==================== interrupt_dispatcher
Figure 1. Routing congestion (interrupt_dispatcher).
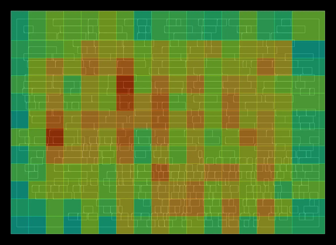

`config.mk`:
```
export PLATFORM = sky130hd
export DESIGN_NAME = interrupt_dispatcher
export DESIGN_NICKNAME = d
export VERILOG_FILES = /design/src/rtl/interrupt_dispatcher_pkg.sv /design/src/rtl/interrupt_dispatcher_return_stack.sv /design/src/rtl/interrupt_dispatcher.sv
export SDC_FILE = /design/constraint.sdc
export NUM_CORES = 1
export LEC_CHECK = 0
export CAP_MARGIN = 20
export CORE_ASPECT_RATIO = 0.7
export CORE_MARGIN = 2
export CORE_UTILIZATION = 40
export DETAILED_ROUTE_END_ITERATION = 12
export GPL_ROUTABILITY_DRIVEN = 1
export PLACE_DENSITY_LB_ADDON = 0.05
export SYNTH_ARGS = -nofsm -noshare
export SYNTH_HDL_FRONTEND = slang
export SYNTH_SLANG_ARGS = --single-unit
```
`constraint.sdc`:
```
create_clock -name clk -period 3.2 [get_ports clk]
set_input_delay 0.48 -clock clk [delete_from_list [all_inputs] [get_ports clk]]
set_output_delay 0.48 -clock clk [all_outputs]
set_load 0.005 [all_outputs]
```
`src/rtl/interrupt_dispatcher_pkg.sv`:
```
// Shared definitions for the interrupt dispatcher slice.
//   - Default sizes for the interrupt line count, PC width and return-stack depth.
//   - Dispatcher state encoding.
//   - Priority helpers. Bit 0 is the highest priority.
//     Vectors are passed zero-extended to MaxWidth bits.
package interrupt_dispatcher_pkg;

  localparam int unsigned DefaultWidth = 8;
  localparam int unsigned DefaultAddrW = 10;
  localparam int unsigned DefaultDepth = 8;
  localparam int unsigned MaxWidth     = 32;

  typedef enum logic {
    StRun   = 1'b0,
    StGuard = 1'b1
  } state_e;

  // Isolates the lowest set bit. Two's-complement trick: vec & -vec.
  function automatic logic [MaxWidth-1:0] lowest_set_onehot(input logic [MaxWidth-1:0] vec);
    return vec & (~vec + 32'd1);
  endfunction

  // Index of the lowest set bit among the first `width` bits.
  // Returns `width` when no bit is set.
  function automatic int unsigned lowest_set_index(input logic [MaxWidth-1:0] vec,
                                                   input int unsigned         width);
    int unsigned         idx;
    logic                found;
    logic [MaxWidth-1:0] sh;
    idx   = width;
    found = 1'b0;
    for (int unsigned i = 0; i < MaxWidth; i++) begin
      sh = vec >> i;
      if (!found && (i < width) && sh[0]) begin
        idx   = i;
        found = 1'b1;
      end
    end
    return idx;
  endfunction

endpackage

```
`src/rtl/interrupt_dispatcher_return_stack.sv`:
```
// LIFO of return PCs used for nested interrupts.
//   clk_i    : clock, rising edge
//   rst_ni   : asynchronous active-low reset; empties the stack
//   push_i   : push data_i (ignored when full)
//   pop_i    : pop the top entry (ignored when empty)
//   data_i   : PC to push
//   top_o    : current top entry, combinational; undefined when empty
//   count_o  : number of valid entries, 0..DEPTH
module interrupt_dispatcher_return_stack #(
  parameter int unsigned DEPTH  = 8,
  parameter int unsigned ADDR_W = 10
) (
  input  logic                     clk_i,
  input  logic                     rst_ni,
  input  logic                     push_i,
  input  logic                     pop_i,
  input  logic [ADDR_W-1:0]        data_i,
  output logic [ADDR_W-1:0]        top_o,
  output logic [$clog2(DEPTH):0]   count_o
);

  localparam int unsigned PtrW = $clog2(DEPTH);
  localparam logic [PtrW:0]   Full   = (PtrW+1)'(DEPTH);
  localparam logic [PtrW:0]   CntOne = (PtrW+1)'(1);
  localparam logic [PtrW-1:0] PtrOne = PtrW'(1);

  logic [ADDR_W-1:0] mem_q [DEPTH];
  logic [PtrW:0]     count_q, count_d;
  logic [PtrW-1:0]   wr_ptr, rd_ptr;
  logic              push_ok, pop_ok;

  assign wr_ptr  = count_q[PtrW-1:0];
  assign rd_ptr  = wr_ptr - PtrOne;
  assign push_ok = push_i && (count_q != Full);
  assign pop_ok  = pop_i && (count_q != '0);

  always_comb begin
    count_d = count_q;
    if (push_ok) begin
      count_d = count_q + CntOne;
    end else if (pop_ok) begin
      count_d = count_q - CntOne;
    end
  end

  always_ff @(posedge clk_i or negedge rst_ni) begin
    if (!rst_ni) begin
      count_q <= '0;
    end else begin
      count_q <= count_d;
    end
  end

  // Storage needs no reset: an empty stack never exposes stale entries.
  always_ff @(posedge clk_i) begin
    if (push_ok) begin
      mem_q[wr_ptr] <= data_i;
    end
  end

  assign top_o   = mem_q[rd_ptr];
  assign count_o = count_q;

  // The dispatcher pushes only on take and pops only on reti.
  // Those two are mutually exclusive.
  push_pop_exclusive_a: assert property (@(posedge clk_i) disable iff (!rst_ni)
    !(push_i && pop_i));

endmodule

```
`src/rtl/interrupt_dispatcher.sv`:
```
// CPU-side interrupt dispatcher. It decides at which instruction boundary a
// pending interrupt is taken, strobes the manager, and redirects the PC.
//   clk         : clock, rising edge
//   reset       : asynchronous active-low reset
//   int_s       : pending requests from the manager
//   int_a       : in-service sources from the manager
//   vec_addr    : handler vector, valid while s_calli is asserted
//   pc_next     : sequential next PC, pushed as the return address
//   instr_reti  : current instruction is a return-from-interrupt
//   int_en      : global interrupt enable
//   s_calli     : one-hot take strobe
//   s_reti      : one-hot service-finished strobe
//   pc_override : select pc_target instead of pc_next
//   pc_target   : vector or popped return address
//   nest_depth  : return-stack occupancy
//   reti_err    : sticky flag, set by a reti with nothing to return to
module interrupt_dispatcher
  import interrupt_dispatcher_pkg::*;
#(
  parameter int unsigned WIDTH  = DefaultWidth,
  parameter int unsigned ADDR_W = DefaultAddrW,
  parameter int unsigned DEPTH  = DefaultDepth
) (
  input  logic                   clk,
  input  logic                   reset,
  input  logic [WIDTH-1:0]       int_s,
  input  logic [WIDTH-1:0]       int_a,
  input  logic [ADDR_W-1:0]      vec_addr,
  input  logic [ADDR_W-1:0]      pc_next,
  input  logic                   instr_reti,
  input  logic                   int_en,
  output logic [WIDTH-1:0]       s_calli,
  output logic [WIDTH-1:0]       s_reti,
  output logic                   pc_override,
  output logic [ADDR_W-1:0]      pc_target,
  output logic [$clog2(DEPTH):0] nest_depth,
  output logic                   reti_err
);

  state_e                state_q;
  logic                  reti_err_q;
  logic [WIDTH-1:0]      cand;
  logic [MaxWidth-1:0]   cand_ext, int_a_ext;
  int unsigned           c_idx, a_idx;
  logic                  take, reti_ok;
  logic [ADDR_W-1:0]     stack_top;
  logic [$clog2(DEPTH):0] depth;

  assign cand = int_s & ~int_a;

  always_comb begin
    cand_ext              = '0;
    int_a_ext             = '0;
    cand_ext[WIDTH-1:0]   = cand;
    int_a_ext[WIDTH-1:0]  = int_a;
  end

  assign c_idx = lowest_set_index(cand_ext, WIDTH);
  assign a_idx = lowest_set_index(int_a_ext, WIDTH);

  // A reti needs both a source in service and a saved PC.
  // If either is missing, the reti only raises reti_err.
  assign reti_ok = instr_reti && (int_a != '0) && (depth != '0);

  // Only a strictly higher-priority source preempts the one in service.
  // GUARD holds off a take for one cycle, so the first handler (or
  // post-return) instruction always executes.
  assign take = int_en && (cand != '0) && (c_idx < a_idx) && (32'(depth) < DEPTH) &&
                (state_q == StRun) && !instr_reti;

  interrupt_dispatcher_return_stack #(
    .DEPTH  (DEPTH),
    .ADDR_W (ADDR_W)
  ) u_return_stack (
    .clk_i   (clk),
    .rst_ni  (reset),
    .push_i  (take),
    .pop_i   (reti_ok),
    .data_i  (pc_next),
    .top_o   (stack_top),
    .count_o (depth)
  );

  always_ff @(posedge clk or negedge reset) begin
    if (!reset) begin
      state_q    <= StRun;
      reti_err_q <= 1'b0;
    end else begin
      state_q <= (take || reti_ok) ? StGuard : StRun;
      if (instr_reti && !reti_ok) begin
        reti_err_q <= 1'b1;
      end
    end
  end

  // Redirect is combinational so it lands in the decision cycle.
  // Gated by reset so nothing leaks out while reset is held.
  always_comb begin
    s_calli     = '0;
    s_reti      = '0;
    pc_override = 1'b0;
    pc_target   = '0;
    if (reset) begin
      if (reti_ok) begin
        s_reti      = WIDTH'(lowest_set_onehot(int_a_ext));
        pc_override = 1'b1;
        pc_target   = stack_top;
      end else if (take) begin
        s_calli     = WIDTH'(lowest_set_onehot(cand_ext));
        pc_override = 1'b1;
        pc_target   = vec_addr;
      end
    end
  end

  assign nest_depth = depth;
  assign reti_err   = reti_err_q;

  strobes_exclusive_a: assert property (@(posedge clk) disable iff (!reset)
    !((|s_calli) && (|s_reti)));

endmodule

```
==================== reduce_pipe_flat
### src/rtl/reduce_pkg.sv
// Shared types and helpers for the pipelined bitwise reduction unit.
package reduce_pkg;

    localparam int MODE_W = 3;

    typedef enum logic [1:0] {
        OP_AND  = 2'b00,
        OP_OR   = 2'b01,
        OP_XOR  = 2'b10,
        OP_RSVD = 2'b11
    } reduce_op_e;

    // Combine two bits with the selected operator; the reserved code behaves as AND.
    function automatic logic op_apply(input reduce_op_e op, input logic a, input logic b);
        logic r;
        case (op)
            OP_OR:   r = a | b;
            OP_XOR:  r = a ^ b;
            default: r = a & b;
        endcase
        return r;
    endfunction

    // Value that leaves the operator's result unchanged, used to pad the tree.
    function automatic logic op_identity(input reduce_op_e op);
        logic r;
        case (op)
            OP_OR:   r = 1'b0;
            OP_XOR:  r = 1'b0;
            default: r = 1'b1;
        endcase
        return r;
    endfunction

endpackage

### src/rtl/reduce_pipe_if.sv
// Streaming bundle: word source side (in_*) and result consumer side (out_*).
interface reduce_pipe_if #(
    parameter int WIDTH = 16,
    parameter int CNT_W = 8
);
    import reduce_pkg::*;

    logic              in_valid;
    logic              in_ready;
    logic [WIDTH-1:0]  in_data;
    logic              in_last;
    logic [MODE_W-1:0] in_mode;
    logic              out_valid;
    logic              out_ready;
    logic              out_result;
    logic [CNT_W-1:0]  out_beats;
    logic              out_ovf;

    modport master (
        output in_valid, in_data, in_last, in_mode, out_ready,
        input  in_ready, out_valid, out_result, out_beats, out_ovf
    );

    modport slave (
        input  in_valid, in_data, in_last, in_mode, out_ready,
        output in_ready, out_valid, out_result, out_beats, out_ovf
    );
endinterface

### src/rtl/reduce_level.sv
// One registered level of the reduction tree: halves the width, forwards sideband.
module reduce_level
    import reduce_pkg::*;
#(
    parameter int IN_W = 2
) (
    input  logic                clk,
    input  logic                rst_n,
    input  logic                en_i,
    input  logic                valid_i,
    input  logic                last_i,
    input  logic [MODE_W-1:0]   mode_i,
    input  logic [IN_W-1:0]     data_i,
    output logic                valid_o,
    output logic                last_o,
    output logic [MODE_W-1:0]   mode_o,
    output logic [IN_W/2-1:0]   data_o
);
    localparam int OUT_W = IN_W / 2;

    logic [OUT_W-1:0]  half_d;
    logic [OUT_W-1:0]  data_q;
    logic              valid_q;
    logic              last_q;
    logic [MODE_W-1:0] mode_q;

    // Pairwise combine adjacent bits with the beat's operator.
    always_comb begin
        half_d = {OUT_W{1'b0}};
        for (int k = 0; k < OUT_W; k++) begin
            half_d[k] = op_apply(reduce_op_e'(mode_i[1:0]), data_i[2*k], data_i[2*k+1]);
        end
    end

    // Level bank: loads when the pipe advances, holds during a stall.
    always_ff @(posedge clk) begin
        if (!rst_n) begin
            data_q  <= {OUT_W{1'b0}};
            valid_q <= 1'b0;
            last_q  <= 1'b0;
            mode_q  <= {MODE_W{1'b0}};
        end else if (en_i) begin
            data_q  <= half_d;
            valid_q <= valid_i;
            last_q  <= last_i;
            mode_q  <= mode_i;
        end else begin
            data_q  <= data_q;
            valid_q <= valid_q;
            last_q  <= last_q;
            mode_q  <= mode_q;
        end
    end

    assign data_o  = data_q;
    assign valid_o = valid_q;
    assign last_o  = last_q;
    assign mode_o  = mode_q;

endmodule

### src/rtl/reduce_pipe.sv
// Pipelined multi-mode reducer: per-beat tree, per-packet fold, valid/ready both sides.
module reduce_pipe
    import reduce_pkg::*;
#(
    parameter int WIDTH = 16,
    parameter int CNT_W = 8
) (
    input  logic          clk,
    input  logic          rst_n,
    reduce_pipe_if.slave  bus
);
    localparam int LEVELS = $clog2(WIDTH);
    localparam int LEAVES = 1 << LEVELS;
    // Tree nodes laid out level after level: leaves first, root in the top bit.
    localparam int TREE_W = 2 * LEAVES - 1;
    localparam logic [CNT_W-1:0] CNT_MAX = {CNT_W{1'b1}};
    localparam logic [CNT_W-1:0] CNT_ONE = CNT_W'(1);

    logic              adv_s;
    logic              in_first_q;
    logic [MODE_W-1:0] pkt_mode_q;
    logic [MODE_W-1:0] eff_mode_s;
    logic              pad_s;
    logic [LEAVES-1:0] leaves_s;
    logic [TREE_W-1:0] tree_s;
    logic              lvl_valid_s [0:LEVELS];
    logic              lvl_last_s  [0:LEVELS];
    logic [MODE_W-1:0] lvl_mode_s  [0:LEVELS];

    logic              first_q, first_d;
    logic              acc_q, acc_d, acc_new_s;
    logic [CNT_W-1:0]  cnt_q, cnt_d, cnt_new_s;
    logic              ovf_q, ovf_d, ovf_new_s;
    logic              out_valid_q, out_valid_d;
    logic              out_result_q, out_result_d;
    logic [CNT_W-1:0]  out_beats_q, out_beats_d;
    logic              out_ovf_q, out_ovf_d;

    // Whole pipe advances unless a result is waiting on a busy consumer.
    assign adv_s       = !(out_valid_q && !bus.out_ready);
    assign bus.in_ready = adv_s;

    // Later beats of a packet reuse the mode captured on its first beat.
    always_comb begin
        if (in_first_q) begin
            eff_mode_s = bus.in_mode;
        end else begin
            eff_mode_s = pkt_mode_q;
        end
    end

    // Track packet boundaries on the input side and capture the packet mode.
    always_ff @(posedge clk) begin
        if (!rst_n) begin
            in_first_q <= 1'b1;
            pkt_mode_q <= {MODE_W{1'b0}};
        end else if (bus.in_valid && adv_s) begin
            in_first_q <= bus.in_last;
            pkt_mode_q <= eff_mode_s;
        end else begin
            in_first_q <= in_first_q;
            pkt_mode_q <= pkt_mode_q;
        end
    end

    assign pad_s = op_identity(reduce_op_e'(eff_mode_s[1:0]));

    // Pad unused leaves with the operator identity so they never change the result.
    always_comb begin
        leaves_s              = {LEAVES{pad_s}};
        leaves_s[WIDTH-1:0]   = bus.in_data;
    end

    assign tree_s[LEAVES-1:0] = leaves_s;
    assign lvl_valid_s[0]     = bus.in_valid;
    assign lvl_last_s[0]      = bus.in_last;
    assign lvl_mode_s[0]      = eff_mode_s;

    for (genvar l = 0; l < LEVELS; l++) begin : g_lvl
        localparam int IN_W    = LEAVES >> l;
        localparam int IN_OFF  = 2 * LEAVES - 2 * (LEAVES >> l);
        localparam int OUT_OFF = 2 * LEAVES - 2 * (LEAVES >> (l + 1));
        reduce_level #(.IN_W(IN_W)) u_level (
            .clk     (clk),
            .rst_n   (rst_n),
            .en_i    (adv_s),
            .valid_i (lvl_valid_s[l]),
            .last_i  (lvl_last_s[l]),
            .mode_i  (lvl_mode_s[l]),
            .data_i  (tree_s[IN_OFF +: IN_W]),
            .valid_o (lvl_valid_s[l+1]),
            .last_o  (lvl_last_s[l+1]),
            .mode_o  (lvl_mode_s[l+1]),
            .data_o  (tree_s[OUT_OFF +: IN_W/2])
        );
    end

    // Fold the tree root into the running packet value and publish on the last beat.
    always_comb begin
        first_d      = first_q;
        acc_d        = acc_q;
        cnt_d        = cnt_q;
        ovf_d        = ovf_q;
        out_valid_d  = out_valid_q;
        out_result_d = out_result_q;
        out_beats_d  = out_beats_q;
        out_ovf_d    = out_ovf_q;
        if (first_q) begin
            acc_new_s = tree_s[TREE_W-1];
            cnt_new_s = CNT_ONE;
            ovf_new_s = 1'b0;
        end else begin
            acc_new_s = op_apply(reduce_op_e'(lvl_mode_s[LEVELS][1:0]), acc_q, tree_s[TREE_W-1]);
            if (cnt_q == CNT_MAX) begin
                cnt_new_s = cnt_q;
                ovf_new_s = 1'b1;
            end else begin
                cnt_new_s = cnt_q + CNT_ONE;
                ovf_new_s = ovf_q;
            end
        end
        if (adv_s) begin
            if (lvl_valid_s[LEVELS]) begin
                if (lvl_last_s[LEVELS]) begin
                    out_valid_d  = 1'b1;
                    out_result_d = acc_new_s ^ lvl_mode_s[LEVELS][2];
                    out_beats_d  = cnt_new_s;
                    out_ovf_d    = ovf_new_s;
                    first_d      = 1'b1;
                    acc_d        = 1'b0;
                    cnt_d        = {CNT_W{1'b0}};
                    ovf_d        = 1'b0;
                end else begin
                    out_valid_d  = 1'b0;
                    first_d      = 1'b0;
                    acc_d        = acc_new_s;
                    cnt_d        = cnt_new_s;
                    ovf_d        = ovf_new_s;
                end
            end else begin
                out_valid_d = 1'b0;
            end
        end else begin
            out_valid_d = out_valid_q;
        end
    end

    // Accumulator and output registers.
    always_ff @(posedge clk) begin
        if (!rst_n) begin
            first_q      <= 1'b1;
            acc_q        <= 1'b0;
            cnt_q        <= {CNT_W{1'b0}};
            ovf_q        <= 1'b0;
            out_valid_q  <= 1'b0;
            out_result_q <= 1'b0;
            out_beats_q  <= {CNT_W{1'b0}};
            out_ovf_q    <= 1'b0;
        end else begin
            first_q      <= first_d;
            acc_q        <= acc_d;
            cnt_q        <= cnt_d;
            ovf_q        <= ovf_d;
            out_valid_q  <= out_valid_d;
            out_result_q <= out_result_d;
            out_beats_q  <= out_beats_d;
            out_ovf_q    <= out_ovf_d;
        end
    end

    assign bus.out_valid  = out_valid_q;
    assign bus.out_result = out_result_q;
    assign bus.out_beats  = out_beats_q;
    assign bus.out_ovf    = out_ovf_q;

endmodule

### src/flat_wrapper.sv
// flat-port wrapper written by rule: the top's interface ports become plain ports
module reduce_pipe_flat import reduce_pkg::*;
#(
    parameter int WIDTH = 16,
    parameter int CNT_W = 8
)
  (clk, rst_n, bus_in_valid, bus_in_data, bus_in_last, bus_in_mode, bus_out_ready, bus_in_ready, bus_out_valid, bus_out_result, bus_out_beats, bus_out_ovf);
  reduce_pipe_if #(.WIDTH(WIDTH), .CNT_W(CNT_W)) bus_i ();
  input  logic clk;
  input  logic rst_n;
  input wire logic [$bits(bus_i.in_valid)-1:0] bus_in_valid;
  input wire logic [$bits(bus_i.in_data)-1:0] bus_in_data;
  input wire logic [$bits(bus_i.in_last)-1:0] bus_in_last;
  input wire logic [$bits(bus_i.in_mode)-1:0] bus_in_mode;
  input wire logic [$bits(bus_i.out_ready)-1:0] bus_out_ready;
  output wire logic [$bits(bus_i.in_ready)-1:0] bus_in_ready;
  output wire logic [$bits(bus_i.out_valid)-1:0] bus_out_valid;
  output wire logic [$bits(bus_i.out_result)-1:0] bus_out_result;
  output wire logic [$bits(bus_i.out_beats)-1:0] bus_out_beats;
  output wire logic [$bits(bus_i.out_ovf)-1:0] bus_out_ovf;
  assign bus_i.in_valid = bus_in_valid;
  assign bus_i.in_data = bus_in_data;
  assign bus_i.in_last = bus_in_last;
  assign bus_i.in_mode = bus_in_mode;
  assign bus_i.out_ready = bus_out_ready;
  assign bus_in_ready = bus_i.in_ready;
  assign bus_out_valid = bus_i.out_valid;
  assign bus_out_result = bus_i.out_result;
  assign bus_out_beats = bus_i.out_beats;
  assign bus_out_ovf = bus_i.out_ovf;
  reduce_pipe #(.WIDTH(WIDTH), .CNT_W(CNT_W)) u_core (.clk(clk), .rst_n(rst_n), .bus(bus_i));
endmodule
### config.mk
export PLATFORM = sky130hd
export DESIGN_NAME = reduce_pipe_flat
export DESIGN_NICKNAME = d
export VERILOG_FILES = /design/src/rtl/reduce_pkg.sv /design/src/rtl/reduce_pipe_if.sv /design/src/rtl/reduce_level.sv /design/src/rtl/reduce_pipe.sv /design/src/flat_wrapper.sv
export SDC_FILE = /design/constraint.sdc
export NUM_CORES = 1
export LEC_CHECK = 0
export ABC_CLOCK_PERIOD_IN_PS = 5900
export CORE_ASPECT_RATIO = 0.7
export CORE_MARGIN = 2
export CORE_UTILIZATION = 40
export DETAILED_ROUTE_END_ITERATION = 8
export GPL_ROUTABILITY_DRIVEN = 0
export MAX_ROUTING_LAYER = met4
export SLEW_MARGIN = 20
export SYNTH_ARGS = -nofsm -noshare
export SYNTH_HDL_FRONTEND = slang
export SYNTH_SLANG_ARGS = --single-unit
### constraint.sdc
create_clock -name clk -period 5.9 [get_ports clk]
set_clock_uncertainty 0.1 [all_clocks]
set_input_delay 1.18 -clock clk [delete_from_list [all_inputs] [get_ports clk]]
set_output_delay 1.18 -clock clk [all_outputs]
set_load 0.05 [all_outputs]
Figure 2. Floorplan with the power grid (reduce_pipe_flat).
Scale: 3 px per um. Pins as bars on the die edge.
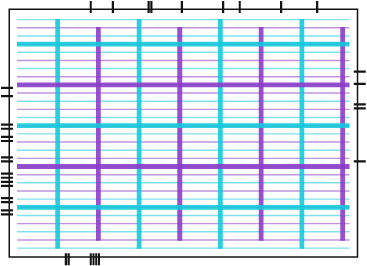
[VSS] cyan
[VDD] purple
met4 straps: 8
rows: 28

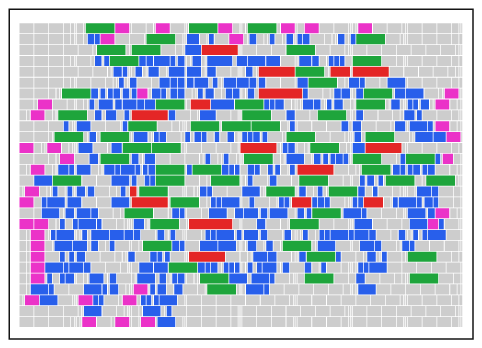
Figure 3: reduce_pipe_flat, placed cells, one colour a class.
Scale: 4 px per um. Fill, decap, tap and diode cells in grey.
[combinational and other logic] blue | cells: 349 | share of their area: 53%
[other buffers and delay cells] magenta | cells: 38 | share of their area: 9.1%
[flops] green | cells: 61 | share of their area: 30%
[clock drivers and dummy loads] red | cells: 16 | share of their area: 8.4%

==> results_slide.txt, reduce_pipe_flat <==
Run Summary

Outcome
  • Outcome: finished clean

Job
  • Count of tool warnings: 47
  • Max-Cap Viols: 0

Timing
  • Final setup vio count: 0
  • Max Slew Vio Count: 0

GRT
  • Overall global routing resource usage: 16.8%
  • GR Util met3: under 10%

Cells and area
  • Multi-input gates: ~290
  • # clk buffers: 13
  • Sequential cell area share: between 20% and 30%
  • FF/Latch Area: around 1200 um2
  • Fill cell total of the finished layout: around 830
  • Dominant logic cell type in the layout: nand2_1
  • Layout cells sized above 1: around 6.7%
  • Non-clock buffer share of cell area: 8.74%

Synth
  • Ys async rst share: 0%
  • XOR/XNOR Area Share: 0.251%
  • Mean Syn Cell Area: 8.07 um2
  • Primary FF master, synth: dfxtp_1
  • AO/OA Area Share: approximately 18%
  • Max-area cell share: 35.0%
  • Synth area leader: dfxtp_1
  • Ys Warns: 0

Place
  • Area after DPL: 3910 um2

Power and ir drop
  • Clock power share: 51.0%
  • Logic power comb: 0.127 mW
  • Cell Int Power: 0.910 mW
  • Power Total: 1.17 mW

Floorplanning
  • Core area: 8440 um2

CTS
  • H-tree Lvls: 3
  • Clk sinks: a little over 60

Detailed routing
  • TritonRoute pass-1 iters: 4
  • Post-route ant nets: 0
  • Vias per Instance: 4.91

Setup path
  • CP Data Required Time: 4.62 ns
reduce_pipe_flat: per-layer routing:
layer	wire, um	part of all wire (%)	up-vias
li1	-	-	1506
met1	3780	54	1289
met2	2880	41	70
met3	333	4.7	5
met4	61	0.87	0
met5	0	0	-
reduce_pipe_flat: worst paths after layout:
kind	start	end	slack (ns)	cells after the start
worst min register to register	u_core.bus.out_beats[3]$_SDFFE_PN0P_	u_core.bus.out_beats[3]$_SDFFE_PN0P_	0.34	2
worst max-delay path	bus_out_ready	bus_in_ready	1.77	5
worst min-delay path	u_core.bus.out_beats[3]$_SDFFE_PN0P_	u_core.bus.out_beats[3]$_SDFFE_PN0P_	0.34	2
worst max register to register	u_core.bus.out_valid$_SDFFE_PN0N_	u_core.cnt_q[4]$_SDFFE_PN0N_	3.47	7
reduce_pipe_flat: critical path, cell delays in order:
cell             delay (ns)
clkdlybuf4s50_1        0.41
nor2b_2                0.11
buf_4                  0.33
clkinv_2               0.10
clkdlybuf4s50_1        0.71
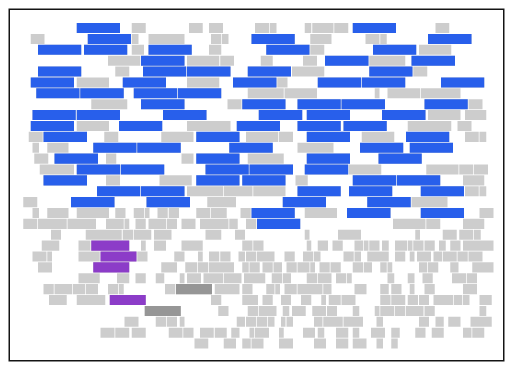
Figure 4: interrupt_dispatcher, sequential cells coloured by netlist name.
Scale: 4 px per um.
[u_return_stack.count_o] purple | sequential cells: 4 | where: lower left
[u_return_stack.mem_q] blue | sequential cells: 80

## Picture notes: Figure 1
overall global routing resource usage: 19.6%
GR Util met3: 5.37%
Avg WL per Cell: 19.0 um
gr busiest metal: met1

==> results_slide.txt, interrupt_dispatcher <==
Run Summary

Cells and area
  • Top reg by flops: u_return_stack.mem_q
  • Final Cell Area: 5880 um2
  • Inserted Diodes: 0
  • Combinational share of cell area: 27.4%
  • Layout cells sized above 1: 44.4%
  • Logic area: between 1500 and 2000 um2

Place
  • RePlAce Congestion: roughly 0.86

Synth
  • Number of synthesized flops with an enable pin: about 80
  • Ys async rst share: roughly 7%
  • Yosys stat cell total: 244
  • Top cells, area: edfxtp_1, mux4_2, dfrtp_1, mux2i_1, o2bb2ai_1
  • Mean Syn Cell Area: 16.3 um2
  • Synthesized flop and latch total: ~86

Floorplanning
  • Tapcells: between 100 and 150
  • Core area: 9680 um2
  • IO Count: 72

Setup path
  • Crit Path Max Fanout: 6
  • CP Capture Type: output pin
  • Setup crit end: pc_target[4]
  • Most used cell, CP: buf_8
  • Max incr delay on CP: 0.47 ns

Timing
  • Final setup vio count: 1
  • Setup TNS: -0.0268 ns
  • Final Skew: 0.00717 ns
  • Final setup margin: -0.0268 ns

CTS
  • CTS resizes: 113
  • Clk sinks: 86
  • Worst-Skew Late Latency: 0.34 ns

Outcome
  • Outcome: complete, but fails checks
  • Failing checks: negative setup slack

Detailed routing
  • DRC: 0
  • M1 WL: between 4000 and 5000 um

GRT
  • GR Util met2: 28.3%
  • Largest net degree at the start of global routing: 21

Power and ir drop
  • Clock power share: 27.6%
interrupt_dispatcher: through the flow:
| stage | instances | setup slack, ns |
|---|---|---|
| final | 522 | -0.0268 |
| after global routing | 522 | -0.113 |
| after CTS | 521 | -0.0674 |
| after detailed placement | 489 | -0.903 |
| after global placement | 489 | -0.842 |
| after floorplan | 244 | -0.0114 |
interrupt_dispatcher: worst min-delay path by stage:
stage / startpoint / endpoint / slack (ns) / cells after the start
2_1_floorplan: reset / reti_err$_DFFE_PN0P_ / 0.18 / 0
3_3_place_gp: reti_err$_DFFE_PN0P_ / reti_err$_DFFE_PN0P_ / 0.46 / 1
3_5_place_dp: reti_err$_DFFE_PN0P_ / reti_err$_DFFE_PN0P_ / 0.47 / 1
4_1_cts: reset / reti_err$_DFFE_PN0P_ / 0.47 / 2
5_1_grt: reset / reti_err$_DFFE_PN0P_ / 0.50 / 2
6_report: reset / u_return_stack.count_o[3]$_DFFE_PN0P_ / 0.48 / 2
interrupt_dispatcher: kinds of logic after synthesis:
group	Yosys count
DFF	86
and+or+nand+nor	71
muxes	32
AOI/OAI and AO/OA	29
buffers and inverters	15
adders and majority gates	7
xor gates and xnor gates	4

## Gallery

Routed clock nets over the placement.
Scale: 4 px per um.
Plate I
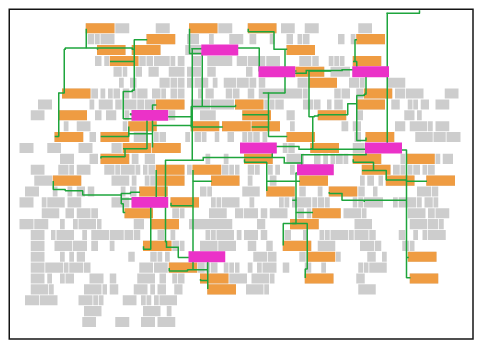
Plate II
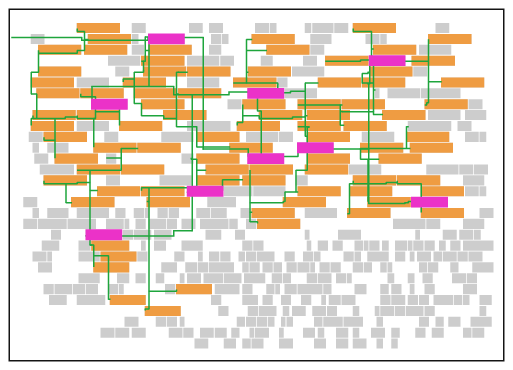
Plate I: reduce_pipe_flat
Plate II: interrupt_dispatcher
Of these, most sequential cells: Plate II


==================== bmc_rx_adaptive
Figure 5. Floorplan with the power grid (bmc_rx_adaptive).
Scale: 2 px per um. Pins as bars on the die edge.
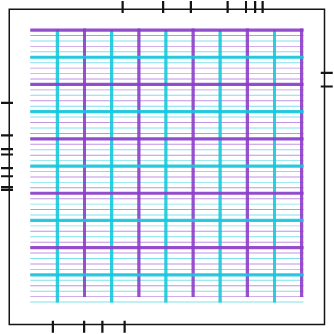

<file path="config.mk">
export PLATFORM = sky130hd
export DESIGN_NAME = bmc_rx_adaptive
export DESIGN_NICKNAME = d
export VERILOG_FILES = /design/src/rtl/bmc_rx_adaptive.sv
export SDC_FILE = /design/constraint.sdc
export NUM_CORES = 1
export LEC_CHECK = 0
export CAP_MARGIN = 20
export CORE_MARGIN = 10
export CORE_UTILIZATION = 35
export CTS_CLUSTER_DIAMETER = 80
export DETAILED_ROUTE_END_ITERATION = 8
export PLACE_DENSITY = 0.5
export SLEW_MARGIN = 20
export SYNTH_ARGS = -nofsm -noshare
export SYNTH_HDL_FRONTEND = slang
export SYNTH_SLANG_ARGS = --single-unit
</file>
<file path="constraint.sdc">
create_clock -name clock -period 5.2 [get_ports clock]
set_input_delay 0.78 -clock clock [delete_from_list [all_inputs] [get_ports clock]]
set_output_delay 0.78 -clock clock [all_outputs]
set_load 0.005 [all_outputs]
</file>
<file path="src/rtl/bmc_rx_adaptive.sv">
// rtl/bmc_rx_adaptive.sv - BMC receiver with edge-interval decoding and bit-period tracking
module bmc_rx_adaptive #(
   parameter int SYSTEM_KHZ  = 30000,
   parameter int BIT_KBPS    = 300,
   parameter int FILTER_LEN  = 3,
   parameter int CNT_W       = 12,
   parameter int TRACK_SHIFT = 3
) (
   input  logic             clock,
   input  logic             rst,
   input  logic             enable,
   input  logic             bmc_in,
   output logic             bit_valid,
   output logic             bit_data,
   output logic             pkt_active,
   output logic             eop,
   output logic             err,
   output logic [CNT_W-1:0] ui_est
);

   localparam int DIV    = SYSTEM_KHZ / BIT_KBPS;
   localparam int UI_MIN = DIV - DIV / 4;
   localparam int UI_MAX = DIV + DIV / 4;
   localparam int XW     = CNT_W + 3;
   localparam logic signed [XW:0] UI_LO = UI_MIN[XW:0];
   localparam logic signed [XW:0] UI_HI = UI_MAX[XW:0];

   typedef enum logic [1:0] {IDLE, FULL, HALF} state_t;

   state_t                  state, state_n;
   logic                    sync1;
   logic [FILTER_LEN-1:0]   samp;
   logic                    filt, filt_d, line_edge;
   logic [CNT_W-1:0]        cnt, first_short, first_n, ui_n;
   logic [XW-1:0]           u_x, cnt_x, short_lo, short_hi, long_hi, timeout_x;
   logic                    is_short, is_long, timeout;
   logic                    bit_valid_n, bit_data_n, err_n, eop_n;

   // samp[0] is the second synchroniser stage; older samples shift upward
   always_ff @(posedge clock) begin
      sync1 <= bmc_in;
      samp  <= (samp << 1) | FILTER_LEN'(sync1);
      if (rst) begin
         filt   <= samp[0];
         filt_d <= samp[0];
      end else begin
         if (&samp)
            filt <= 1'b1;
         else if (~|samp)
            filt <= 1'b0;
         filt_d <= filt;
      end
   end

   assign line_edge = filt != filt_d;

   // cnt counts clocks since the previous edge, so at an edge it equals the interval
   always_ff @(posedge clock) begin
      if (rst || !enable)
         cnt <= '0;
      else if (line_edge)
         cnt <= CNT_W'(1);
      else if (cnt != '1)
         cnt <= cnt + 1'b1;
   end

   always_comb begin
      u_x       = XW'(ui_est);
      cnt_x     = XW'(cnt);
      short_lo  = u_x >> 2;
      short_hi  = (u_x + (u_x << 1)) >> 2;
      long_hi   = (u_x + (u_x << 2)) >> 2;
      timeout_x = u_x + (u_x >> 1);
      is_short  = (cnt_x >= short_lo) && (cnt_x < short_hi);
      is_long   = (cnt_x >= short_hi) && (cnt_x <= long_hi);
      timeout   = cnt_x == timeout_x;
   end

   function automatic logic [CNT_W-1:0] track(input logic [XW-1:0] meas,
                                              input logic [CNT_W-1:0] u);
      logic signed [XW:0] cur, nxt;
      cur = signed'({1'b0, XW'(u)});
      nxt = cur + ((signed'({1'b0, meas}) - cur) >>> TRACK_SHIFT);
      if (nxt < UI_LO)
         nxt = UI_LO;
      else if (nxt > UI_HI)
         nxt = UI_HI;
      return CNT_W'(nxt);
   endfunction

   always_ff @(posedge clock) begin
      if (rst)
         state <= IDLE;
      else
         state <= state_n;
   end

   always_comb begin
      state_n = state;
      if (!enable)
         state_n = IDLE;
      else begin
         case (state)
            IDLE: if (line_edge) state_n = FULL;
            FULL: begin
               if (line_edge) begin
                  if (is_short) state_n = HALF;
               end else if (timeout)
                  state_n = IDLE;
            end
            HALF: begin
               if (line_edge)
                  state_n = FULL;
               else if (timeout)
                  state_n = IDLE;
            end
            default: state_n = IDLE;
         endcase
      end
   end

   always_comb begin
      bit_valid_n = 1'b0;
      bit_data_n  = 1'b0;
      err_n       = 1'b0;
      eop_n       = 1'b0;
      ui_n        = ui_est;
      first_n     = first_short;
      if (!enable)
         ui_n = CNT_W'(DIV);
      else begin
         case (state)
            FULL: begin
               if (line_edge) begin
                  if (is_long) begin
                     bit_valid_n = 1'b1;
                     if (TRACK_SHIFT > 0) ui_n = track(cnt_x, ui_est);
                  end else if (is_short)
                     first_n = cnt;
                  else
                     err_n = 1'b1;
               end else if (timeout) begin
                  eop_n = 1'b1;
                  ui_n  = CNT_W'(DIV);
               end
            end
            HALF: begin
               if (line_edge) begin
                  if (is_short) begin
                     bit_valid_n = 1'b1;
                     bit_data_n  = 1'b1;
                     if (TRACK_SHIFT > 0) ui_n = track(cnt_x + XW'(first_short), ui_est);
                  end else
                     err_n = 1'b1;
               end else if (timeout) begin
                  eop_n = 1'b1;
                  ui_n  = CNT_W'(DIV);
               end
            end
            default: ;
         endcase
      end
   end

   always_ff @(posedge clock) begin
      if (rst) begin
         bit_valid   <= 1'b0;
         bit_data    <= 1'b0;
         err         <= 1'b0;
         eop         <= 1'b0;
         ui_est      <= CNT_W'(DIV);
         first_short <= '0;
      end else begin
         bit_valid   <= bit_valid_n;
         bit_data    <= bit_data_n;
         err         <= err_n;
         eop         <= eop_n;
         ui_est      <= ui_n;
         first_short <= first_n;
      end
   end

   assign pkt_active = state != IDLE;

endmodule
</file>
==================== kfsdram_arbiter
File: config.mk
export PLATFORM = sky130hd
export DESIGN_NAME = kfsdram_arbiter
export DESIGN_NICKNAME = d
export VERILOG_FILES = /design/src/rtl/kfsdram_pkg.sv /design/src/rtl/kfsdram_rr_arbiter.sv /design/src/rtl/kfsdram_arbiter.sv
export SDC_FILE = /design/constraint.sdc
export NUM_CORES = 1
export LEC_CHECK = 0
export ABC_AREA = 1
export CORE_ASPECT_RATIO = 0.7
export CORE_MARGIN = 4
export CORE_UTILIZATION = 30
export CTS_CLUSTER_SIZE = 16
export DETAILED_ROUTE_END_ITERATION = 7
export PLACE_DENSITY = 0.84
export SKIP_CTS_REPAIR_TIMING = 1
export SYNTH_ARGS = -nofsm -noshare
export SYNTH_HDL_FRONTEND = slang
export SYNTH_SLANG_ARGS = --single-unit
File: constraint.sdc
create_clock -name clock -period 1.3 [get_ports clock]
set_input_delay 0.26 -clock clock [delete_from_list [all_inputs] [get_ports clock]]
set_output_delay 0.26 -clock clock [all_outputs]
set_load 0.05 [all_outputs]
File: src/rtl/kfsdram_pkg.sv
// Shared KFSDRAM definitions: default user-port widths and the arbiter FSM state encoding.
package kfsdram_pkg;

    localparam int KFS_ADDR_W = 25;
    localparam int KFS_ACC_W  = 10;
    localparam int KFS_DATA_W = 16;

    typedef enum logic [2:0] {
        ST_IDLE,
        ST_ISSUE,
        ST_WAIT_BUSY,
        ST_BUSY,
        ST_DONE
    } arb_state_e;

endpackage

File: src/rtl/kfsdram_rr_arbiter.sv
// Two-way round-robin pick. The pointer names the port that wins a tie and,
// after each grant, moves to the port that did not win.
module kfsdram_rr_arbiter (
    input  logic       clock,
    input  logic       reset,
    input  logic [1:0] req_i,
    input  logic       advance_i,
    output logic       valid_o,
    output logic       winner_o
);

    logic ptr_q, ptr_d;

    always_comb begin
        valid_o  = |req_i;
        winner_o = (req_i[0] && req_i[1]) ? ptr_q : req_i[1];
    end

    assign ptr_d = (advance_i && valid_o) ? ~winner_o : ptr_q;

    always_ff @(posedge clock or posedge reset) begin
        if (reset) ptr_q <= 1'b0;
        else       ptr_q <= ptr_d;
    end

endmodule

File: src/rtl/kfsdram_arbiter.sv
// Two-port front end for the KFSDRAM controller: round-robin grant, one command
// pulse per burst, and status flags routed back only to the port that owns the burst.
module kfsdram_arbiter
    import kfsdram_pkg::*;
#(
    parameter int address_width = KFS_ADDR_W,
    parameter int access_width  = KFS_ACC_W,
    parameter int data_width    = KFS_DATA_W
) (
    input  logic                     clock,
    input  logic                     reset,
    input  logic                     p0_request,
    input  logic                     p0_write,
    input  logic [address_width-1:0] p0_address,
    input  logic [access_width-1:0]  p0_access_num,
    input  logic [data_width-1:0]    p0_data_in,
    output logic                     p0_accept,
    output logic                     p0_write_flag,
    output logic                     p0_read_flag,
    output logic                     p0_done,
    input  logic                     p1_request,
    input  logic                     p1_write,
    input  logic [address_width-1:0] p1_address,
    input  logic [access_width-1:0]  p1_access_num,
    input  logic [data_width-1:0]    p1_data_in,
    output logic                     p1_accept,
    output logic                     p1_write_flag,
    output logic                     p1_read_flag,
    output logic                     p1_done,
    output logic [data_width-1:0]    data_out,
    output logic [address_width-1:0] sd_address,
    output logic [access_width-1:0]  sd_access_num,
    output logic [data_width-1:0]    sd_data_in,
    output logic                     sd_write_request,
    output logic                     sd_read_request,
    input  logic [data_width-1:0]    sd_data_out,
    input  logic                     sd_write_flag,
    input  logic                     sd_read_flag,
    input  logic                     sd_idle
);

    arb_state_e               state_q, state_d;
    logic                     arb_valid, arb_winner, grant, owned;
    logic                     owner_q, owner_d, write_q, write_d;
    logic [address_width-1:0] addr_q, addr_d;
    logic [access_width-1:0]  num_q, num_d;

    assign grant = (state_q == ST_IDLE) && sd_idle && arb_valid;
    assign owned = (state_q != ST_IDLE);

    kfsdram_rr_arbiter u_rr (
        .clock     (clock),
        .reset     (reset),
        .req_i     ({p1_request, p0_request}),
        .advance_i (grant),
        .valid_o   (arb_valid),
        .winner_o  (arb_winner)
    );

    always_ff @(posedge clock or posedge reset) begin
        if (reset) state_q <= ST_IDLE;
        else       state_q <= state_d;
    end

    always_comb begin
        state_d = state_q;
        case (state_q)
            ST_IDLE:      if (grant) state_d = ST_ISSUE;
            ST_ISSUE:     state_d = ST_WAIT_BUSY;
            // A refresh that delays the burst simply keeps us here.
            ST_WAIT_BUSY: if (!sd_idle) state_d = ST_BUSY;
            ST_BUSY:      if (sd_idle) state_d = ST_DONE;
            ST_DONE:      state_d = ST_IDLE;
            default:      state_d = ST_IDLE;
        endcase
    end

    // Command fields are captured once at grant and held for the whole burst.
    always_comb begin
        owner_d = owner_q;
        write_d = write_q;
        addr_d  = addr_q;
        num_d   = num_q;
        if (grant) begin
            owner_d = arb_winner;
            write_d = arb_winner ? p1_write      : p0_write;
            addr_d  = arb_winner ? p1_address    : p0_address;
            num_d   = arb_winner ? p1_access_num : p0_access_num;
        end
    end

    always_ff @(posedge clock or posedge reset) begin
        if (reset) begin
            owner_q <= 1'b0;
            write_q <= 1'b0;
            addr_q  <= '0;
            num_q   <= '0;
        end else begin
            owner_q <= owner_d;
            write_q <= write_d;
            addr_q  <= addr_d;
            num_q   <= num_d;
        end
    end

    // Accept is raised in ISSUE, i.e. once the request has actually been latched.
    always_comb begin
        p0_accept        = 1'b0;
        p1_accept        = 1'b0;
        p0_done          = 1'b0;
        p1_done          = 1'b0;
        sd_write_request = 1'b0;
        sd_read_request  = 1'b0;
        case (state_q)
            ST_ISSUE: begin
                p0_accept        = !owner_q;
                p1_accept        = owner_q;
                sd_write_request = write_q;
                sd_read_request  = !write_q;
            end
            ST_DONE: begin
                p0_done = !owner_q;
                p1_done = owner_q;
            end
            default: ;
        endcase
    end

    assign p0_write_flag = owned && !owner_q && sd_write_flag;
    assign p0_read_flag  = owned && !owner_q && sd_read_flag;
    assign p1_write_flag = owned && owner_q && sd_write_flag;
    assign p1_read_flag  = owned && owner_q && sd_read_flag;

    assign sd_data_in    = !owned ? '0 : (owner_q ? p1_data_in : p0_data_in);
    assign data_out      = sd_data_out;
    assign sd_address    = addr_q;
    assign sd_access_num = num_q;

endmodule

==================== gcd_mmio_port
$ cat config.mk
export PLATFORM = sky130hd
export DESIGN_NAME = gcd_mmio_port
export DESIGN_NICKNAME = d
export VERILOG_FILES = /design/src/rtl/gcd_mmio_port.sv
export SDC_FILE = /design/constraint.sdc
export NUM_CORES = 1
export LEC_CHECK = 0
export CORE_MARGIN = 1
export CORE_UTILIZATION = 46
export CTS_CLUSTER_DIAMETER = 40
export DETAILED_ROUTE_END_ITERATION = 7
export GPL_ROUTABILITY_DRIVEN = 0
export HOLD_SLACK_MARGIN = 0.03
export PLACE_DENSITY = 0.86
export SETUP_SLACK_MARGIN = 0.05
export SYNTH_ARGS = -nofsm -noshare
export SYNTH_HDL_FRONTEND = slang
export SYNTH_SLANG_ARGS = --single-unit
$ cat constraint.sdc
create_clock -name clk -period 3.6 [get_ports clk]
set_clock_uncertainty 0.05 [all_clocks]
set_input_delay 0.72 -clock clk [delete_from_list [all_inputs] [get_ports clk]]
set_output_delay 0.72 -clock clk [all_outputs]
set_load 0.05 [all_outputs]
$ cat src/rtl/gcd_mmio_port.sv
// Memory-mapped port that hands GCD jobs from an external requester to rv32i firmware.
// Firmware claims a latched job, computes it, and stores the result; the port then holds it and raises calc_done.
module gcd_mmio_port #(
    parameter logic [31:0] BASE_ADDR = 32'h0000_1000,
    parameter int          CNT_W     = 32
) (
    input  logic        clk,
    input  logic        rst_n,
    input  logic        calc_start,
    input  logic [31:0] gcd_a,
    input  logic [31:0] gcd_b,
    output logic [31:0] gcd_result,
    output logic        calc_done,
    input  logic [31:0] mem_addr,
    input  logic [31:0] mem_wdata,
    input  logic        mem_we,
    input  logic        mem_re,
    output logic [31:0] mem_rdata,
    output logic        mem_hit
);

    // One-hot encoding doubles as the STATUS register value.
    typedef enum logic [2:0] {
        IDLE    = 3'b000,
        PENDING = 3'b001,
        BUSY    = 3'b010,
        DONE    = 3'b100
    } state_t;

    state_t             state;
    logic               start_q;
    logic [31:0]        opa;
    logic [31:0]        opb;
    logic [CNT_W-1:0]   cycles;
    logic [31:0]        cycles_rd;
    logic [3:0]         offset;
    logic               req;
    logic               wr;
    logic               claim_wr;
    logic               result_wr;
    logic [1:0]         unused_addr;

    assign req         = calc_start & ~start_q;
    assign mem_hit     = (mem_addr[31:6] == BASE_ADDR[31:6]);
    assign offset      = mem_addr[5:2];
    assign unused_addr = mem_addr[1:0];
    assign wr          = mem_we & mem_hit;
    assign claim_wr    = wr & (offset == 4'h4) & mem_wdata[0];
    assign result_wr   = wr & (offset == 4'h3);
    assign cycles_rd   = 32'(cycles);

    always_comb begin
        mem_rdata = '0;
        if (mem_re && mem_hit) begin
            case (offset)
                4'h0:    mem_rdata = {29'b0, state};
                4'h1:    mem_rdata = opa;
                4'h2:    mem_rdata = opb;
                4'h5:    mem_rdata = cycles_rd;
                default: mem_rdata = '0;
            endcase
        end
    end

    // Requests outside IDLE/DONE are dropped; a RESULT store beats a same-cycle request.
    always_ff @(posedge clk) begin
        if (!rst_n) begin
            state      <= IDLE;
            start_q    <= 1'b0;
            opa        <= '0;
            opb        <= '0;
            cycles     <= '0;
            gcd_result <= '0;
            calc_done  <= 1'b0;
        end else begin
            start_q <= calc_start;
            case (state)
                IDLE: begin
                    if (req) begin
                        state <= PENDING;
                        opa   <= gcd_a;
                        opb   <= gcd_b;
                    end
                end
                PENDING: begin
                    if (claim_wr) begin
                        state  <= BUSY;
                        cycles <= '0;
                    end
                end
                BUSY: begin
                    if (cycles != {CNT_W{1'b1}}) begin
                        cycles <= cycles + CNT_W'(1);
                    end
                    if (result_wr) begin
                        state      <= DONE;
                        gcd_result <= mem_wdata;
                        calc_done  <= 1'b1;
                    end
                end
                DONE: begin
                    if (req) begin
                        state     <= PENDING;
                        opa       <= gcd_a;
                        opb       <= gcd_b;
                        calc_done <= 1'b0;
                    end
                end
                default: state <= IDLE;
            endcase
        end
    end

endmodule

==================== reg_file_dumper
`config.mk`:
```
export PLATFORM = sky130hd
export DESIGN_NAME = reg_file_dumper
export DESIGN_NICKNAME = d
export VERILOG_FILES = /design/src/rtl/reg_file_dump_pkg.sv /design/src/rtl/reg_file_dumper.sv
export SDC_FILE = /design/constraint.sdc
export NUM_CORES = 1
export LEC_CHECK = 0
export CORE_ASPECT_RATIO = 0.8
export CORE_UTILIZATION = 40
export DETAILED_ROUTE_END_ITERATION = 10
export PLACE_DENSITY = 0.74
export SLEW_MARGIN = 40
export SYNTH_ARGS = -nofsm -noshare
export SYNTH_HDL_FRONTEND = slang
export SYNTH_SLANG_ARGS = --single-unit
```
`constraint.sdc`:
```
create_clock -name clk -period 1.96 [get_ports clk]
set_input_delay 0.392 -clock clk [delete_from_list [all_inputs] [get_ports clk]]
set_output_delay 0.392 -clock clk [all_outputs]
set_load 0.01 [all_outputs]
```
`src/rtl/reg_file_dump_pkg.sv`:
```
// Shared types and sizing for the register-file debug dumper.
package reg_file_dump_pkg;

  localparam int NUM_REGS       = 32;
  localparam int REG_ADDR_WIDTH = $clog2(NUM_REGS);
  localparam int DUMP_DATA_W    = 32;  // XLEN of the RV32I core

  typedef enum logic [1:0] {
    IDLE = 2'd0,
    READ = 2'd1,
    SEND = 2'd2,
    DONE = 2'd3
  } dump_state_t;

endpackage

```
`src/rtl/reg_file_dumper.sv`:
```
// Walks every register through one reg_file read port and streams
// {idx, data, last} words out over a valid/ready handshake.
module reg_file_dumper #(
  parameter int NUM_REGS   = reg_file_dump_pkg::NUM_REGS,
  parameter int ADDR_WIDTH = reg_file_dump_pkg::REG_ADDR_WIDTH,
  parameter int DATA_WIDTH = reg_file_dump_pkg::DUMP_DATA_W
) (
  input  logic                  clk,
  input  logic                  rst_n,
  input  logic                  start,
  input  logic                  abort,
  output logic [ADDR_WIDTH-1:0] rd_reg,
  input  logic [DATA_WIDTH-1:0] rd_data,
  output logic                  out_valid,
  input  logic                  out_ready,
  output logic [DATA_WIDTH-1:0] out_data,
  output logic [ADDR_WIDTH-1:0] out_idx,
  output logic                  out_last,
  output logic                  busy,
  output logic                  done
);
  import reg_file_dump_pkg::*;

  localparam logic [ADDR_WIDTH-1:0] LAST_IDX = ADDR_WIDTH'(NUM_REGS - 1);

  dump_state_t           state_q, state_d;
  logic [ADDR_WIDTH-1:0] idx_q, idx_d;
  logic                  out_valid_q, out_valid_d;
  logic [DATA_WIDTH-1:0] out_data_q, out_data_d;
  logic [ADDR_WIDTH-1:0] out_idx_q, out_idx_d;
  logic                  out_last_q, out_last_d;

  always_comb begin
    state_d     = state_q;
    idx_d       = idx_q;
    out_valid_d = out_valid_q;
    out_data_d  = out_data_q;
    out_idx_d   = out_idx_q;
    out_last_d  = out_last_q;

    unique case (state_q)
      IDLE: begin
        if (start && !abort) begin
          state_d = READ;
          idx_d   = '0;
        end
      end
      READ: begin
        out_data_d  = rd_data;
        out_idx_d   = idx_q;
        out_last_d  = (idx_q == LAST_IDX);
        out_valid_d = 1'b1;
        state_d     = SEND;
      end
      SEND: begin
        if (out_ready) begin
          out_valid_d = 1'b0;
          // Terminal test uses the captured last flag, so idx never wraps.
          if (out_last_q) begin
            state_d = DONE;
          end else begin
            idx_d   = idx_q + ADDR_WIDTH'(1);
            state_d = READ;
          end
        end
      end
      DONE: begin
        state_d = IDLE;
        idx_d   = '0;
      end
      default: state_d = IDLE;
    endcase

    // Abort wins over a same-cycle handshake and suppresses the done pulse.
    if (abort && (state_q != IDLE)) begin
      state_d     = IDLE;
      out_valid_d = 1'b0;
      idx_d       = '0;
    end
  end

  always_ff @(posedge clk or negedge rst_n) begin
    if (!rst_n) begin
      state_q     <= IDLE;
      idx_q       <= '0;
      out_valid_q <= 1'b0;
      out_data_q  <= '0;
      out_idx_q   <= '0;
      out_last_q  <= 1'b0;
    end else begin
      state_q     <= state_d;
      idx_q       <= idx_d;
      out_valid_q <= out_valid_d;
      out_data_q  <= out_data_d;
      out_idx_q   <= out_idx_d;
      out_last_q  <= out_last_d;
    end
  end

  assign rd_reg    = (state_q == READ) ? idx_q : '0;
  assign out_valid = out_valid_q;
  assign out_data  = out_data_q;
  assign out_idx   = out_idx_q;
  assign out_last  = out_last_q;
  assign busy      = (state_q != IDLE);
  assign done      = (state_q == DONE);

endmodule
```
Figure 6. Placed cells, one colour a class (gcd_mmio_port).
Scale: 4 px per um. Fill, decap, tap and diode cells in grey.
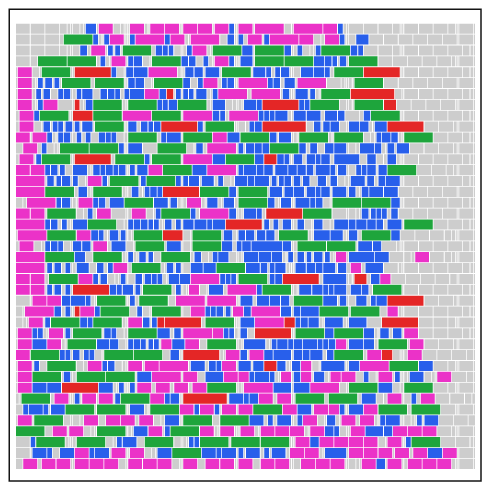
[clock drivers and dummy loads] red | cells: 32 | share of their area: 6.7%
[flops] green | cells: 133 | share of their area: 29%
[other buffers and delay cells] magenta | cells: 215 | share of their area: 27%
[combinational and other logic] blue | cells: 559 | share of their area: 37%

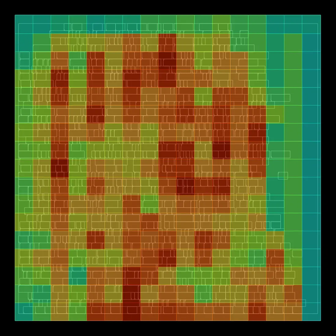
Figure 7: gcd_mmio_port, routing congestion.
GR Layer Usage met1: 35.3%
Avg WL per Cell: 17.5 um
gr busiest metal: met2
GR Util met2: 45.3%
final core occ: 72.8%

==> results_slide.txt, gcd_mmio_port <==
Run Summary

Synth
  • Net count after synthesis: 881
  • And+or+nand+nor area frac: ~27%

Cells and area
  • Most frequent cells in the layout: clkdlybuf4s50_1, nand2_1, dfxtp_1, a21oi_1, nor2_1
  • Sequential cell area share: 28.5%
  • P&R area growth vs syn: 51.9%
  • Non-clock buffer share of cell area: 26.6%

Place
  • Post-Place Setup Slack: 0.0536 ns
  • Placed cell count: between 1000 and 1500
  • DP HPWL: 13300 um

Detailed routing
  • Via Count: ~6500

Power and ir drop
  • VDD IR max: 0.297 mV
  • Flop+latch power: 1.54 mW
  • Sw Pwr: 0.816 mW

Floorplanning
  • IO Count: between 150 and 200
  • Die height: between 100 and 150 um
  • Initial Util: a little under half

Setup path
  • CP Class: primary input to output pin
  • Arrival time at the worst endpoint: 2.69 ns
  • Max incr delay on CP: 0.40 ns

CTS
  • CTS root buffer: clkbuf_16
  • Max Buffers Root-to-Sink: 2

GRT
  • Initial antenna violation count: 1
  • Gr ovfl total: 0

Job
  • Count of tool warnings: 32

Outcome
  • Outcome: finished clean
[gcd_mmio_port: synth_stat cells (3+ instances only)]
cell type,count
nand2_1,160
dfxtp_1,133
a21oi_1,66
nor2_1,64
clkbuf_1,41
mux2i_1,33
nand3_1,27
nor3_1,24
a22oi_1,18
and3_1,18
o21ai_0,16
nor4_1,15
a222oi_1,14
nand4_1,14
a211o_1,12
a21o_1,6
buf_2,6
a311o_1,5
o31ai_1,5
inv_1,4
a211o_2,3
a221oi_1,3
a32o_1,3
and2_1,3
buf_6,3
nor3b_1,3
o211a_1,3
xnor2_1,3
[gcd_mmio_port: path summary, 6_finish.rpt]
path / startpoint / endpoint / slack, ns / depth (start not counted)
hold / removal: opb[2]$_SDFFE_PN0P_ / opb[2]$_SDFFE_PN0P_ / 0.40 / 2
setup / recovery: mem_addr[18] / mem_rdata[7] / 0.14 / 8
setup reg to reg: cycles[8]$_SDFFE_PN0P_ / cycles[11]$_SDFFE_PN0P_ / 0.66 / 5
hold reg to reg: opb[2]$_SDFFE_PN0P_ / opb[2]$_SDFFE_PN0P_ / 0.40 / 2
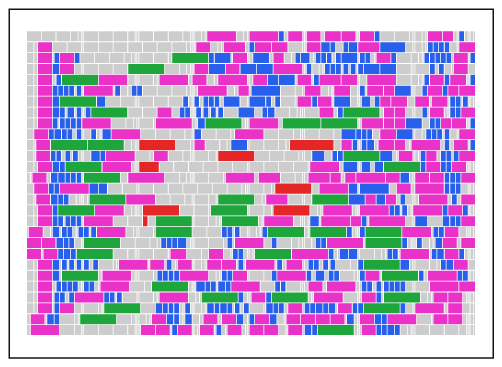
Figure 8: kfsdram_arbiter, placed cells, one colour a class.
Scale: 4 px per um. Fill, decap, tap and diode cells in grey.
[flops] green | cells: 41 | share of their area: 19%
[other buffers and delay cells] magenta | cells: 212 | share of their area: 49%
[combinational and other logic] blue | cells: 347 | share of their area: 29%
[clock drivers and dummy loads] red | cells: 8 | share of their area: 3.1%

==> results_slide.txt, kfsdram_arbiter <==
Run Summary

CTS
  • Register clock-pin slew on the reported worst setup and hold paths: 0.06 ns
  • TritonCTS clock tree: done
  • H-tree Lvls: 2

Setup path
  • Worst Setup SP: state_q[2]$_DFFE_PP0P_
  • R2R Path End: sd_address[1]$_DFFE_PP0P_
  • Worst Setup Start Kind: register
  • Critical path's top delay family: buffers and inverters

GRT
  • Number of global-route vias before repair: 3321
  • Gr busiest metal: met2

Detailed routing
  • Max Used Layer: met4
  • Drt total wl: 10900 um
  • DRC: 0

Place
  • Placed cell count: 706

Synth
  • AO/OA Area Share: 0.705%
  • Cells after synthesis: approximately 430
  • Cell Area, Synth: between 2000 and 3000 um2
  • Synth area leader: dfrtp_1
  • Yosys Chip Area: between 2000 and 3000 um2
  • Net count after synthesis: between 500 and 600

Floorplanning
  • Tapcells: 120

Cells and area
  • Biggest Area Class: buffers
  • Non-clock inverters: 28
  • Layout Nets: 734
  • Inserted Diodes: 0
  • Clock-cell share: 3.04%

Timing
  • Final setup margin: -0.345 ns
  • Final setup vio count: ~66

Outcome
  • Failing checks: negative setup slack
  • Outcome: complete, but fails checks
## kfsdram_arbiter: cell families after synthesis
kind of cell           Yosys count
flip-flops                      41
buffers and inverters           68
AND-OR/OR-AND                    3
AND/OR/NAND/NOR                316
## kfsdram_arbiter: state kept, by name (all words and copies together) (netlist names)
name and count:
owner_q 1, sd_access_num 10, sd_address 25, write_q 1, u_rr.ptr_q 1, state_q 3
## kfsdram_arbiter: layout by cell type (no fill, tap or decap), drive strengths merged
| cell type | instances |
|---|---|
| nand4 | 2 |
| nand2 | 261 |
| clkdlybuf4s50 | 110 |
| bufinv | 1 |
| buf | 97 |
| nor2 | 13 |
| dfrtp | 41 |
| clkbuf | 12 |
| inv | 27 |
| o21ai | 3 |
| clkinvlp | 1 |
| nand3 | 40 |
## kfsdram_arbiter: worst max-delay path by stage
stage / to / slack (ns)
2_1_floorplan: sd_data_in[10] / -0.14
3_3_place_gp: sd_access_num[2]$_DFFE_PP0P_ / -0.20
3_5_place_dp: u_rr.ptr_q$_DFFE_PP0P_ / -0.28
4_1_cts: p0_read_flag / -0.52
5_1_grt: sd_data_in[10] / -0.40
6_report: sd_write_request / -0.34
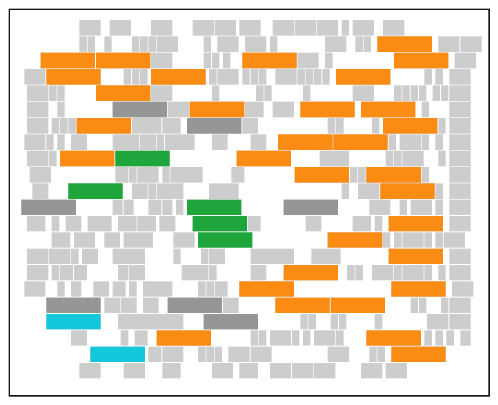
Figure 9: reg_file_dumper, sequential cells coloured by netlist name.
Scale: 6 px per um.
[out_data] orange | sequential cells: 32 | where: all over the die
[state_q] cyan | sequential cells: 2
[idx_q] green | sequential cells: 5 | where: centre
not coloured: 7

==> results_slide.txt, reg_file_dumper <==
Run Summary

Synth
  • Distinct lib cells: 30
  • XOR/XNOR Area Share: 0%
  • Ys Warns: 0
  • Net count after synthesis: 246
  • Mux frac, synth: 2.85%

Place
  • Post-Place Setup Slack: approximately 0.019 ns
  • DP HPWL: 3120 um
  • Placed cell count: 349
  • RePlAce Congestion: a little over 0.8

Cells and area
  • Logic area: 719 um2
  • Finished Layout Cells: 358
  • Dominant logic cell type in the layout: nand2_1

Timing
  • Final Critical Period: about 1.9 ns
  • Fin. Hold Viols: 0
  • Peak Freq: 534 MHz
  • Setup TNS: 0 ns
  • Hold WS: between 0.05 and 0.06 ns
  • Final Cycle Share: 95.5%

Min path
  • Worst hold path class: primary input to async pin

Power and ir drop
  • Flop+latch power: 1.19 mW
  • Sw Share: 26.1%
  • Cell Int Power: 1.95 mW
  • Comb pwr share: roughly 28%
  • Sw Pwr: between 0.6 and 0.7 mW
  • Power Total: ~2.6 mW

Job
  • Max-Cap Viols: 0

CTS
  • Register clock-pin slew on the reported worst setup and hold paths: 0.08 ns

Detailed routing
  • Avg WL per Cell: 11.9 um
  • DRC: 0

Setup path
  • Worst Setup SP: state_q[1]$_DFFE_PN0P_
  • Critical-path cell list: buf_4 > and2_1 > clkdlybuf4s50_1
  • R2R Path End: idx_q[0]$_DFFE_PN0P_
  • CP Class: register to output pin

GRT
  • Largest net degree at the start of global routing: 26
  • Overall global routing resource usage: 18.2%
  • Initial antenna violation count: 0

Outcome
  • Outcome: finished clean
-- reg_file_dumper: metal layers --
metal,global-route usage [%],vias up,routed length (um)
met5,0,-,0
met4,5.91,0,36
met3,4.71,5,285
met2,28.5,48,1950
met1,24.6,760,1970
li1,-,830,-
-- reg_file_dumper: cells in the mapped netlist (2+ instances only) --
master    instances
clkbuf_1          3
o211ai_1          2
nand2_1         102
and2_1            3
dfrtp_1          46
inv_1             6
a21o_1            5
nand3_1           2
mux2i_1           4
o21ai_0           2
ha_1              2
nor2_1            7
buf_2             5
nor3b_1           2
-- reg_file_dumper: area by class of cell --
type / instances / area share, %
clock buffers: 6 / 2.76
clock inverters: 1 / 1.00
inverters: 6 / 0.753
multi-input cells: 145 / 24.0
flip-flops and latches: 46 / 38.5
well taps: 60 / 2.51
repair buffers: 94 / 30.4
-- reg_file_dumper: worst max-delay path: cells and delay by family (launching register included) --
family | cells | cell delay [ns]
DFF | 1 | 0.41
and+or+nand+nor | 1 | 0.11
buffers and inverters | 2 | 0.67
-- reg_file_dumper: state kept, by name, summed over array words and instances, names as in the netlist --
name,cells
idx_q,5
out_data,32
out_idx,5
out_last,1
out_valid,1
state_q,2
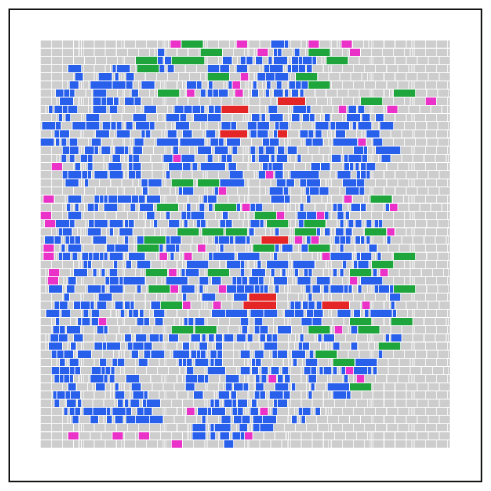
Figure 10: bmc_rx_adaptive, placed cells, one colour a class.
Scale: 3 px per um. Fill, decap, tap and diode cells in grey.
[other buffers and delay cells] magenta | cells: 57 | share of their area: 6.6%
[flops] green | cells: 48 | share of their area: 13%
[combinational and other logic] blue | cells: 756 | share of their area: 77%
[clock drivers and dummy loads] red | cells: 8 | share of their area: 2.6%

About Figure 5:
[VSS] cyan
[VDD] purple
met5 straps: 10
met4 straps: 10
met1 rails: 51
rows: 50

==> results_slide.txt, bmc_rx_adaptive <==
Run Summary

Outcome
  • Outcome: finished clean

Setup path
  • Worst Setup SP: cnt[2]$_SDFFE_PP0P_
  • Crit Path Max Fanout: 5
  • Worst R2R Path Depth: 23
  • Worst r2r src: cnt[2]$_SDFFE_PP0P_
  • CP Class: register to register
  • Arrival time at the worst endpoint: 5.03 ns

Detailed routing
  • Via Count: slightly below 6000
  • Max Used Layer: met4
  • TritonRoute pass-1 iters: 6
  • Post-route ant nets: 0
  • Detail Route met3 WL: approximately 730 um

GRT
  • Initial antenna violation count: 0
  • Gr busiest metal: met2

Power and ir drop
  • Power Total: 0.940 mW
  • Static Leak: around 3.3 nW
  • Pwr Density: about 130 nW/um2
  • VDD IR max: approximately 0.11 mV

Cells and area
  • Inserted Diodes: 0
  • P&R area growth vs syn: 14.2%
  • Dominant logic cell type in the layout: ha_1

Synth
  • And+or+nand+nor area frac: 19.0%
  • Synth cell count leaders: ha_1, inv_1, nor2_1, a21oi_1, dfxtp_1
  • Ys Warns: 0
  • Mean Syn Cell Area: 7.97 um2
  • Cells after synthesis: 823
  • Ys async rst share: 0%
  • Synthesized flop and latch total: 48
  • Number of synthesized flops with an enable pin: 1
  • Yosys top cell by instances: ha_1
  • AO/OA Area Share: 21.7%

CTS
  • Register clock-pin slew on the reported worst setup and hold paths: around 0.070 ns
  • CTS buffer count: 5
  • H-tree Lvls: 2
  • Post-CTS Repair Setup Buffers: 0

Place
  • RePlAce Congestion: 0.832
  • Placed cell count: 1095
  • Area after DPL: between 7000 and 8000 um2

Floorplanning
  • Initial Util: 35.3%
  • Rows: 50
  • IO Count: 21

Min path
  • Worst hold path class: register to register
  • Hold path depth: 0

Timing
  • Worst rel slew slack: 47.2%
  • Fin. Hold Viols: 0
  • Final Critical Period: 4.86 ns
  • Least-Margin Pin Slew: about 0.79 ns
  • Final Skew: 0.00662 ns
[bmc_rx_adaptive: power by group]
group / total [mW] / internal [mW] / switching (mW) / leakage, nW
Sequential: 0.380 / 0.375 / 0.00555 / 0.391
Combinational: 0.135 / 0.0555 / 0.0792 / 2.82
Clock: 0.425 / 0.259 / 0.166 / 0.0926
[bmc_rx_adaptive: state kept, by name (all words and copies together), names as in the netlist]
register	cells
cnt	12
first_short	12
ui_est	12
samp	3
state	2
bit_data	1
bit_valid	1
eop	1
err	1
filt	1
filt_d	1
sync1	1
[bmc_rx_adaptive: area by class of cell]
class | count | area, um2 | area share (%)
tap | 234 | 293 | 3.91
multi-input combinational | 674 | 5250 | 70.1
clock buffer | 6 | 150 | 2.00
timing repair buffer | 57 | 478 | 6.38
inverter | 82 | 308 | 4.11
clock inverter | 2 | 38.8 | 0.518
sequential | 48 | 971 | 13.0
[bmc_rx_adaptive: per-stage QoR]
step,hold slack [ns],setup slack (ns)
floorplan,0.310,0.130
global placement,0.311,0.182
detailed placement,0.315,0.155
CTS,0.333,0.119
global route,0.339,-0.0173
finish,0.332,0.339

==================== rotary_decoder
Figure 11. Routed clock nets over the placement (rotary_decoder).
Scale: 8 px per um.
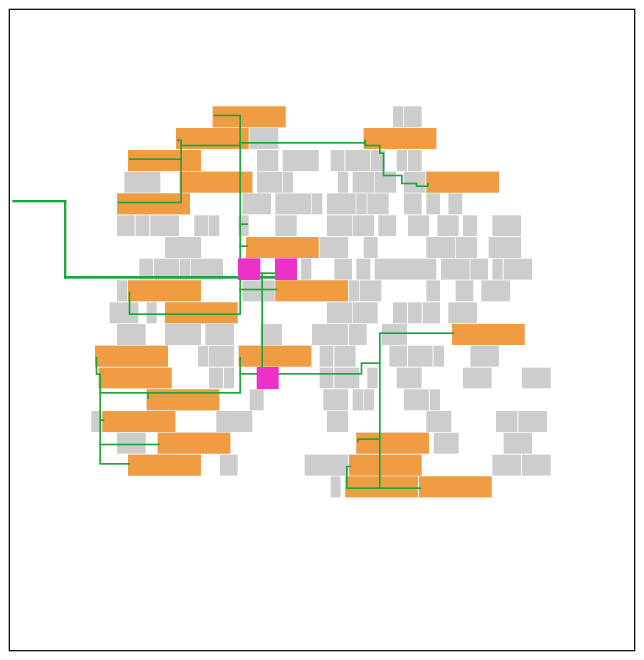

File: src/rtl/rotary_decoder.sv
// Quadrature rotary-encoder front end: resynchronise, debounce, hysteresis
// filter, step/direction decode and a wrapping or saturating position count.
// All outputs are registered in the CLK domain.
module rotary_decoder #(
  parameter int unsigned DEB_CYC = 4,
  parameter int unsigned CNT_W   = 8,
  parameter int unsigned POS_MAX = 255,
  parameter int unsigned WRAP    = 1
) (
  input  logic             CLK,
  input  logic             RST_N,
  input  logic             ROTA,
  input  logic             ROTB,
  input  logic             EN,
  input  logic             CLR,
  output logic             ROTAF,
  output logic             ROTBF,
  output logic             ROT_EVENT,
  output logic             ROT_LEFT,
  output logic [CNT_W-1:0] POS
);

  localparam int unsigned      CW   = (DEB_CYC > 1) ? $clog2(DEB_CYC) : 1;
  localparam logic [CNT_W-1:0] PMAX = CNT_W'(POS_MAX);

  // bit 1 = phase a, bit 0 = phase b (both active-high internally)
  logic [1:0]       sync1;
  logic [1:0]       sync2;
  logic [1:0]       deb;
  logic             rotaf_q;
  logic             rise;
  logic [CNT_W-1:0] pos_nxt;

  // Two-flop resynchroniser on the inverted raw encoder pins
  always_ff @(posedge CLK or negedge RST_N) begin
    if (!RST_N) begin
      sync1 <= '0;
      sync2 <= '0;
    end else begin
      sync1 <= {~ROTA, ~ROTB};
      sync2 <= sync1;
    end
  end

  for (genvar g = 0; g < 2; g++) begin : g_deb
    logic q;
    assign deb[g] = q;

    if (DEB_CYC == 0) begin : g_bypass
      // Debounce bypassed: plain register stage keeps latency uniform
      always_ff @(posedge CLK or negedge RST_N) begin
        if (!RST_N) q <= 1'b0;
        else        q <= sync2[g];
      end
    end else begin : g_count
      logic [CW-1:0] cnt;
      // Accept a new level only after DEB_CYC consecutive differing samples
      always_ff @(posedge CLK or negedge RST_N) begin
        if (!RST_N) begin
          q   <= 1'b0;
          cnt <= '0;
        end else if (sync2[g] == q) begin
          cnt <= '0;
        end else if (cnt == CW'(DEB_CYC - 1)) begin
          q   <= sync2[g];
          cnt <= '0;
        end else begin
          cnt <= cnt + CW'(1);
        end
      end
    end
  end

  // Hysteresis filter: each debounced phase pair moves only one output
  always_ff @(posedge CLK or negedge RST_N) begin
    if (!RST_N) begin
      ROTAF <= 1'b0;
      ROTBF <= 1'b0;
    end else begin
      case (deb)
        2'b00:   ROTAF <= 1'b0;
        2'b01:   ROTBF <= 1'b0;
        2'b10:   ROTBF <= 1'b1;
        default: ROTAF <= 1'b1;
      endcase
    end
  end

  assign rise = ROTAF & ~rotaf_q;

  // Next position for one step in the current ROTBF direction
  always_comb begin
    pos_nxt = POS;
    if (ROTBF) begin
      if (POS == '0) pos_nxt = (WRAP != 0) ? PMAX : '0;
      else           pos_nxt = POS - CNT_W'(1);
    end else begin
      if (POS == PMAX) pos_nxt = (WRAP != 0) ? '0 : PMAX;
      else             pos_nxt = POS + CNT_W'(1);
    end
  end

  // Step decode on ROTAF rise; CLR wins over a coincident step for POS only
  always_ff @(posedge CLK or negedge RST_N) begin
    if (!RST_N) begin
      rotaf_q   <= 1'b0;
      ROT_EVENT <= 1'b0;
      ROT_LEFT  <= 1'b0;
      POS       <= '0;
    end else begin
      rotaf_q   <= ROTAF;
      ROT_EVENT <= rise & EN;
      if (rise && EN) ROT_LEFT <= ROTBF;
      if (CLR)              POS <= '0;
      else if (rise && EN)  POS <= pos_nxt;
    end
  end

endmodule

File: config.mk
export PLATFORM = sky130hd
export DESIGN_NAME = rotary_decoder
export DESIGN_NICKNAME = d
export VERILOG_FILES = /design/src/rtl/rotary_decoder.sv
export SDC_FILE = /design/constraint.sdc
export NUM_CORES = 1
export LEC_CHECK = 0
export CAP_MARGIN = 20
export CORE_AREA = 10 10 68 70
export CTS_CLUSTER_SIZE = 16
export DETAILED_ROUTE_END_ITERATION = 10
export DIE_AREA = 0 0 78 80
export PLACE_DENSITY = 0.71
export SETUP_SLACK_MARGIN = 0.1
export SLEW_MARGIN = 10
export SYNTH_ARGS = -nofsm -noshare
export SYNTH_HDL_FRONTEND = slang
export SYNTH_SLANG_ARGS = --single-unit
File: constraint.sdc
create_clock -name CLK -period 2.4 [get_ports CLK]
set_input_delay 0.24 -clock CLK [delete_from_list [all_inputs] [get_ports CLK]]
set_output_delay 0.24 -clock CLK [all_outputs]
set_load 0.02 [all_outputs]
==================== ksa_pipe_adder
### src/rtl/ksa_pipe_adder.sv
// Pipelined Kogge-Stone add/subtract unit.
// Stage 0 forms bitwise generate/propagate, stages 1..S each evaluate up to
// LVL_PER_STG prefix levels, and a final output stage forms the sum and the
// carry/overflow/zero flags. A single global stall (head result presented
// but not taken) freezes every register, so results and tags stay in order
// and a presented result never changes until it is consumed.
module ksa_pipe_adder #(
    parameter int WIDTH       = 32,
    parameter int LVL_PER_STG = 2,
    parameter int TAG_W       = 4
) (
    input  logic             clk,
    input  logic             rst,
    input  logic             i_valid,
    output logic             i_ready,
    input  logic [WIDTH-1:0] i_a,
    input  logic [WIDTH-1:0] i_b,
    input  logic             i_carry,
    input  logic             i_sub,
    input  logic [TAG_W-1:0] i_tag,
    output logic             o_valid,
    input  logic             o_ready,
    output logic [WIDTH-1:0] o_sum,
    output logic             o_carry,
    output logic             o_ovf,
    output logic             o_zero,
    output logic [TAG_W-1:0] o_tag
);

    // Number of Kogge-Stone levels; a 1-bit adder still gets one (trivial) level.
    localparam int LVLS = (WIDTH <= 1) ? 1 : $clog2(WIDTH);
    // Number of prefix pipeline stages; the last one takes the remainder.
    localparam int S    = (LVLS + LVL_PER_STG - 1) / LVL_PER_STG;

    // ------------------------------------------------------------------
    // Prefix helpers. Level j combines each bit with the bit 2^j below it.
    // Bits below the span keep their values, which the shifts give for free
    // (zeros shifted into g, ones masked into p).
    // ------------------------------------------------------------------
    function automatic logic [WIDTH-1:0] span_g(
        input logic [WIDTH-1:0] g_in,
        input logic [WIDTH-1:0] p_in,
        input int               lo,
        input int               hi
    );
        logic [WIDTH-1:0] g;
        logic [WIDTH-1:0] p;
        g = g_in;
        p = p_in;
        for (int j = 0; j < LVLS; j++) begin
            if (j >= lo && j < hi) begin
                g = g | (p & (g << (1 << j)));
                p = p & ((p << (1 << j)) | ~({WIDTH{1'b1}} << (1 << j)));
            end
        end
        return g;
    endfunction

    function automatic logic [WIDTH-1:0] span_p(
        input logic [WIDTH-1:0] p_in,
        input int               lo,
        input int               hi
    );
        logic [WIDTH-1:0] p;
        p = p_in;
        for (int j = 0; j < LVLS; j++) begin
            if (j >= lo && j < hi) begin
                p = p & ((p << (1 << j)) | ~({WIDTH{1'b1}} << (1 << j)));
            end
        end
        return p;
    endfunction

    // ------------------------------------------------------------------
    // Flow control: everything advances unless the head result is stalled.
    // ------------------------------------------------------------------
    logic en;
    assign en      = !(o_valid && !o_ready);
    assign i_ready = en;

    // ------------------------------------------------------------------
    // Stage 0 front end: operand conditioning and bitwise G/P.
    // The carry-in is folded into bit 0's generate so that the final prefix
    // generate of bit i is directly the carry out of bit i.
    // ------------------------------------------------------------------
    logic [WIDTH-1:0] b_eff;
    logic [WIDTH-1:0] g0;
    logic [WIDTH-1:0] p0;
    logic             cin0;

    // Condition B for subtract and form per-bit generate/propagate.
    always_comb begin
        // NOTE: every variable gets a full assignment before any partial
        // update, so no path through the block can leave a latch behind.
        b_eff = i_sub ? ~i_b : i_b;
        cin0  = i_sub ? 1'b1 : i_carry;
        p0    = i_a ^ b_eff;
        g0    = i_a & b_eff;
        g0[0] = g0[0] | (p0[0] & cin0);
    end

    // ------------------------------------------------------------------
    // Pipeline state. Index 0 is the stage-0 register, index S the final
    // prefix register. Propagate is not needed after the last prefix stage,
    // so it is only carried through stages 0..S-1.
    // ------------------------------------------------------------------
    logic [S:0]                  v_q;
    logic [S:0][WIDTH-1:0]       g_q;
    logic [S:0][WIDTH-1:0]       g_d;
    logic [S-1:0][WIDTH-1:0]     p_q;
    logic [S-1:0][WIDTH-1:0]     p_d;
    logic [S:0][WIDTH-1:0]       x_q;     // half-sum a ^ b', needed for the final xor
    logic [S:0]                  am_q;    // A[MSB] for the overflow flag
    logic [S:0]                  bm_q;    // B'[MSB] for the overflow flag
    logic [S:0]                  ci_q;    // effective carry-in (carry into bit 0)
    logic [S:0][TAG_W-1:0]       tag_q;

    assign g_d[0] = g0;
    assign p_d[0] = p0;

    // Each prefix stage evaluates its share of levels on the previous register.
    for (genvar k = 1; k <= S; k++) begin : g_stage
        localparam int LO = (k - 1) * LVL_PER_STG;
        localparam int HI = (k * LVL_PER_STG < LVLS) ? k * LVL_PER_STG : LVLS;

        assign g_d[k] = span_g(g_q[k-1], p_q[k-1], LO, HI);

        if (k < S) begin : g_prop
            assign p_d[k] = span_p(p_q[k-1], LO, HI);
        end
    end

    // Advance the whole prefix pipeline together whenever the unit is not stalled.
    always_ff @(posedge clk or posedge rst) begin
        // NOTE: state is updated with non-blocking assignments so every stage
        // samples the values the previous stage held before this edge.
        if (rst) begin
            // NOTE: the datapath registers are cleared along with the valid
            // bits so the outputs read all-zero while reset is held.
            v_q   <= '0;
            g_q   <= '0;
            p_q   <= '0;
            x_q   <= '0;
            am_q  <= '0;
            bm_q  <= '0;
            ci_q  <= '0;
            tag_q <= '0;
        end else if (en) begin
            v_q   <= {v_q[S-1:0], i_valid};
            g_q   <= g_d;
            p_q   <= p_d;
            x_q   <= {x_q[S-1:0], p0};
            am_q  <= {am_q[S-1:0], i_a[WIDTH-1]};
            bm_q  <= {bm_q[S-1:0], b_eff[WIDTH-1]};
            ci_q  <= {ci_q[S-1:0], cin0};
            tag_q <= {tag_q[S-1:0], i_tag};
        end
    end

    // ------------------------------------------------------------------
    // Output stage: sum and flags from the final prefix register.
    // ------------------------------------------------------------------
    logic [WIDTH:0]   carry_vec;   // carry into each bit, plus carry out at the top
    logic [WIDTH-1:0] sum_d;
    logic             carry_d;
    logic             ovf_d;
    logic             zero_d;

    // Form the sum from carries-in and the saved half-sum, then derive flags.
    always_comb begin
        carry_vec = {g_q[S], ci_q[S]};
        sum_d     = x_q[S] ^ carry_vec[WIDTH-1:0];
        carry_d   = carry_vec[WIDTH];
        ovf_d     = (am_q[S] == bm_q[S]) && (sum_d[WIDTH-1] != am_q[S]);
        zero_d    = ~|sum_d;
    end

    logic             valid_q;
    logic [WIDTH-1:0] sum_q;
    logic             carry_q;
    logic             ovf_q;
    logic             zero_q;
    logic [TAG_W-1:0] otag_q;

    // Register the result; it holds while the downstream is not ready.
    always_ff @(posedge clk or posedge rst) begin
        if (rst) begin
            valid_q <= 1'b0;
            sum_q   <= '0;
            carry_q <= 1'b0;
            ovf_q   <= 1'b0;
            zero_q  <= 1'b0;
            otag_q  <= '0;
        end else if (en) begin
            valid_q <= v_q[S];
            sum_q   <= sum_d;
            carry_q <= carry_d;
            ovf_q   <= ovf_d;
            zero_q  <= zero_d;
            otag_q  <= tag_q[S];
        end
    end

    assign o_valid = valid_q;
    assign o_sum   = sum_q;
    assign o_carry = carry_q;
    assign o_ovf   = ovf_q;
    assign o_zero  = zero_q;
    assign o_tag   = otag_q;

endmodule

### config.mk
export PLATFORM = sky130hd
export DESIGN_NAME = ksa_pipe_adder
export DESIGN_NICKNAME = d
export VERILOG_FILES = /design/src/rtl/ksa_pipe_adder.sv
export SDC_FILE = /design/constraint.sdc
export NUM_CORES = 1
export LEC_CHECK = 0
export CORE_MARGIN = 4
export CORE_UTILIZATION = 45
export CTS_BUF_LIST = sky130_fd_sc_hd__clkbuf_4 sky130_fd_sc_hd__clkbuf_8 sky130_fd_sc_hd__clkbuf_16
export DETAILED_ROUTE_END_ITERATION = 7
export HOLD_SLACK_MARGIN = 0.06
export PLACE_DENSITY = 0.62
export SYNTH_ARGS = -nofsm -noshare
export SYNTH_HDL_FRONTEND = slang
export SYNTH_SLANG_ARGS = --single-unit
### constraint.sdc
create_clock -name clk -period 15.95 [get_ports clk]
set_clock_uncertainty 0.05 [all_clocks]
set_input_delay 3.19 -clock clk [delete_from_list [all_inputs] [get_ports clk]]
set_output_delay 3.19 -clock clk [all_outputs]
set_load 0.01 [all_outputs]
==================== fetch_unit
### src/rtl/fetch_unit_pkg.sv
// Shared RISC-V fetch definitions: datapath width, instruction width, PC step.
package fetch_unit_pkg;

   localparam int XLEN_DEFAULT = 32;
   localparam int ILEN         = 32;
   localparam int INSTR_BYTES  = 4;

endpackage

### src/rtl/fetch_unit_fifo.sv
// Circular instruction buffer holding {pc, instr} entries; flush empties it in one cycle.
module fetch_fifo
   import fetch_unit_pkg::*;
#(
   parameter int WIDTH = XLEN_DEFAULT + ILEN,
   parameter int DEPTH = 4
) (
   input  logic                    clock,
   input  logic                    reset,
   input  logic                    push,
   input  logic                    pop,
   input  logic                    flush,
   input  logic [WIDTH-1:0]        wdata,
   output logic [WIDTH-1:0]        rdata,
   output logic                    full,
   output logic                    empty,
   output logic [$clog2(DEPTH):0]  count
);

   localparam int PW = $clog2(DEPTH);
   localparam logic [PW:0] DEPTH_W = (PW+1)'(DEPTH);

   logic [WIDTH-1:0] mem [DEPTH];
   logic [PW-1:0]    wr_ptr;
   logic [PW-1:0]    rd_ptr;

   // NOTE: non-blocking assignments for all state so every register samples pre-edge values.
   always_ff @(posedge clock or negedge reset) begin
      if (!reset) begin
         wr_ptr <= '0;
         rd_ptr <= '0;
         count  <= '0;
      end else if (flush) begin
         wr_ptr <= '0;
         rd_ptr <= '0;
         count  <= '0;
      end else begin
         if (push) wr_ptr <= wr_ptr + 1'b1;
         if (pop)  rd_ptr <= rd_ptr + 1'b1;
         case ({push, pop})
            2'b10:   count <= count + 1'b1;
            2'b01:   count <= count - 1'b1;
            default: count <= count;
         endcase
      end
   end

   // NOTE: storage has no reset; the count gates what is visible, so stale contents never leak out.
   always_ff @(posedge clock) begin
      if (push && !flush) mem[wr_ptr] <= wdata;
   end

   assign empty = (count == '0);
   assign full  = (count == DEPTH_W);
   assign rdata = empty ? '0 : mem[rd_ptr];

endmodule

### src/rtl/fetch_unit.sv
// Instruction fetch front end: one-cycle synchronous imem, one request in flight, FIFO to decode.
module fetch_unit
   import fetch_unit_pkg::*;
#(
   parameter int              XLEN     = XLEN_DEFAULT,
   parameter int              DEPTH    = 4,
   parameter logic [XLEN-1:0] RESET_PC = '0
) (
   input  logic                    clock,
   input  logic                    reset,
   output logic                    imem_req,
   output logic [XLEN-1:0]         imem_addr,
   input  logic [ILEN-1:0]         imem_rdata,
   input  logic                    redirect_valid,
   input  logic [XLEN-1:0]         redirect_pc,
   output logic                    out_valid,
   input  logic                    out_ready,
   output logic [ILEN-1:0]         out_instr,
   output logic [XLEN-1:0]         out_pc,
   output logic [$clog2(DEPTH):0]  occupancy
);

   localparam int CW = $clog2(DEPTH) + 1;
   localparam logic [CW:0] DEPTH_W = (CW+1)'(DEPTH);

   logic [XLEN-1:0]      fetch_pc;
   logic [XLEN-1:0]      inflight_pc;
   logic                 inflight;
   logic [XLEN-1:0]      redirect_addr;
   logic                 push;
   logic                 pop;
   logic                 fifo_full;
   logic                 fifo_empty;
   logic [CW:0]          demand;
   logic [XLEN+ILEN-1:0] fifo_rdata;

   assign redirect_addr = redirect_pc & ~XLEN'(3);
   assign out_valid     = !fifo_empty && !redirect_valid;
   assign pop           = out_valid && out_ready;
   // A redirect kills the returning word: it belongs to the abandoned path.
   assign push          = inflight && !redirect_valid;

   // Entries already owned plus the one still coming back must leave room for a new one.
   assign demand   = {1'b0, occupancy} + (CW+1)'(inflight) - (CW+1)'(pop);
   assign imem_req = reset && (redirect_valid || (demand < DEPTH_W));
   assign imem_addr = redirect_valid ? redirect_addr : fetch_pc;

   always_ff @(posedge clock or negedge reset) begin
      if (!reset) begin
         fetch_pc    <= RESET_PC;
         inflight    <= 1'b0;
         inflight_pc <= '0;
      end else begin
         inflight <= imem_req;
         if (imem_req) begin
            inflight_pc <= imem_addr;
            fetch_pc    <= imem_addr + XLEN'(INSTR_BYTES);
         end
      end
   end

   always_ff @(posedge clock) begin
      if (reset) assert (!(push && fifo_full && !pop));
   end

   fetch_fifo #(
      .WIDTH (XLEN + ILEN),
      .DEPTH (DEPTH)
   ) u_fifo (
      .clock (clock),
      .reset (reset),
      .push  (push),
      .pop   (pop),
      .flush (redirect_valid),
      .wdata ({inflight_pc, imem_rdata}),
      .rdata (fifo_rdata),
      .full  (fifo_full),
      .empty (fifo_empty),
      .count (occupancy)
   );

   assign out_pc    = fifo_rdata[XLEN+ILEN-1:ILEN];
   assign out_instr = fifo_rdata[ILEN-1:0];

endmodule

### config.mk
export PLATFORM = sky130hd
export DESIGN_NAME = fetch_unit
export DESIGN_NICKNAME = d
export VERILOG_FILES = /design/src/rtl/fetch_unit_pkg.sv /design/src/rtl/fetch_unit_fifo.sv /design/src/rtl/fetch_unit.sv
export SDC_FILE = /design/constraint.sdc
export NUM_CORES = 1
export LEC_CHECK = 0
export ABC_AREA = 0
export CAP_MARGIN = 0
export CORE_MARGIN = 2
export CORE_UTILIZATION = 45
export CTS_CLUSTER_SIZE = 20
export DETAILED_ROUTE_END_ITERATION = 6
export GPL_TIMING_DRIVEN = 0
export PLACE_DENSITY = 0.74
export SYNTH_ARGS = -nofsm -noshare
export SYNTH_HDL_FRONTEND = slang
export SYNTH_HIERARCHICAL = 1
export SYNTH_SLANG_ARGS = --single-unit
### constraint.sdc
create_clock -name clock -period 7.9 [get_ports clock]
set_clock_uncertainty 0.2 [all_clocks]
set_input_delay 1.975 -clock clock [delete_from_list [all_inputs] [get_ports clock]]
set_output_delay 1.975 -clock clock [all_outputs]
set_load 0.01 [all_outputs]

==> layout pictures side by side <==
Sequential cells coloured by netlist name.
(a)
Scale: 2 px per um.
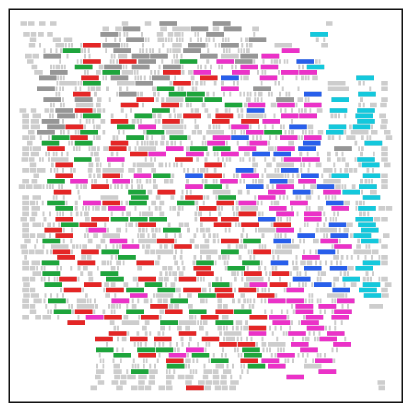
(b)
Scale: 3 px per um.
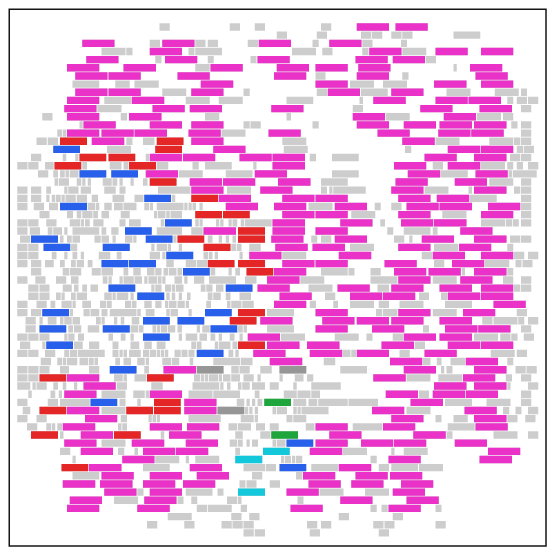
(c)
Scale: 6 px per um.
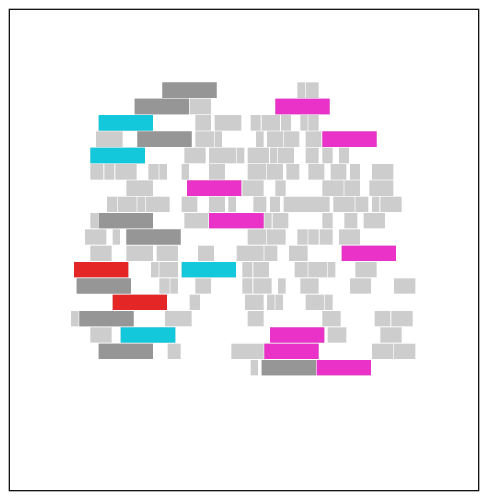
The one with the fewest cells is (c).
| picture | from |
|---|---|
| (a) | ksa_pipe_adder |
| (b) | fetch_unit |
| (c) | rotary_decoder |

Key to (c):
[g_deb.g_count.cnt] cyan | sequential cells: 4
[sync2] red | sequential cells: 2
[POS] magenta | sequential cells: 8
not coloured: 9

Figure 12. Floorplan with the power grid (rotary_decoder).
Scale: 4 px per um. Pins as bars on the die edge.
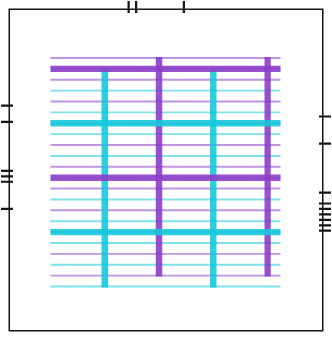
[VSS] cyan
[VDD] purple
met1 rails: 22
signal pins: 18

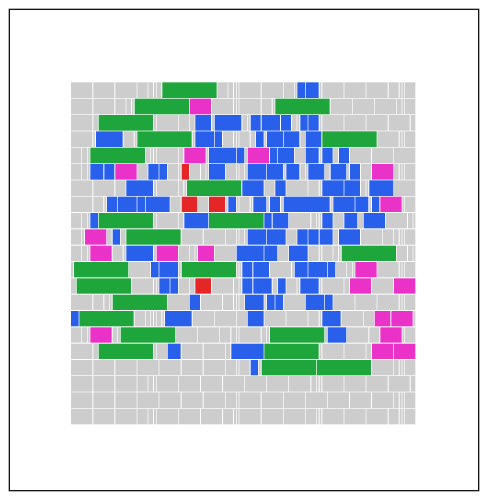
Figure 13: rotary_decoder, placed cells, one colour a class.
Scale: 6 px per um. Fill, decap, tap and diode cells in grey.
[other buffers and delay cells] magenta | cells: 19 | share of their area: 13%
[flops] green | cells: 23 | share of their area: 39%
[clock drivers and dummy loads] red | cells: 4 | share of their area: 1.8%
[combinational and other logic] blue | cells: 96 | share of their area: 46%

## Picture notes: Figure 11
[clock drivers] magenta | count: 3
[clock wires] green | length: 286 um
[flip-flops] orange | count: 23
routed clock nets: 4

==> results_slide.txt, rotary_decoder <==
Run Summary

Outcome
  • Outcome: finished clean

Detailed routing
  • Vias per Instance: 5.58

Cells and area
  • Non-clock buffer share of cell area: 12.2%
  • Fill cell total of the finished layout: 322
  • Layout Nets: 156

Timing
  • RSZ-0062 raised after global routing: false
  • Max Slew Vio Count: 0
  • Final Critical Period: 2.09 ns

Setup path
  • R2R Setup Slk: 0.31 ns
  • CP Class: register to register
  • Crit path max-delay cell type: a211oi_1
  • Crit Path Max Fanout: 11
  • Worst r2r src: POS[0]$_DFFE_PN0P_

Place
  • DP HPWL: 2250 um

GRT
  • Initial antenna violation count: 0
  • GR Util met2: 16.5%

Floorplanning
  • Die height: 80 um

CTS
  • Clk sinks: 23

Power and ir drop
  • Cell Int Power: around 0.87 mW
## rotary_decoder: Yosys cell counts, drive strengths merged, types with 2 or more instances
library cell  instances  area (um2)
a211oi                2        15.0
a21o                  2        15.0
a21oi                 3        15.0
a31oi                 2        12.5
buf                   4        31.3
clkbuf                3        12.5
dfrtp                23         576
ha                    7        87.6
inv                  11        41.3
mux2                  2        22.5
nand2                 6        22.5
nand3                 5        25.0
nand4                 3        18.8
nor2                  5        18.8
nor2b                 2        12.5
nor3                  3        15.0
o211ai                4        30.0
o21ai                 7        38.8
o311ai                3        26.3
o31ai                 2        28.8
or3                   2        12.5
or4                   2        18.8
xnor2                 3        26.3
xor2                  2        17.5
## rotary_decoder: logic make-up after synthesis
logic type	after synthesis	share of synthesized area (%)
and+or+nand+nor	36	16.1
buffers and inverters	19	6.94
DFF	23	44.4
adders and majority gates	7	6.75
xor gates and xnor gates	5	3.38
muxes	3	2.51
AOI/OAI and AO/OA	33	20.0
## rotary_decoder: sequential cells by signal, indices dropped and copies added, names as in the netlist
register / flops
sync2: 2
ROTAF: 1
sync1: 2
ROT_LEFT: 1
g_deb.q: 2
g_deb.g_count.cnt: 4
rotaf_q: 1
POS: 8
ROT_EVENT: 1
ROTBF: 1
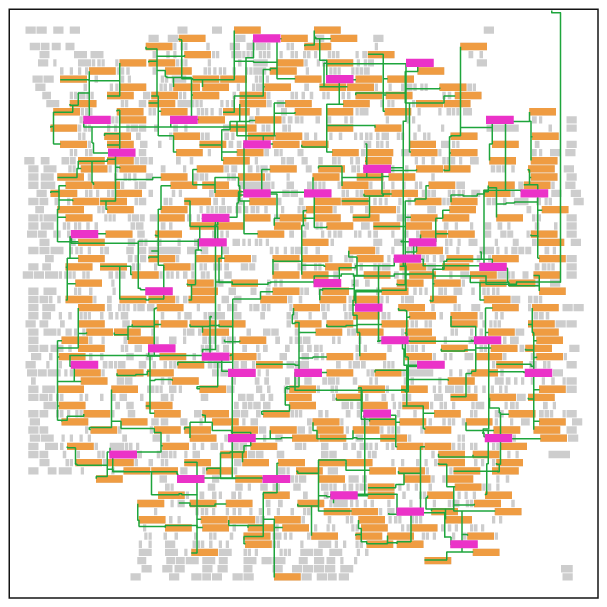
Figure 14: ksa_pipe_adder, routed clock nets over the placement.
Scale: 3 px per um.
[clock wires] green | length: 4390 um
[flip-flops] orange | count: 372
[clock drivers] magenta | count: 39
flops lie: all over the die

==> results_slide.txt, ksa_pipe_adder <==
Run Summary

Floorplanning
  • Core area: 34600 um2
  • Die ar.: 38300 um2
  • Initial Util: 45.8%

Synth
  • Synthesized flop and latch total: 372
  • Cells after synthesis: 1721
  • Synth cell count leaders: nand2_1, dfrtp_1, a21oi_1, o21ai_0, nor2_1
  • Synth area leader: dfrtp_1
  • Mean Syn Cell Area: 9.22 um2
  • Mux frac, synth: 0%
  • Top logic family: simple AND/OR/NAND/NOR gates
  • Ys Warns: 0

Outcome
  • Outcome: finished clean

Setup path
  • Arrival time at the worst endpoint: ~5.9 ns
  • R2R Path End: g_q[38]$_DFFE_PP0N_
  • Critical-path cell list: clkdlybuf4s50_1 > nor2b_4 > buf_4 > clkinv_8 > clkdlybuf4s50_1
  • Worst path depth: 5
  • CP Data Required Time: 12.71 ns
  • Worst r2r src: o_valid$_DFFE_PP0N_
  • Most used cell, CP: clkdlybuf4s50_1
  • R2R Setup Slk: 12.03 ns
  • Crit path buf inv count: 4
  • Worst R2R Path Depth: 7

Power and ir drop
  • Sw Pwr: 1.30 mW
  • Logic power comb: 1.02 mW
  • Cell Int Power: about 2.3 mW
  • Static Leak: just over 9 nW

Place
  • I/O Buffers: 114

Detailed routing
  • Vias per Instance: 5.03
  • 1st-iter DRT viols: between 800 and 900
  • Via Count: approximately 11000

Cells and area
  • Final Cell Area: 18500 um2

CTS
  • Post-CTS Repair Setup Buffers: 0
  • TritonCTS clock tree: done
  • Max Buffers Root-to-Sink: 3
  • CTS buffer count: 39
  • Clk sinks: 372

GRT
  • Number of global-route vias before repair: 11278
  • Initial antenna violation count: 0

Timing
  • Fin. Hold Viols: 0
  • Final Cycle Share: 57.3%
  • Final setup vio count: 0
==> ksa_pipe_adder: layer usage <==
layer  global-route usage [%]  wire length (um)  up-vias
met4                     4.24               654        0
li1                         -                 -     5746
met3                     2.46              1440       41
met1                     28.5             18000     5475
met2                     28.8             16100      212
met5                        0                 0        -
==> ksa_pipe_adder: area by class of cell <==
| cell class | count | area (um2) |
|---|---|---|
| Clock buffer | 57 | 1170 |
| Clock inverter | 13 | 160 |
| Fill cell | 3245 | 16100 |
| Inverter | 5 | 38.8 |
| Multi-Input combinational cell | 1255 | 6050 |
| Sequential cell | 372 | 9310 |
| Tap cell | 455 | 569 |
| Timing Repair Buffer | 122 | 1210 |
==> ksa_pipe_adder: cells in the final DEF (no fill, tap or decap), types with 5 or more instances in the layout <==
master	netlist	routed
nor2b_1	5	5
o21a_1	18	18
nor2_1	68	68
o211ai_1	19	19
clkinv_2	0	6
dfrtp_1	372	372
ha_1	32	32
buf_4	11	7
a21oi_1	99	99
clkbuf_4	0	10
clkbuf_16	0	40
o21ai_0	74	74
o31ai_1	15	15
nand4_1	19	19
nand2_1	763	763
nand3_1	11	11
xor2_1	36	36
xnor2_1	28	28
clkbuf_8	1	7
a21o_1	53	53
clkdlybuf4s50_1	0	113
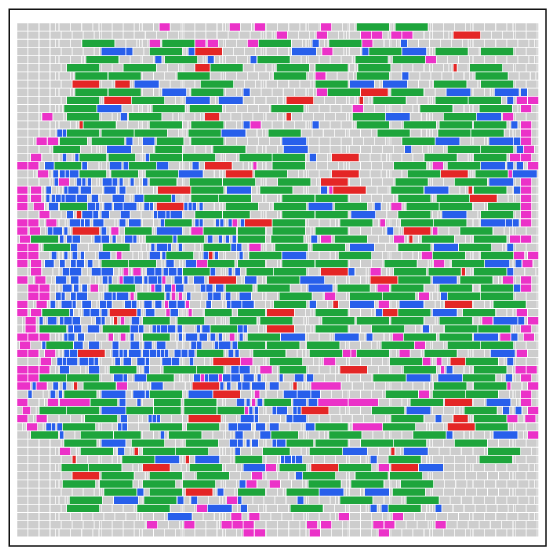
Figure 15: fetch_unit, placed cells, one colour a class.
Scale: 3 px per um. Fill, decap, tap and diode cells in grey.
[clock drivers and dummy loads] red | cells: 63 | share of their area: 7.0%
[other buffers and delay cells] magenta | cells: 214 | share of their area: 12%
[flops] green | cells: 326 | share of their area: 57%
[combinational and other logic] blue | cells: 470 | share of their area: 24%

==> results_slide.txt, fetch_unit <==
Run Summary

Cells and area
  • Logic area: 3920 um2
  • FF/Latch Area: about 9400 um2
  • Top reg by flops: u_fifo/mem
  • Final core occ: a little under three fifths
  • Multi-input gates: 445
  • Dominant logic cell type in the layout: edfxtp_1

Power and ir drop
  • Flop+latch power: 2.37 mW
  • Power Total: 5.57 mW

Outcome
  • Outcome: finished clean

Setup path
  • Critical path's top delay family: buffers and inverters
  • Critical-path cell list: dlymetal6s2s_1 > buf_6 > buf_2 > buf_4 > nor2_1 > and2_1 > ha_1 > nand3b_1 > a32oi_1 > and3_2 > clkinvlp_4 > clkdlybuf4s50_1
  • Crit Path Max Fanout: 19

Detailed routing
  • 1st-iter DRT viols: 856
  • Post-route ant nets: 0
  • M1 WL: 13400 um

GRT
  • Largest net degree at the start of global routing: 63

CTS
  • Register clock-pin slew on the reported worst setup and hold paths: 0.06 ns
  • Worst-Skew Late Latency: ~0.50 ns

Timing
  • Worst rel slew slack: 24.6%
  • Peak Freq: 132 MHz

Synth
  • Mean Syn Cell Area: 16.3 um2
  • Cell Area, Synth: approximately 14000 um2

Place
  • I/O Buffers: roughly 170
  • Post-Place Setup Slack: -1.52 ns
fetch_unit: worst register-to-register path, cell delays in order (launching register included):
cell        delay, ns
dfrtp_1          0.45
nor3_1           0.25
clkbuf_1         0.47
nor2_1           0.13
and2_1           0.28
ha_1             0.22
inv_1            0.05
ha_1             0.21
nand3b_1         0.14
a32oi_1          0.11
and3_2           0.32
clkinvlp_4       0.12
buf_4            0.23
buf_1            0.47
mux2_2           0.40
fetch_unit: worst paths after layout:
check | end | start | slack [ns]
worst max-delay path | imem_req | redirect_valid | 0.34
worst max register to register | inflight_pc[21]$_DFFE_PN0P_ | u_fifo/count[1]$_DFFE_PN0P_ | 3.73
max in group asynchronous | u_fifo/rd_ptr[0]$_DFFE_PN0P_ | reset | 5.77
min in group asynchronous | inflight_pc[14]$_DFFE_PN0P_ | reset | 1.14
worst min-delay path | fetch_pc[27]$_DFFE_PN0P_ | fetch_pc[27]$_DFFE_PN0P_ | 0.27
worst min register to register | fetch_pc[27]$_DFFE_PN0P_ | fetch_pc[27]$_DFFE_PN0P_ | 0.27

==================== mux_scan_seq
Figure 16. Sequential cells coloured by netlist name (mux_scan_seq).
Scale: 8 px per um.
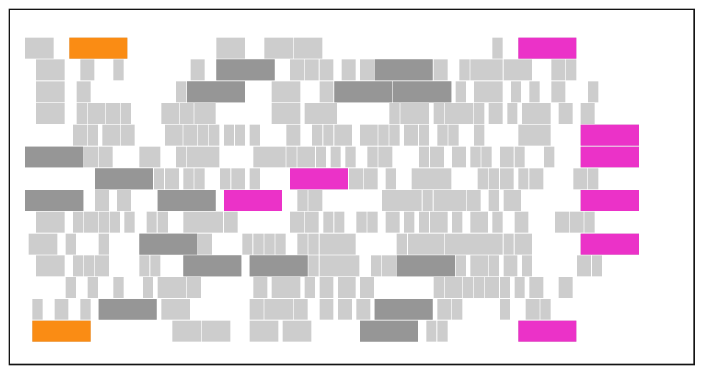

### config.mk
export PLATFORM = sky130hd
export DESIGN_NAME = mux_scan_seq
export DESIGN_NICKNAME = d
export VERILOG_FILES = /design/src/rtl/mux_scan_seq.sv
export SDC_FILE = /design/constraint.sdc
export NUM_CORES = 1
export LEC_CHECK = 0
export ABC_AREA = 1
export CAP_MARGIN = 20
export CORE_ASPECT_RATIO = 0.5
export CORE_MARGIN = 1.5
export CORE_UTILIZATION = 46
export DETAILED_ROUTE_END_ITERATION = 7
export PLACE_DENSITY = 0.7
export SKIP_LAST_GASP = 1
export SYNTH_ARGS = -nofsm -noshare
export SYNTH_HDL_FRONTEND = slang
export SYNTH_SLANG_ARGS = --single-unit
### constraint.sdc
create_clock -name clk_i -period 3.3 [get_ports clk_i]
set_input_delay 0.66 -clock clk_i [delete_from_list [all_inputs] [get_ports clk_i]]
set_output_delay 0.66 -clock clk_i [all_outputs]
set_load 0.02 [all_outputs]
### src/rtl/mux_scan_seq.sv
// mux_scan_seq: select-line sequencer for a downstream 4:1 mux.
// Walks the enabled channels (sel1 = ch[0], sel2 = ch[1]). Each channel is
// settled, strobed for one cycle, then held for a programmable dwell.
// The scan is either a single pass or a continuous loop until stopped.
// Build option: MUX_SCAN_MASK_EN -- when defined the channel mask is honoured
// and an all-zero mask at start raises err; otherwise all four channels scan.
module mux_scan_seq #(
  parameter int SETTLE_CYC = 2,
  parameter int DW_W       = 8
) (
  input  logic            clk_i,
  input  logic            rst_i,
  input  logic            start_i,
  input  logic            stop_i,
  input  logic            cont_i,
  input  logic [3:0]      mask_i,
  input  logic [DW_W-1:0] dwell_i,
  output logic            sel1_o,
  output logic            sel2_o,
  output logic [1:0]      ch_id_o,
  output logic            sample_stb_o,
  output logic            busy_o,
  output logic            done_o,
  output logic            err_o
);

  localparam int SW    = $clog2(SETTLE_CYC + 1);
  localparam int CNT_W = (DW_W > SW) ? DW_W : SW;

  typedef enum logic [1:0] {IDLE, SETTLE, STROBE, DWELL} state_t;

  typedef struct packed {
    logic            cont;
    logic [3:0]      mask;
    logic [DW_W-1:0] dwell;
  } cfg_t;

  typedef struct packed {
    logic       found;
    logic [1:0] ch;
  } pick_t;

  // Lowest set bit of m.
  function automatic pick_t pick_lowest(input logic [3:0] m);
    pick_t r;
    r = '0;
    for (int i = 3; i >= 0; i--) begin
      if (m[i]) begin
        r.found = 1'b1;
        r.ch    = 2'(i);
      end
    end
    return r;
  endfunction

  // Lowest set bit of m strictly above channel c.
  function automatic pick_t pick_above(input logic [3:0] m, input logic [1:0] c);
    pick_t r;
    r = '0;
    for (int i = 3; i >= 0; i--) begin
      if (m[i] && (2'(i) > c)) begin
        r.found = 1'b1;
        r.ch    = 2'(i);
      end
    end
    return r;
  endfunction

  state_t           state_q, state_d;
  cfg_t             cfg_q, cfg_d;
  logic [1:0]       ch_q, ch_d;
  logic [CNT_W-1:0] cnt_q, cnt_d;
  logic             stop_q, stop_d;
  logic             err_d;
  logic             stb_q, busy_q, done_q, err_q;

  logic [3:0]       mask_eff;
  logic             stop_eff;
  logic [CNT_W-1:0] dwell_ext;
  pick_t            first_pick, next_pick, wrap_pick;

`ifdef MUX_SCAN_MASK_EN
  assign mask_eff = mask_i;
`else
  // Mask input is present but overridden: every channel is enabled.
  assign mask_eff = mask_i | 4'hF;
`endif

  // A stop seen in the same cycle as the advance decision still counts.
  assign stop_eff   = stop_q | stop_i;
  assign dwell_ext  = CNT_W'(cfg_q.dwell);
  assign first_pick = pick_lowest(mask_eff);
  assign next_pick  = pick_above(cfg_q.mask, ch_q);
  assign wrap_pick  = pick_lowest(cfg_q.mask);

  // Next-state logic; ch only changes on the way into SETTLE.
  always_comb begin
    state_d = state_q;
    cfg_d   = cfg_q;
    ch_d    = ch_q;
    cnt_d   = cnt_q;
    stop_d  = stop_q;
    err_d   = 1'b0;
    case (state_q)
      IDLE: begin
        stop_d = 1'b0;
        if (start_i && !stop_i) begin
          if (first_pick.found) begin
            cfg_d   = '{cont: cont_i, mask: mask_eff, dwell: dwell_i};
            ch_d    = first_pick.ch;
            cnt_d   = '0;
            state_d = SETTLE;
          end else begin
`ifdef MUX_SCAN_MASK_EN
            err_d = 1'b1;
`endif
          end
        end
      end
      SETTLE: begin
        stop_d = stop_eff;
        if (cnt_q == CNT_W'(SETTLE_CYC - 1)) begin
          cnt_d   = '0;
          state_d = STROBE;
        end else begin
          cnt_d = cnt_q + CNT_W'(1);
        end
      end
      STROBE, DWELL: begin
        stop_d = stop_eff;
        if ((state_q == STROBE && cfg_q.dwell != '0) ||
            (state_q == DWELL && (cnt_q + CNT_W'(1)) != dwell_ext)) begin
          // Enter or continue the dwell hold.
          cnt_d   = (state_q == STROBE) ? '0 : cnt_q + CNT_W'(1);
          state_d = DWELL;
        end else begin
          // Advance to the next channel, wrap, or finish.
          cnt_d = '0;
          if (next_pick.found && !stop_eff) begin
            ch_d    = next_pick.ch;
            state_d = SETTLE;
          end else if (cfg_q.cont && !stop_eff) begin
            ch_d    = wrap_pick.ch;
            state_d = SETTLE;
          end else begin
            stop_d  = 1'b0;
            state_d = IDLE;
          end
        end
      end
      default: state_d = IDLE;
    endcase
  end

  // State, config latch and registered outputs.
  always_ff @(posedge clk_i) begin
    if (rst_i) begin
      state_q <= IDLE;
      cfg_q   <= '0;
      ch_q    <= '0;
      cnt_q   <= '0;
      stop_q  <= 1'b0;
      stb_q   <= 1'b0;
      busy_q  <= 1'b0;
      done_q  <= 1'b0;
      err_q   <= 1'b0;
    end else begin
      state_q <= state_d;
      cfg_q   <= cfg_d;
      ch_q    <= ch_d;
      cnt_q   <= cnt_d;
      stop_q  <= stop_d;
      stb_q   <= (state_d == STROBE);
      busy_q  <= (state_d != IDLE);
      done_q  <= (state_q != IDLE) && (state_d == IDLE);
      err_q   <= err_d;
    end
  end

  assign sel1_o       = ch_q[0];
  assign sel2_o       = ch_q[1];
  assign ch_id_o      = ch_q;
  assign sample_stb_o = stb_q;
  assign busy_o       = busy_q;
  assign done_o       = done_q;
  assign err_o        = err_q;

endmodule

==================== tx_packet_buf
$ cat src/rtl/tx_packet_buf_pkg.sv
// Shared definitions for the TX packet buffer: FSM states, status bit positions
// and preamble constants. The preamble is only used when TX_BUF_PREAMBLE_EN is defined.
package tx_packet_buf_pkg;

  typedef enum logic [2:0] {
    ST_IDLE  = 3'd0,
    ST_PRE   = 3'd1,
    ST_LOAD  = 3'd2,
    ST_SHIFT = 3'd3,
    ST_DONE  = 3'd4
  } state_t;

  // Bit positions inside the status byte {busy, full, empty, ovf, unf, done, 2'b00}
  localparam int STAT_BUSY  = 7;
  localparam int STAT_FULL  = 6;
  localparam int STAT_EMPTY = 5;
  localparam int STAT_OVF   = 4;
  localparam int STAT_UNF   = 3;
  localparam int STAT_DONE  = 2;

  localparam logic [1:0] PREAMBLE_SYM = 2'b01;
  localparam int         PREAMBLE_LEN = 16;

endpackage

$ cat src/rtl/byte_fifo.sv
// Byte FIFO with extra-MSB pointers so full and empty are distinguishable.
// A push while full is accepted only when a pop happens in the same cycle.
module byte_fifo #(
  parameter int DEPTH = 64
) (
  input  logic       clk,
  input  logic       reset_n,
  input  logic       push,
  input  logic       pop,
  input  logic [7:0] din,
  output logic [7:0] dout,
  output logic       full,
  output logic       empty
);

  localparam int AW = $clog2(DEPTH);
  localparam logic [AW:0] PTR_ONE = (AW+1)'(1);

  logic [7:0]  mem [DEPTH];
  logic [AW:0] wr_ptr_q, wr_ptr_d;
  logic [AW:0] rd_ptr_q, rd_ptr_d;
  logic        push_ok, pop_ok;

  assign empty   = (wr_ptr_q == rd_ptr_q);
  assign full    = (wr_ptr_q[AW] != rd_ptr_q[AW]) && (wr_ptr_q[AW-1:0] == rd_ptr_q[AW-1:0]);
  assign pop_ok  = pop && !empty;
  assign push_ok = push && (!full || pop_ok);
  assign dout    = mem[rd_ptr_q[AW-1:0]];

  // Next pointer values
  always_comb begin
    wr_ptr_d = wr_ptr_q;
    rd_ptr_d = rd_ptr_q;
    if (push_ok) wr_ptr_d = wr_ptr_q + PTR_ONE;
    if (pop_ok)  rd_ptr_d = rd_ptr_q + PTR_ONE;
  end

  // Pointer registers; reset empties the FIFO
  always_ff @(posedge clk or negedge reset_n) begin
    if (!reset_n) begin
      wr_ptr_q <= '0;
      rd_ptr_q <= '0;
    end else begin
      wr_ptr_q <= wr_ptr_d;
      rd_ptr_q <= rd_ptr_d;
    end
  end

  // Storage write; contents need no reset since pointers gate visibility
  always_ff @(posedge clk) begin
    if (push_ok) mem[wr_ptr_q[AW-1:0]] <= din;
  end

endmodule

$ cat src/rtl/tx_packet_buf.sv
// TX packet buffer: bytes pushed by the register decoder are serialised into
// 2-bit symbols (MSB pair first) with a valid/ready handshake.
// Optional feature macro: TX_BUF_PREAMBLE_EN (sends 16 x 2'b01 before the payload).
module tx_packet_buf
  import tx_packet_buf_pkg::*;
#(
  parameter int DEPTH = 64
) (
  input  logic       clk,
  input  logic       reset_n,
  input  logic       wr_en,
  input  logic [7:0] data_in,
  input  logic       len_wr_en,
  input  logic [7:0] len_in,
  input  logic       rd_en,
  output logic [7:0] data_out,
  output logic       sym_valid,
  output logic [1:0] sym,
  input  logic       sym_rdy
);

  state_t     state_q, state_d;
  logic [7:0] shreg_q, shreg_d;
  logic [1:0] cnt_q, cnt_d;
  logic [7:0] len_q, len_d;
  logic       sym_valid_q, sym_valid_d;
  logic       ovf_q, ovf_d, unf_q, unf_d, done_q, done_d;
  logic [7:0] data_out_q, data_out_d;
`ifdef TX_BUF_PREAMBLE_EN
  logic [3:0] pre_cnt_q, pre_cnt_d;
`endif

  logic       fifo_pop, fifo_full, fifo_empty;
  logic [7:0] fifo_dout;
  logic       xfer, busy;
  logic [7:0] status;

  byte_fifo #(.DEPTH(DEPTH)) u_fifo (
    .clk     (clk),
    .reset_n (reset_n),
    .push    (wr_en),
    .pop     (fifo_pop),
    .din     (data_in),
    .dout    (fifo_dout),
    .full    (fifo_full),
    .empty   (fifo_empty)
  );

  assign fifo_pop  = (state_q == ST_LOAD);
  assign xfer      = sym_valid_q && sym_rdy;
  assign busy      = (state_q != ST_IDLE);
  assign sym_valid = sym_valid_q;
  assign sym       = shreg_q[7:6];
  assign data_out  = data_out_q;

  // Status snapshot taken on a register read
  always_comb begin
    status             = '0;
    status[STAT_BUSY]  = busy;
    status[STAT_FULL]  = fifo_full;
    status[STAT_EMPTY] = fifo_empty;
    status[STAT_OVF]   = ovf_q;
    status[STAT_UNF]   = unf_q;
    status[STAT_DONE]  = done_q;
  end

  // FSM next state, shifter and sticky flags; a same-cycle set beats the read clear
  always_comb begin
    state_d     = state_q;
    shreg_d     = shreg_q;
    cnt_d       = cnt_q;
    len_d       = len_q;
    sym_valid_d = sym_valid_q;
`ifdef TX_BUF_PREAMBLE_EN
    pre_cnt_d   = pre_cnt_q;
`endif
    ovf_d       = (ovf_q  && !rd_en) || (wr_en && fifo_full && !fifo_pop);
    unf_d       = (unf_q  && !rd_en) || (state_q == ST_LOAD && fifo_empty);
    done_d      = (done_q && !rd_en) || (state_q == ST_DONE);
    data_out_d  = rd_en ? status : data_out_q;

    case (state_q)
      ST_IDLE: begin
        if (len_wr_en && len_in != 8'd0) begin
          len_d = len_in;
`ifdef TX_BUF_PREAMBLE_EN
          state_d     = ST_PRE;
          shreg_d     = {4{PREAMBLE_SYM}};
          sym_valid_d = 1'b1;
          pre_cnt_d   = 4'(PREAMBLE_LEN - 1);
`else
          state_d = ST_LOAD;
`endif
        end
      end
`ifdef TX_BUF_PREAMBLE_EN
      ST_PRE: begin
        if (xfer) begin
          if (pre_cnt_q == 4'd0) begin
            state_d     = ST_LOAD;
            sym_valid_d = 1'b0;
            shreg_d     = 8'h00;
          end else begin
            pre_cnt_d = pre_cnt_q - 4'd1;
          end
        end
      end
`endif
      ST_LOAD: begin
        // An empty FIFO still yields a byte (zeros) so the packet keeps its length
        shreg_d     = fifo_empty ? 8'h00 : fifo_dout;
        cnt_d       = 2'd3;
        len_d       = len_q - 8'd1;
        sym_valid_d = 1'b1;
        state_d     = ST_SHIFT;
      end
      ST_SHIFT: begin
        if (xfer) begin
          shreg_d = {shreg_q[5:0], 2'b00};
          if (cnt_q != 2'd0) begin
            cnt_d = cnt_q - 2'd1;
          end else begin
            sym_valid_d = 1'b0;
            state_d     = (len_q != 8'd0) ? ST_LOAD : ST_DONE;
          end
        end
      end
      ST_DONE: state_d = ST_IDLE;
      default: state_d = ST_IDLE;
    endcase
  end

  // State and output registers
  always_ff @(posedge clk or negedge reset_n) begin
    if (!reset_n) begin
      state_q     <= ST_IDLE;
      shreg_q     <= '0;
      cnt_q       <= '0;
      len_q       <= '0;
      sym_valid_q <= 1'b0;
      ovf_q       <= 1'b0;
      unf_q       <= 1'b0;
      done_q      <= 1'b0;
      data_out_q  <= '0;
`ifdef TX_BUF_PREAMBLE_EN
      pre_cnt_q   <= '0;
`endif
    end else begin
      state_q     <= state_d;
      shreg_q     <= shreg_d;
      cnt_q       <= cnt_d;
      len_q       <= len_d;
      sym_valid_q <= sym_valid_d;
      ovf_q       <= ovf_d;
      unf_q       <= unf_d;
      done_q      <= done_d;
      data_out_q  <= data_out_d;
`ifdef TX_BUF_PREAMBLE_EN
      pre_cnt_q   <= pre_cnt_d;
`endif
    end
  end

endmodule

$ cat config.mk
export PLATFORM = sky130hd
export DESIGN_NAME = tx_packet_buf
export DESIGN_NICKNAME = d
export VERILOG_FILES = /design/src/rtl/tx_packet_buf_pkg.sv /design/src/rtl/byte_fifo.sv /design/src/rtl/tx_packet_buf.sv
export SDC_FILE = /design/constraint.sdc
export NUM_CORES = 1
export LEC_CHECK = 0
export ABC_AREA = 1
export CAP_MARGIN = 20
export CORE_MARGIN = 10
export CORE_UTILIZATION = 35
export DETAILED_ROUTE_END_ITERATION = 6
export PLACE_DENSITY = 0.5
export SLEW_MARGIN = 20
export SYNTH_ARGS = -nofsm -noshare
export SYNTH_HDL_FRONTEND = slang
export SYNTH_SLANG_ARGS = --single-unit
$ cat constraint.sdc
create_clock -name clk -period 2.2 [get_ports clk]
set_input_delay 0.44 -clock clk [delete_from_list [all_inputs] [get_ports clk]]
set_output_delay 0.44 -clock clk [all_outputs]
set_load 0.01 [all_outputs]

==> gallery <==
Routed clock nets over the placement.
shot_01.png
Scale: 8 px per um.
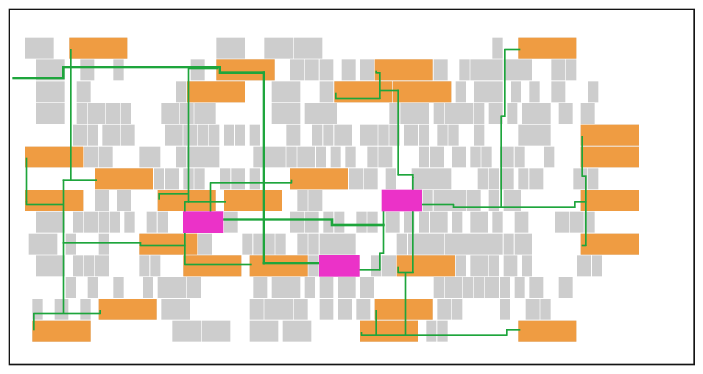
shot_02.png
Scale: 2 px per um.
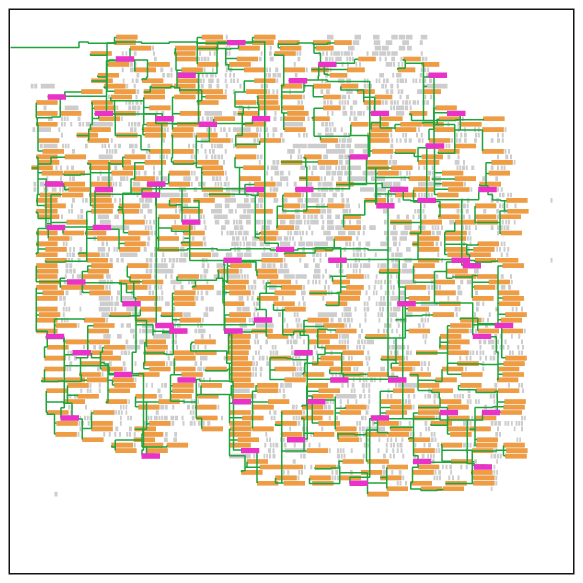
mux_scan_seq: shot_01.png
tx_packet_buf: shot_02.png
Of these, most sequential cells: shot_02.png
Of these, largest die: shot_02.png

Key to shot_02.png:
[clock wires] green | length: 7000 um
[flip-flops] orange | count: 557
[clock drivers] magenta | count: 61
routed clock nets: 62

Figure 17. Floorplan with the power grid (tx_packet_buf).
Scale: 1.5 px per um. Pins as bars on the die edge.
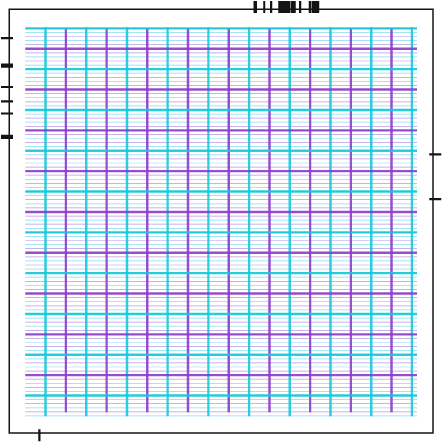
[VSS] cyan
[VDD] purple
rows: 95
met5 straps: 19
met1 rails: 96

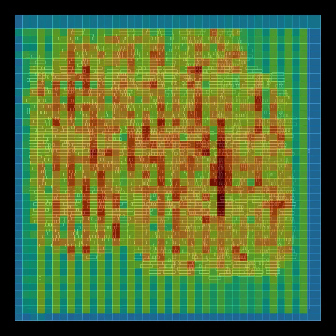
Figure 18: tx_packet_buf, routing congestion.
Avg WL per Cell: 20.3 um
final core occ: 43.4%
gr busiest metal: met2

==> results_slide.txt, tx_packet_buf <==
Run Summary

Power and ir drop
  • Pwr Density: 1230 nW/um2
  • Sequential share of power: 34.5%
  • Comb pwr share: 38.1%
  • Top Consumer: combinational logic

Setup path
  • CP Class: register to register
  • Worst r2r src: u_fifo.rd_ptr_q[0]$_DFFE_PN0P_
  • R2R Setup Slk: -0.05 ns
  • Max incr delay on CP: 0.50 ns
  • Crit path max-delay cell type: dfrtp_4
  • Most used cell, CP: buf_6

Timing
  • Peak Freq: 444 MHz
  • Hold WS: 0.245 ns
  • Worst rel slew slack: 43.1%
  • Final setup margin: -0.0541 ns
  • Final setup vio count: around 110

Cells and area
  • P&R area growth vs syn: 22.4%
  • Inserted Diodes: 0
  • Non-clock inverters: 231
  • Final Cell Area: 29300 um2
  • Non-clock buffer share of cell area: 8.45%
  • Dominant logic cell type in the layout: nand2_1
  • Signal buffers: 219
  • Most frequent cells in the layout: nand2_1, edfxtp_1, nor2_1, inv_1, nand3_1
  • Biggest Area Class: flip-flops and latches

CTS
  • Register clock-pin slew on the reported worst setup and hold paths: 0.06 ns
  • CTS root buffer: clkbuf_16
  • Max Buffers Root-to-Sink: 3
  • Clk sinks: roughly 560

Outcome
  • Failing checks: negative setup slack
  • Outcome: complete, but fails checks

Synth
  • Synth area leader: edfxtp_1
  • Number of synthesized flops with an enable pin: about 510
  • Distinct lib cells: 35
  • Ys Warns: 0

Floorplanning
  • Initial Util: 35.5%

Detailed routing
  • TritonRoute pass-1 iters: 7
  • Metal2 WL: 32900 um

GRT
  • Largest net degree at the start of global routing: 97

Place
  • I/O Buffers: 30
==> tx_packet_buf: worst max-delay path, delay by kind of cell, from the launching register on <==
family | cells | cell delay [ns]
and+or+nand+nor | 10 | 0.93
DFF | 1 | 0.50
buffers and inverters | 4 | 0.48
==> tx_packet_buf: flip-flops by register name, indices dropped and copies added (netlist names) <==
| signal | cells |
|---|---|
| cnt_q | 2 |
| unf_q | 1 |
| state_q | 3 |
| ovf_q | 1 |
| u_fifo.rd_ptr_q | 7 |
| done_q | 1 |
| sym_valid | 1 |
| len_q | 8 |
| shreg_q | 8 |
| u_fifo.mem | 512 |
| u_fifo.wr_ptr_q | 7 |
| data_out | 6 |
==> tx_packet_buf: kinds of logic (layout without fill, tap and decap cells) <==
group | count (synthesis) | count (layout) | synth area share (%)
xor+xnor | 14 | 14 | 0.512
buf+inv | 345 | 562 | 6.45
flops | 557 | 557 | 68.9
fa+ha+maj | 5 | 5 | 0.261
compound gates | 210 | 210 | 4.70
simple gates | 1124 | 1124 | 19.1
other cells | 1 | 2 | 0.0157
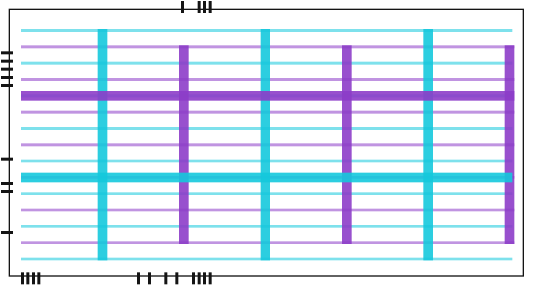
Figure 19: mux_scan_seq, floorplan with the power grid.
Scale: 6 px per um. Pins as bars on the die edge.
[VDD] purple
[VSS] cyan
met1 rails: 15
rows: 14
met4 straps: 6
met5 straps: 2
signal pins: 25

About Figure 16:
[cfg_q] orange | sequential cells: 2
[cnt_q] magenta | sequential cells: 8 | where: middle right
not coloured: 16

==> results_slide.txt, mux_scan_seq <==
Run Summary

Outcome
  • Outcome: finished clean

CTS
  • TritonCTS clock tree: done
  • Post-CTS Repair Setup Buffers: 0

Synth
  • Yosys top cell by instances: nand2_1
  • Top cells, area: dfxtp_1, nand2_1, nand3_1, a21oi_1, inv_1
  • Distinct lib cells: 24
  • Cells after synthesis: 235

Power and ir drop
  • Sw Share: 28.3%
  • Power Total: 0.676 mW
  • Pwr Density: 371 nW/um2
  • Sw Pwr: 0.191 mW
  • Static Leak: 0.798 nW

Cells and area
  • Layout cells sized above 1: 9.92%
  • Clock-cell share: 3.02%
  • Inserted Diodes: 0
  • Finished Layout Cells: a little under 300

Job
  • Count of tool warnings: 31

Setup path
  • Worst Setup Start Kind: register
  • CP Class: register to output pin
  • Worst R2R Path Depth: 12
  • Arrival time at the worst endpoint: 1.34 ns
  • R2R Setup Slk: roughly 1.4 ns

Timing
  • Final Critical Period: 2.00 ns

GRT
  • Gr ovfl total: 0

Min path
  • Hold EP: cfg_q[12]$_SDFFE_PP0P_

Place
  • Post-Place Setup Slack: 1.04 ns
  • I/O Buffers: 19

Detailed routing
  • DRC: 0
  • Metal2 WL: 1540 um
[mux_scan_seq: cells by family after synthesis]
logic type,count (synthesis),synth area share [%]
compound gates,38,12.2
simple gates,124,41.1
buf+inv,44,11.5
flops,26,33.3
other cells,1,0.240
fa+ha+maj,2,1.60
[mux_scan_seq: routing by layer]
metal  up-vias  global-route usage, %
li1        801                      -
met1       661                   28.4
met2        37                   34.6
met3         2                   4.85
met4         0                   5.48
met5         -                      0
[mux_scan_seq: registers in the layout (all words and copies together) (netlist names)]
name / flops
busy_o: 1
sample_stb_o: 1
cnt_q: 8
state_q: 2
done_o: 1
ch_id_o: 2
cfg_q: 2
stop_q: 1
dwell_ext: 8
[mux_scan_seq: worst max-delay path by stage]
stage                             from                       to  cells after the start
3_5_place_dp                    stop_i    state_q[0]$_SDFF_PP0_                      8
4_1_cts        ch_id_o[0]$_SDFFE_PP0P_                   sel1_o                      1
2_1_floorplan    cnt_q[0]$_SDFFE_PP0P_    cnt_q[3]$_SDFFE_PP0P_                     14
5_1_grt                         stop_i  sample_stb_o$_SDFF_PP0_                      9
6_report       ch_id_o[0]$_SDFFE_PP0P_                   sel1_o                      1
3_3_place_gp                    stop_i    state_q[0]$_SDFF_PP0_                      8


==> notes/layouts.md <==
Pictures saved along the way, in no particular order.

Sequential cells coloured by netlist name.
picture 1
Scale: 3 px per um.
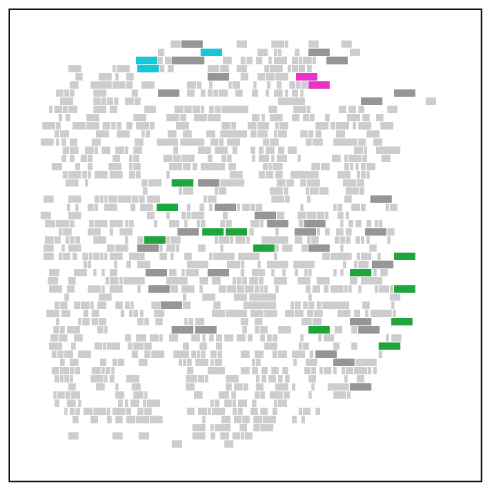
picture 2
Scale: 4 px per um.
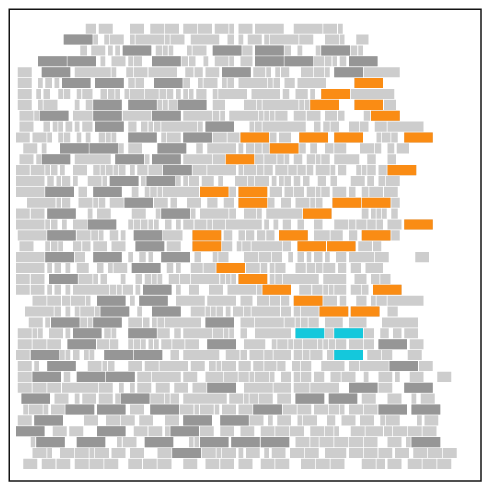
picture 3
Scale: 1.5 px per um.
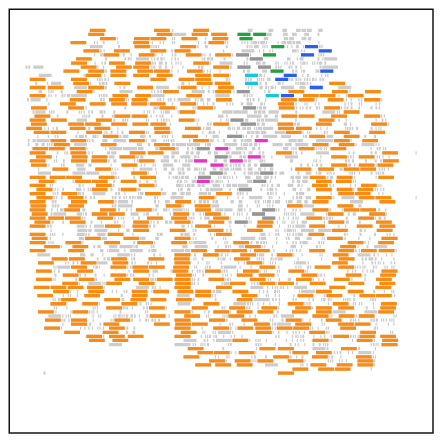
picture 4
Scale: 4 px per um.
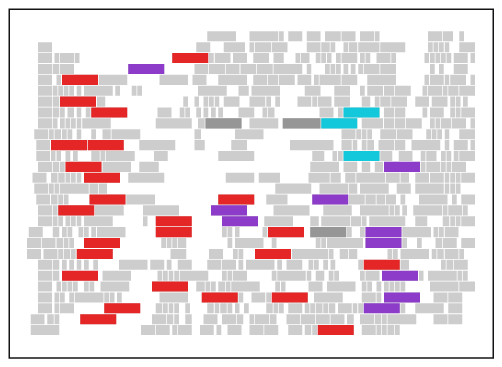
picture 5
Scale: 4 px per um.
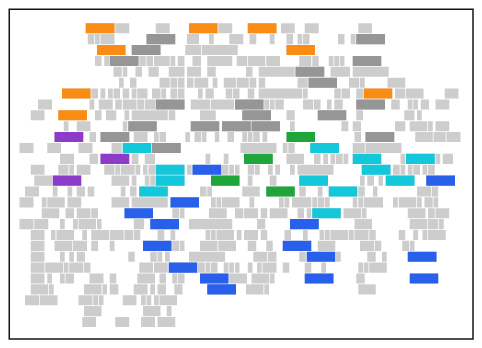
kfsdram_arbiter is picture 4.
tx_packet_buf is picture 3.
gcd_mmio_port is picture 2.
bmc_rx_adaptive is picture 1.
reduce_pipe_flat is picture 5.
The one with the most sequential cells is picture 3.


==> layout pictures side by side <==
Placed cells, one colour a class.
panel A
Scale: 4 px per um. Fill, decap, tap and diode cells in grey.
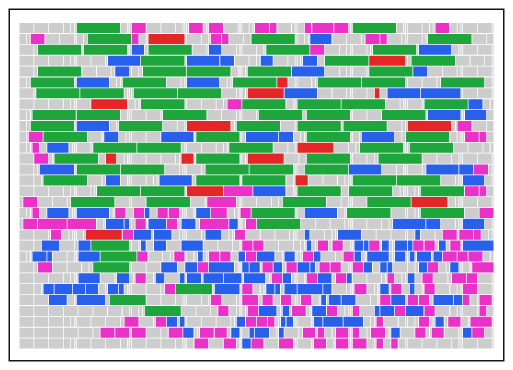
panel B
Scale: 6 px per um. Fill, decap, tap and diode cells in grey.
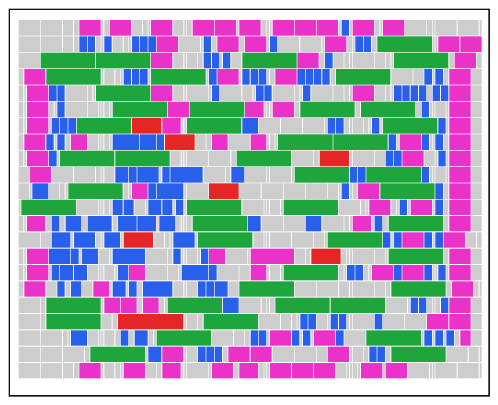
panel C
Scale: 2 px per um. Fill, decap, tap and diode cells in grey.
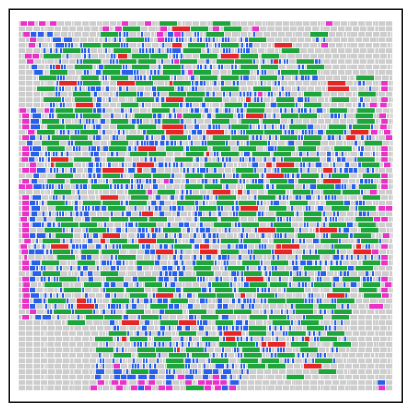
panel D
Scale: 8 px per um. Fill, decap, tap and diode cells in grey.
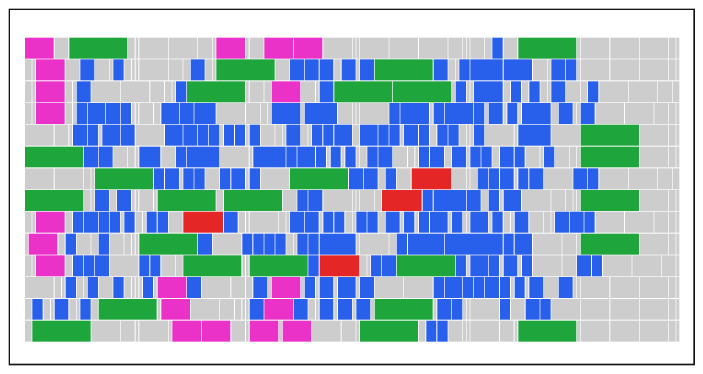
panel E
Scale: 1.5 px per um. Fill, decap, tap and diode cells in grey.
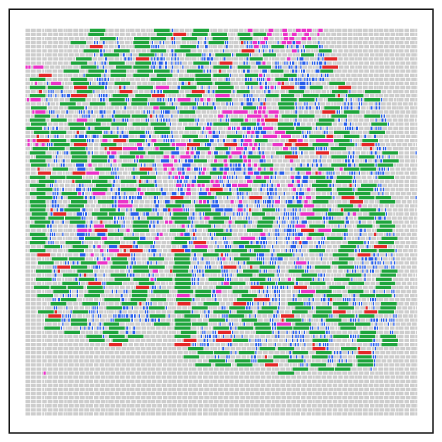
For ksa_pipe_adder, see panel C.
For reg_file_dumper, see panel B.
For mux_scan_seq, see panel D.
For interrupt_dispatcher, see panel A.
For tx_packet_buf, see panel E.
- smallest die: panel D
- largest die: panel E

Power figures rest on the tool's default switching activity, not on a simulated workload.
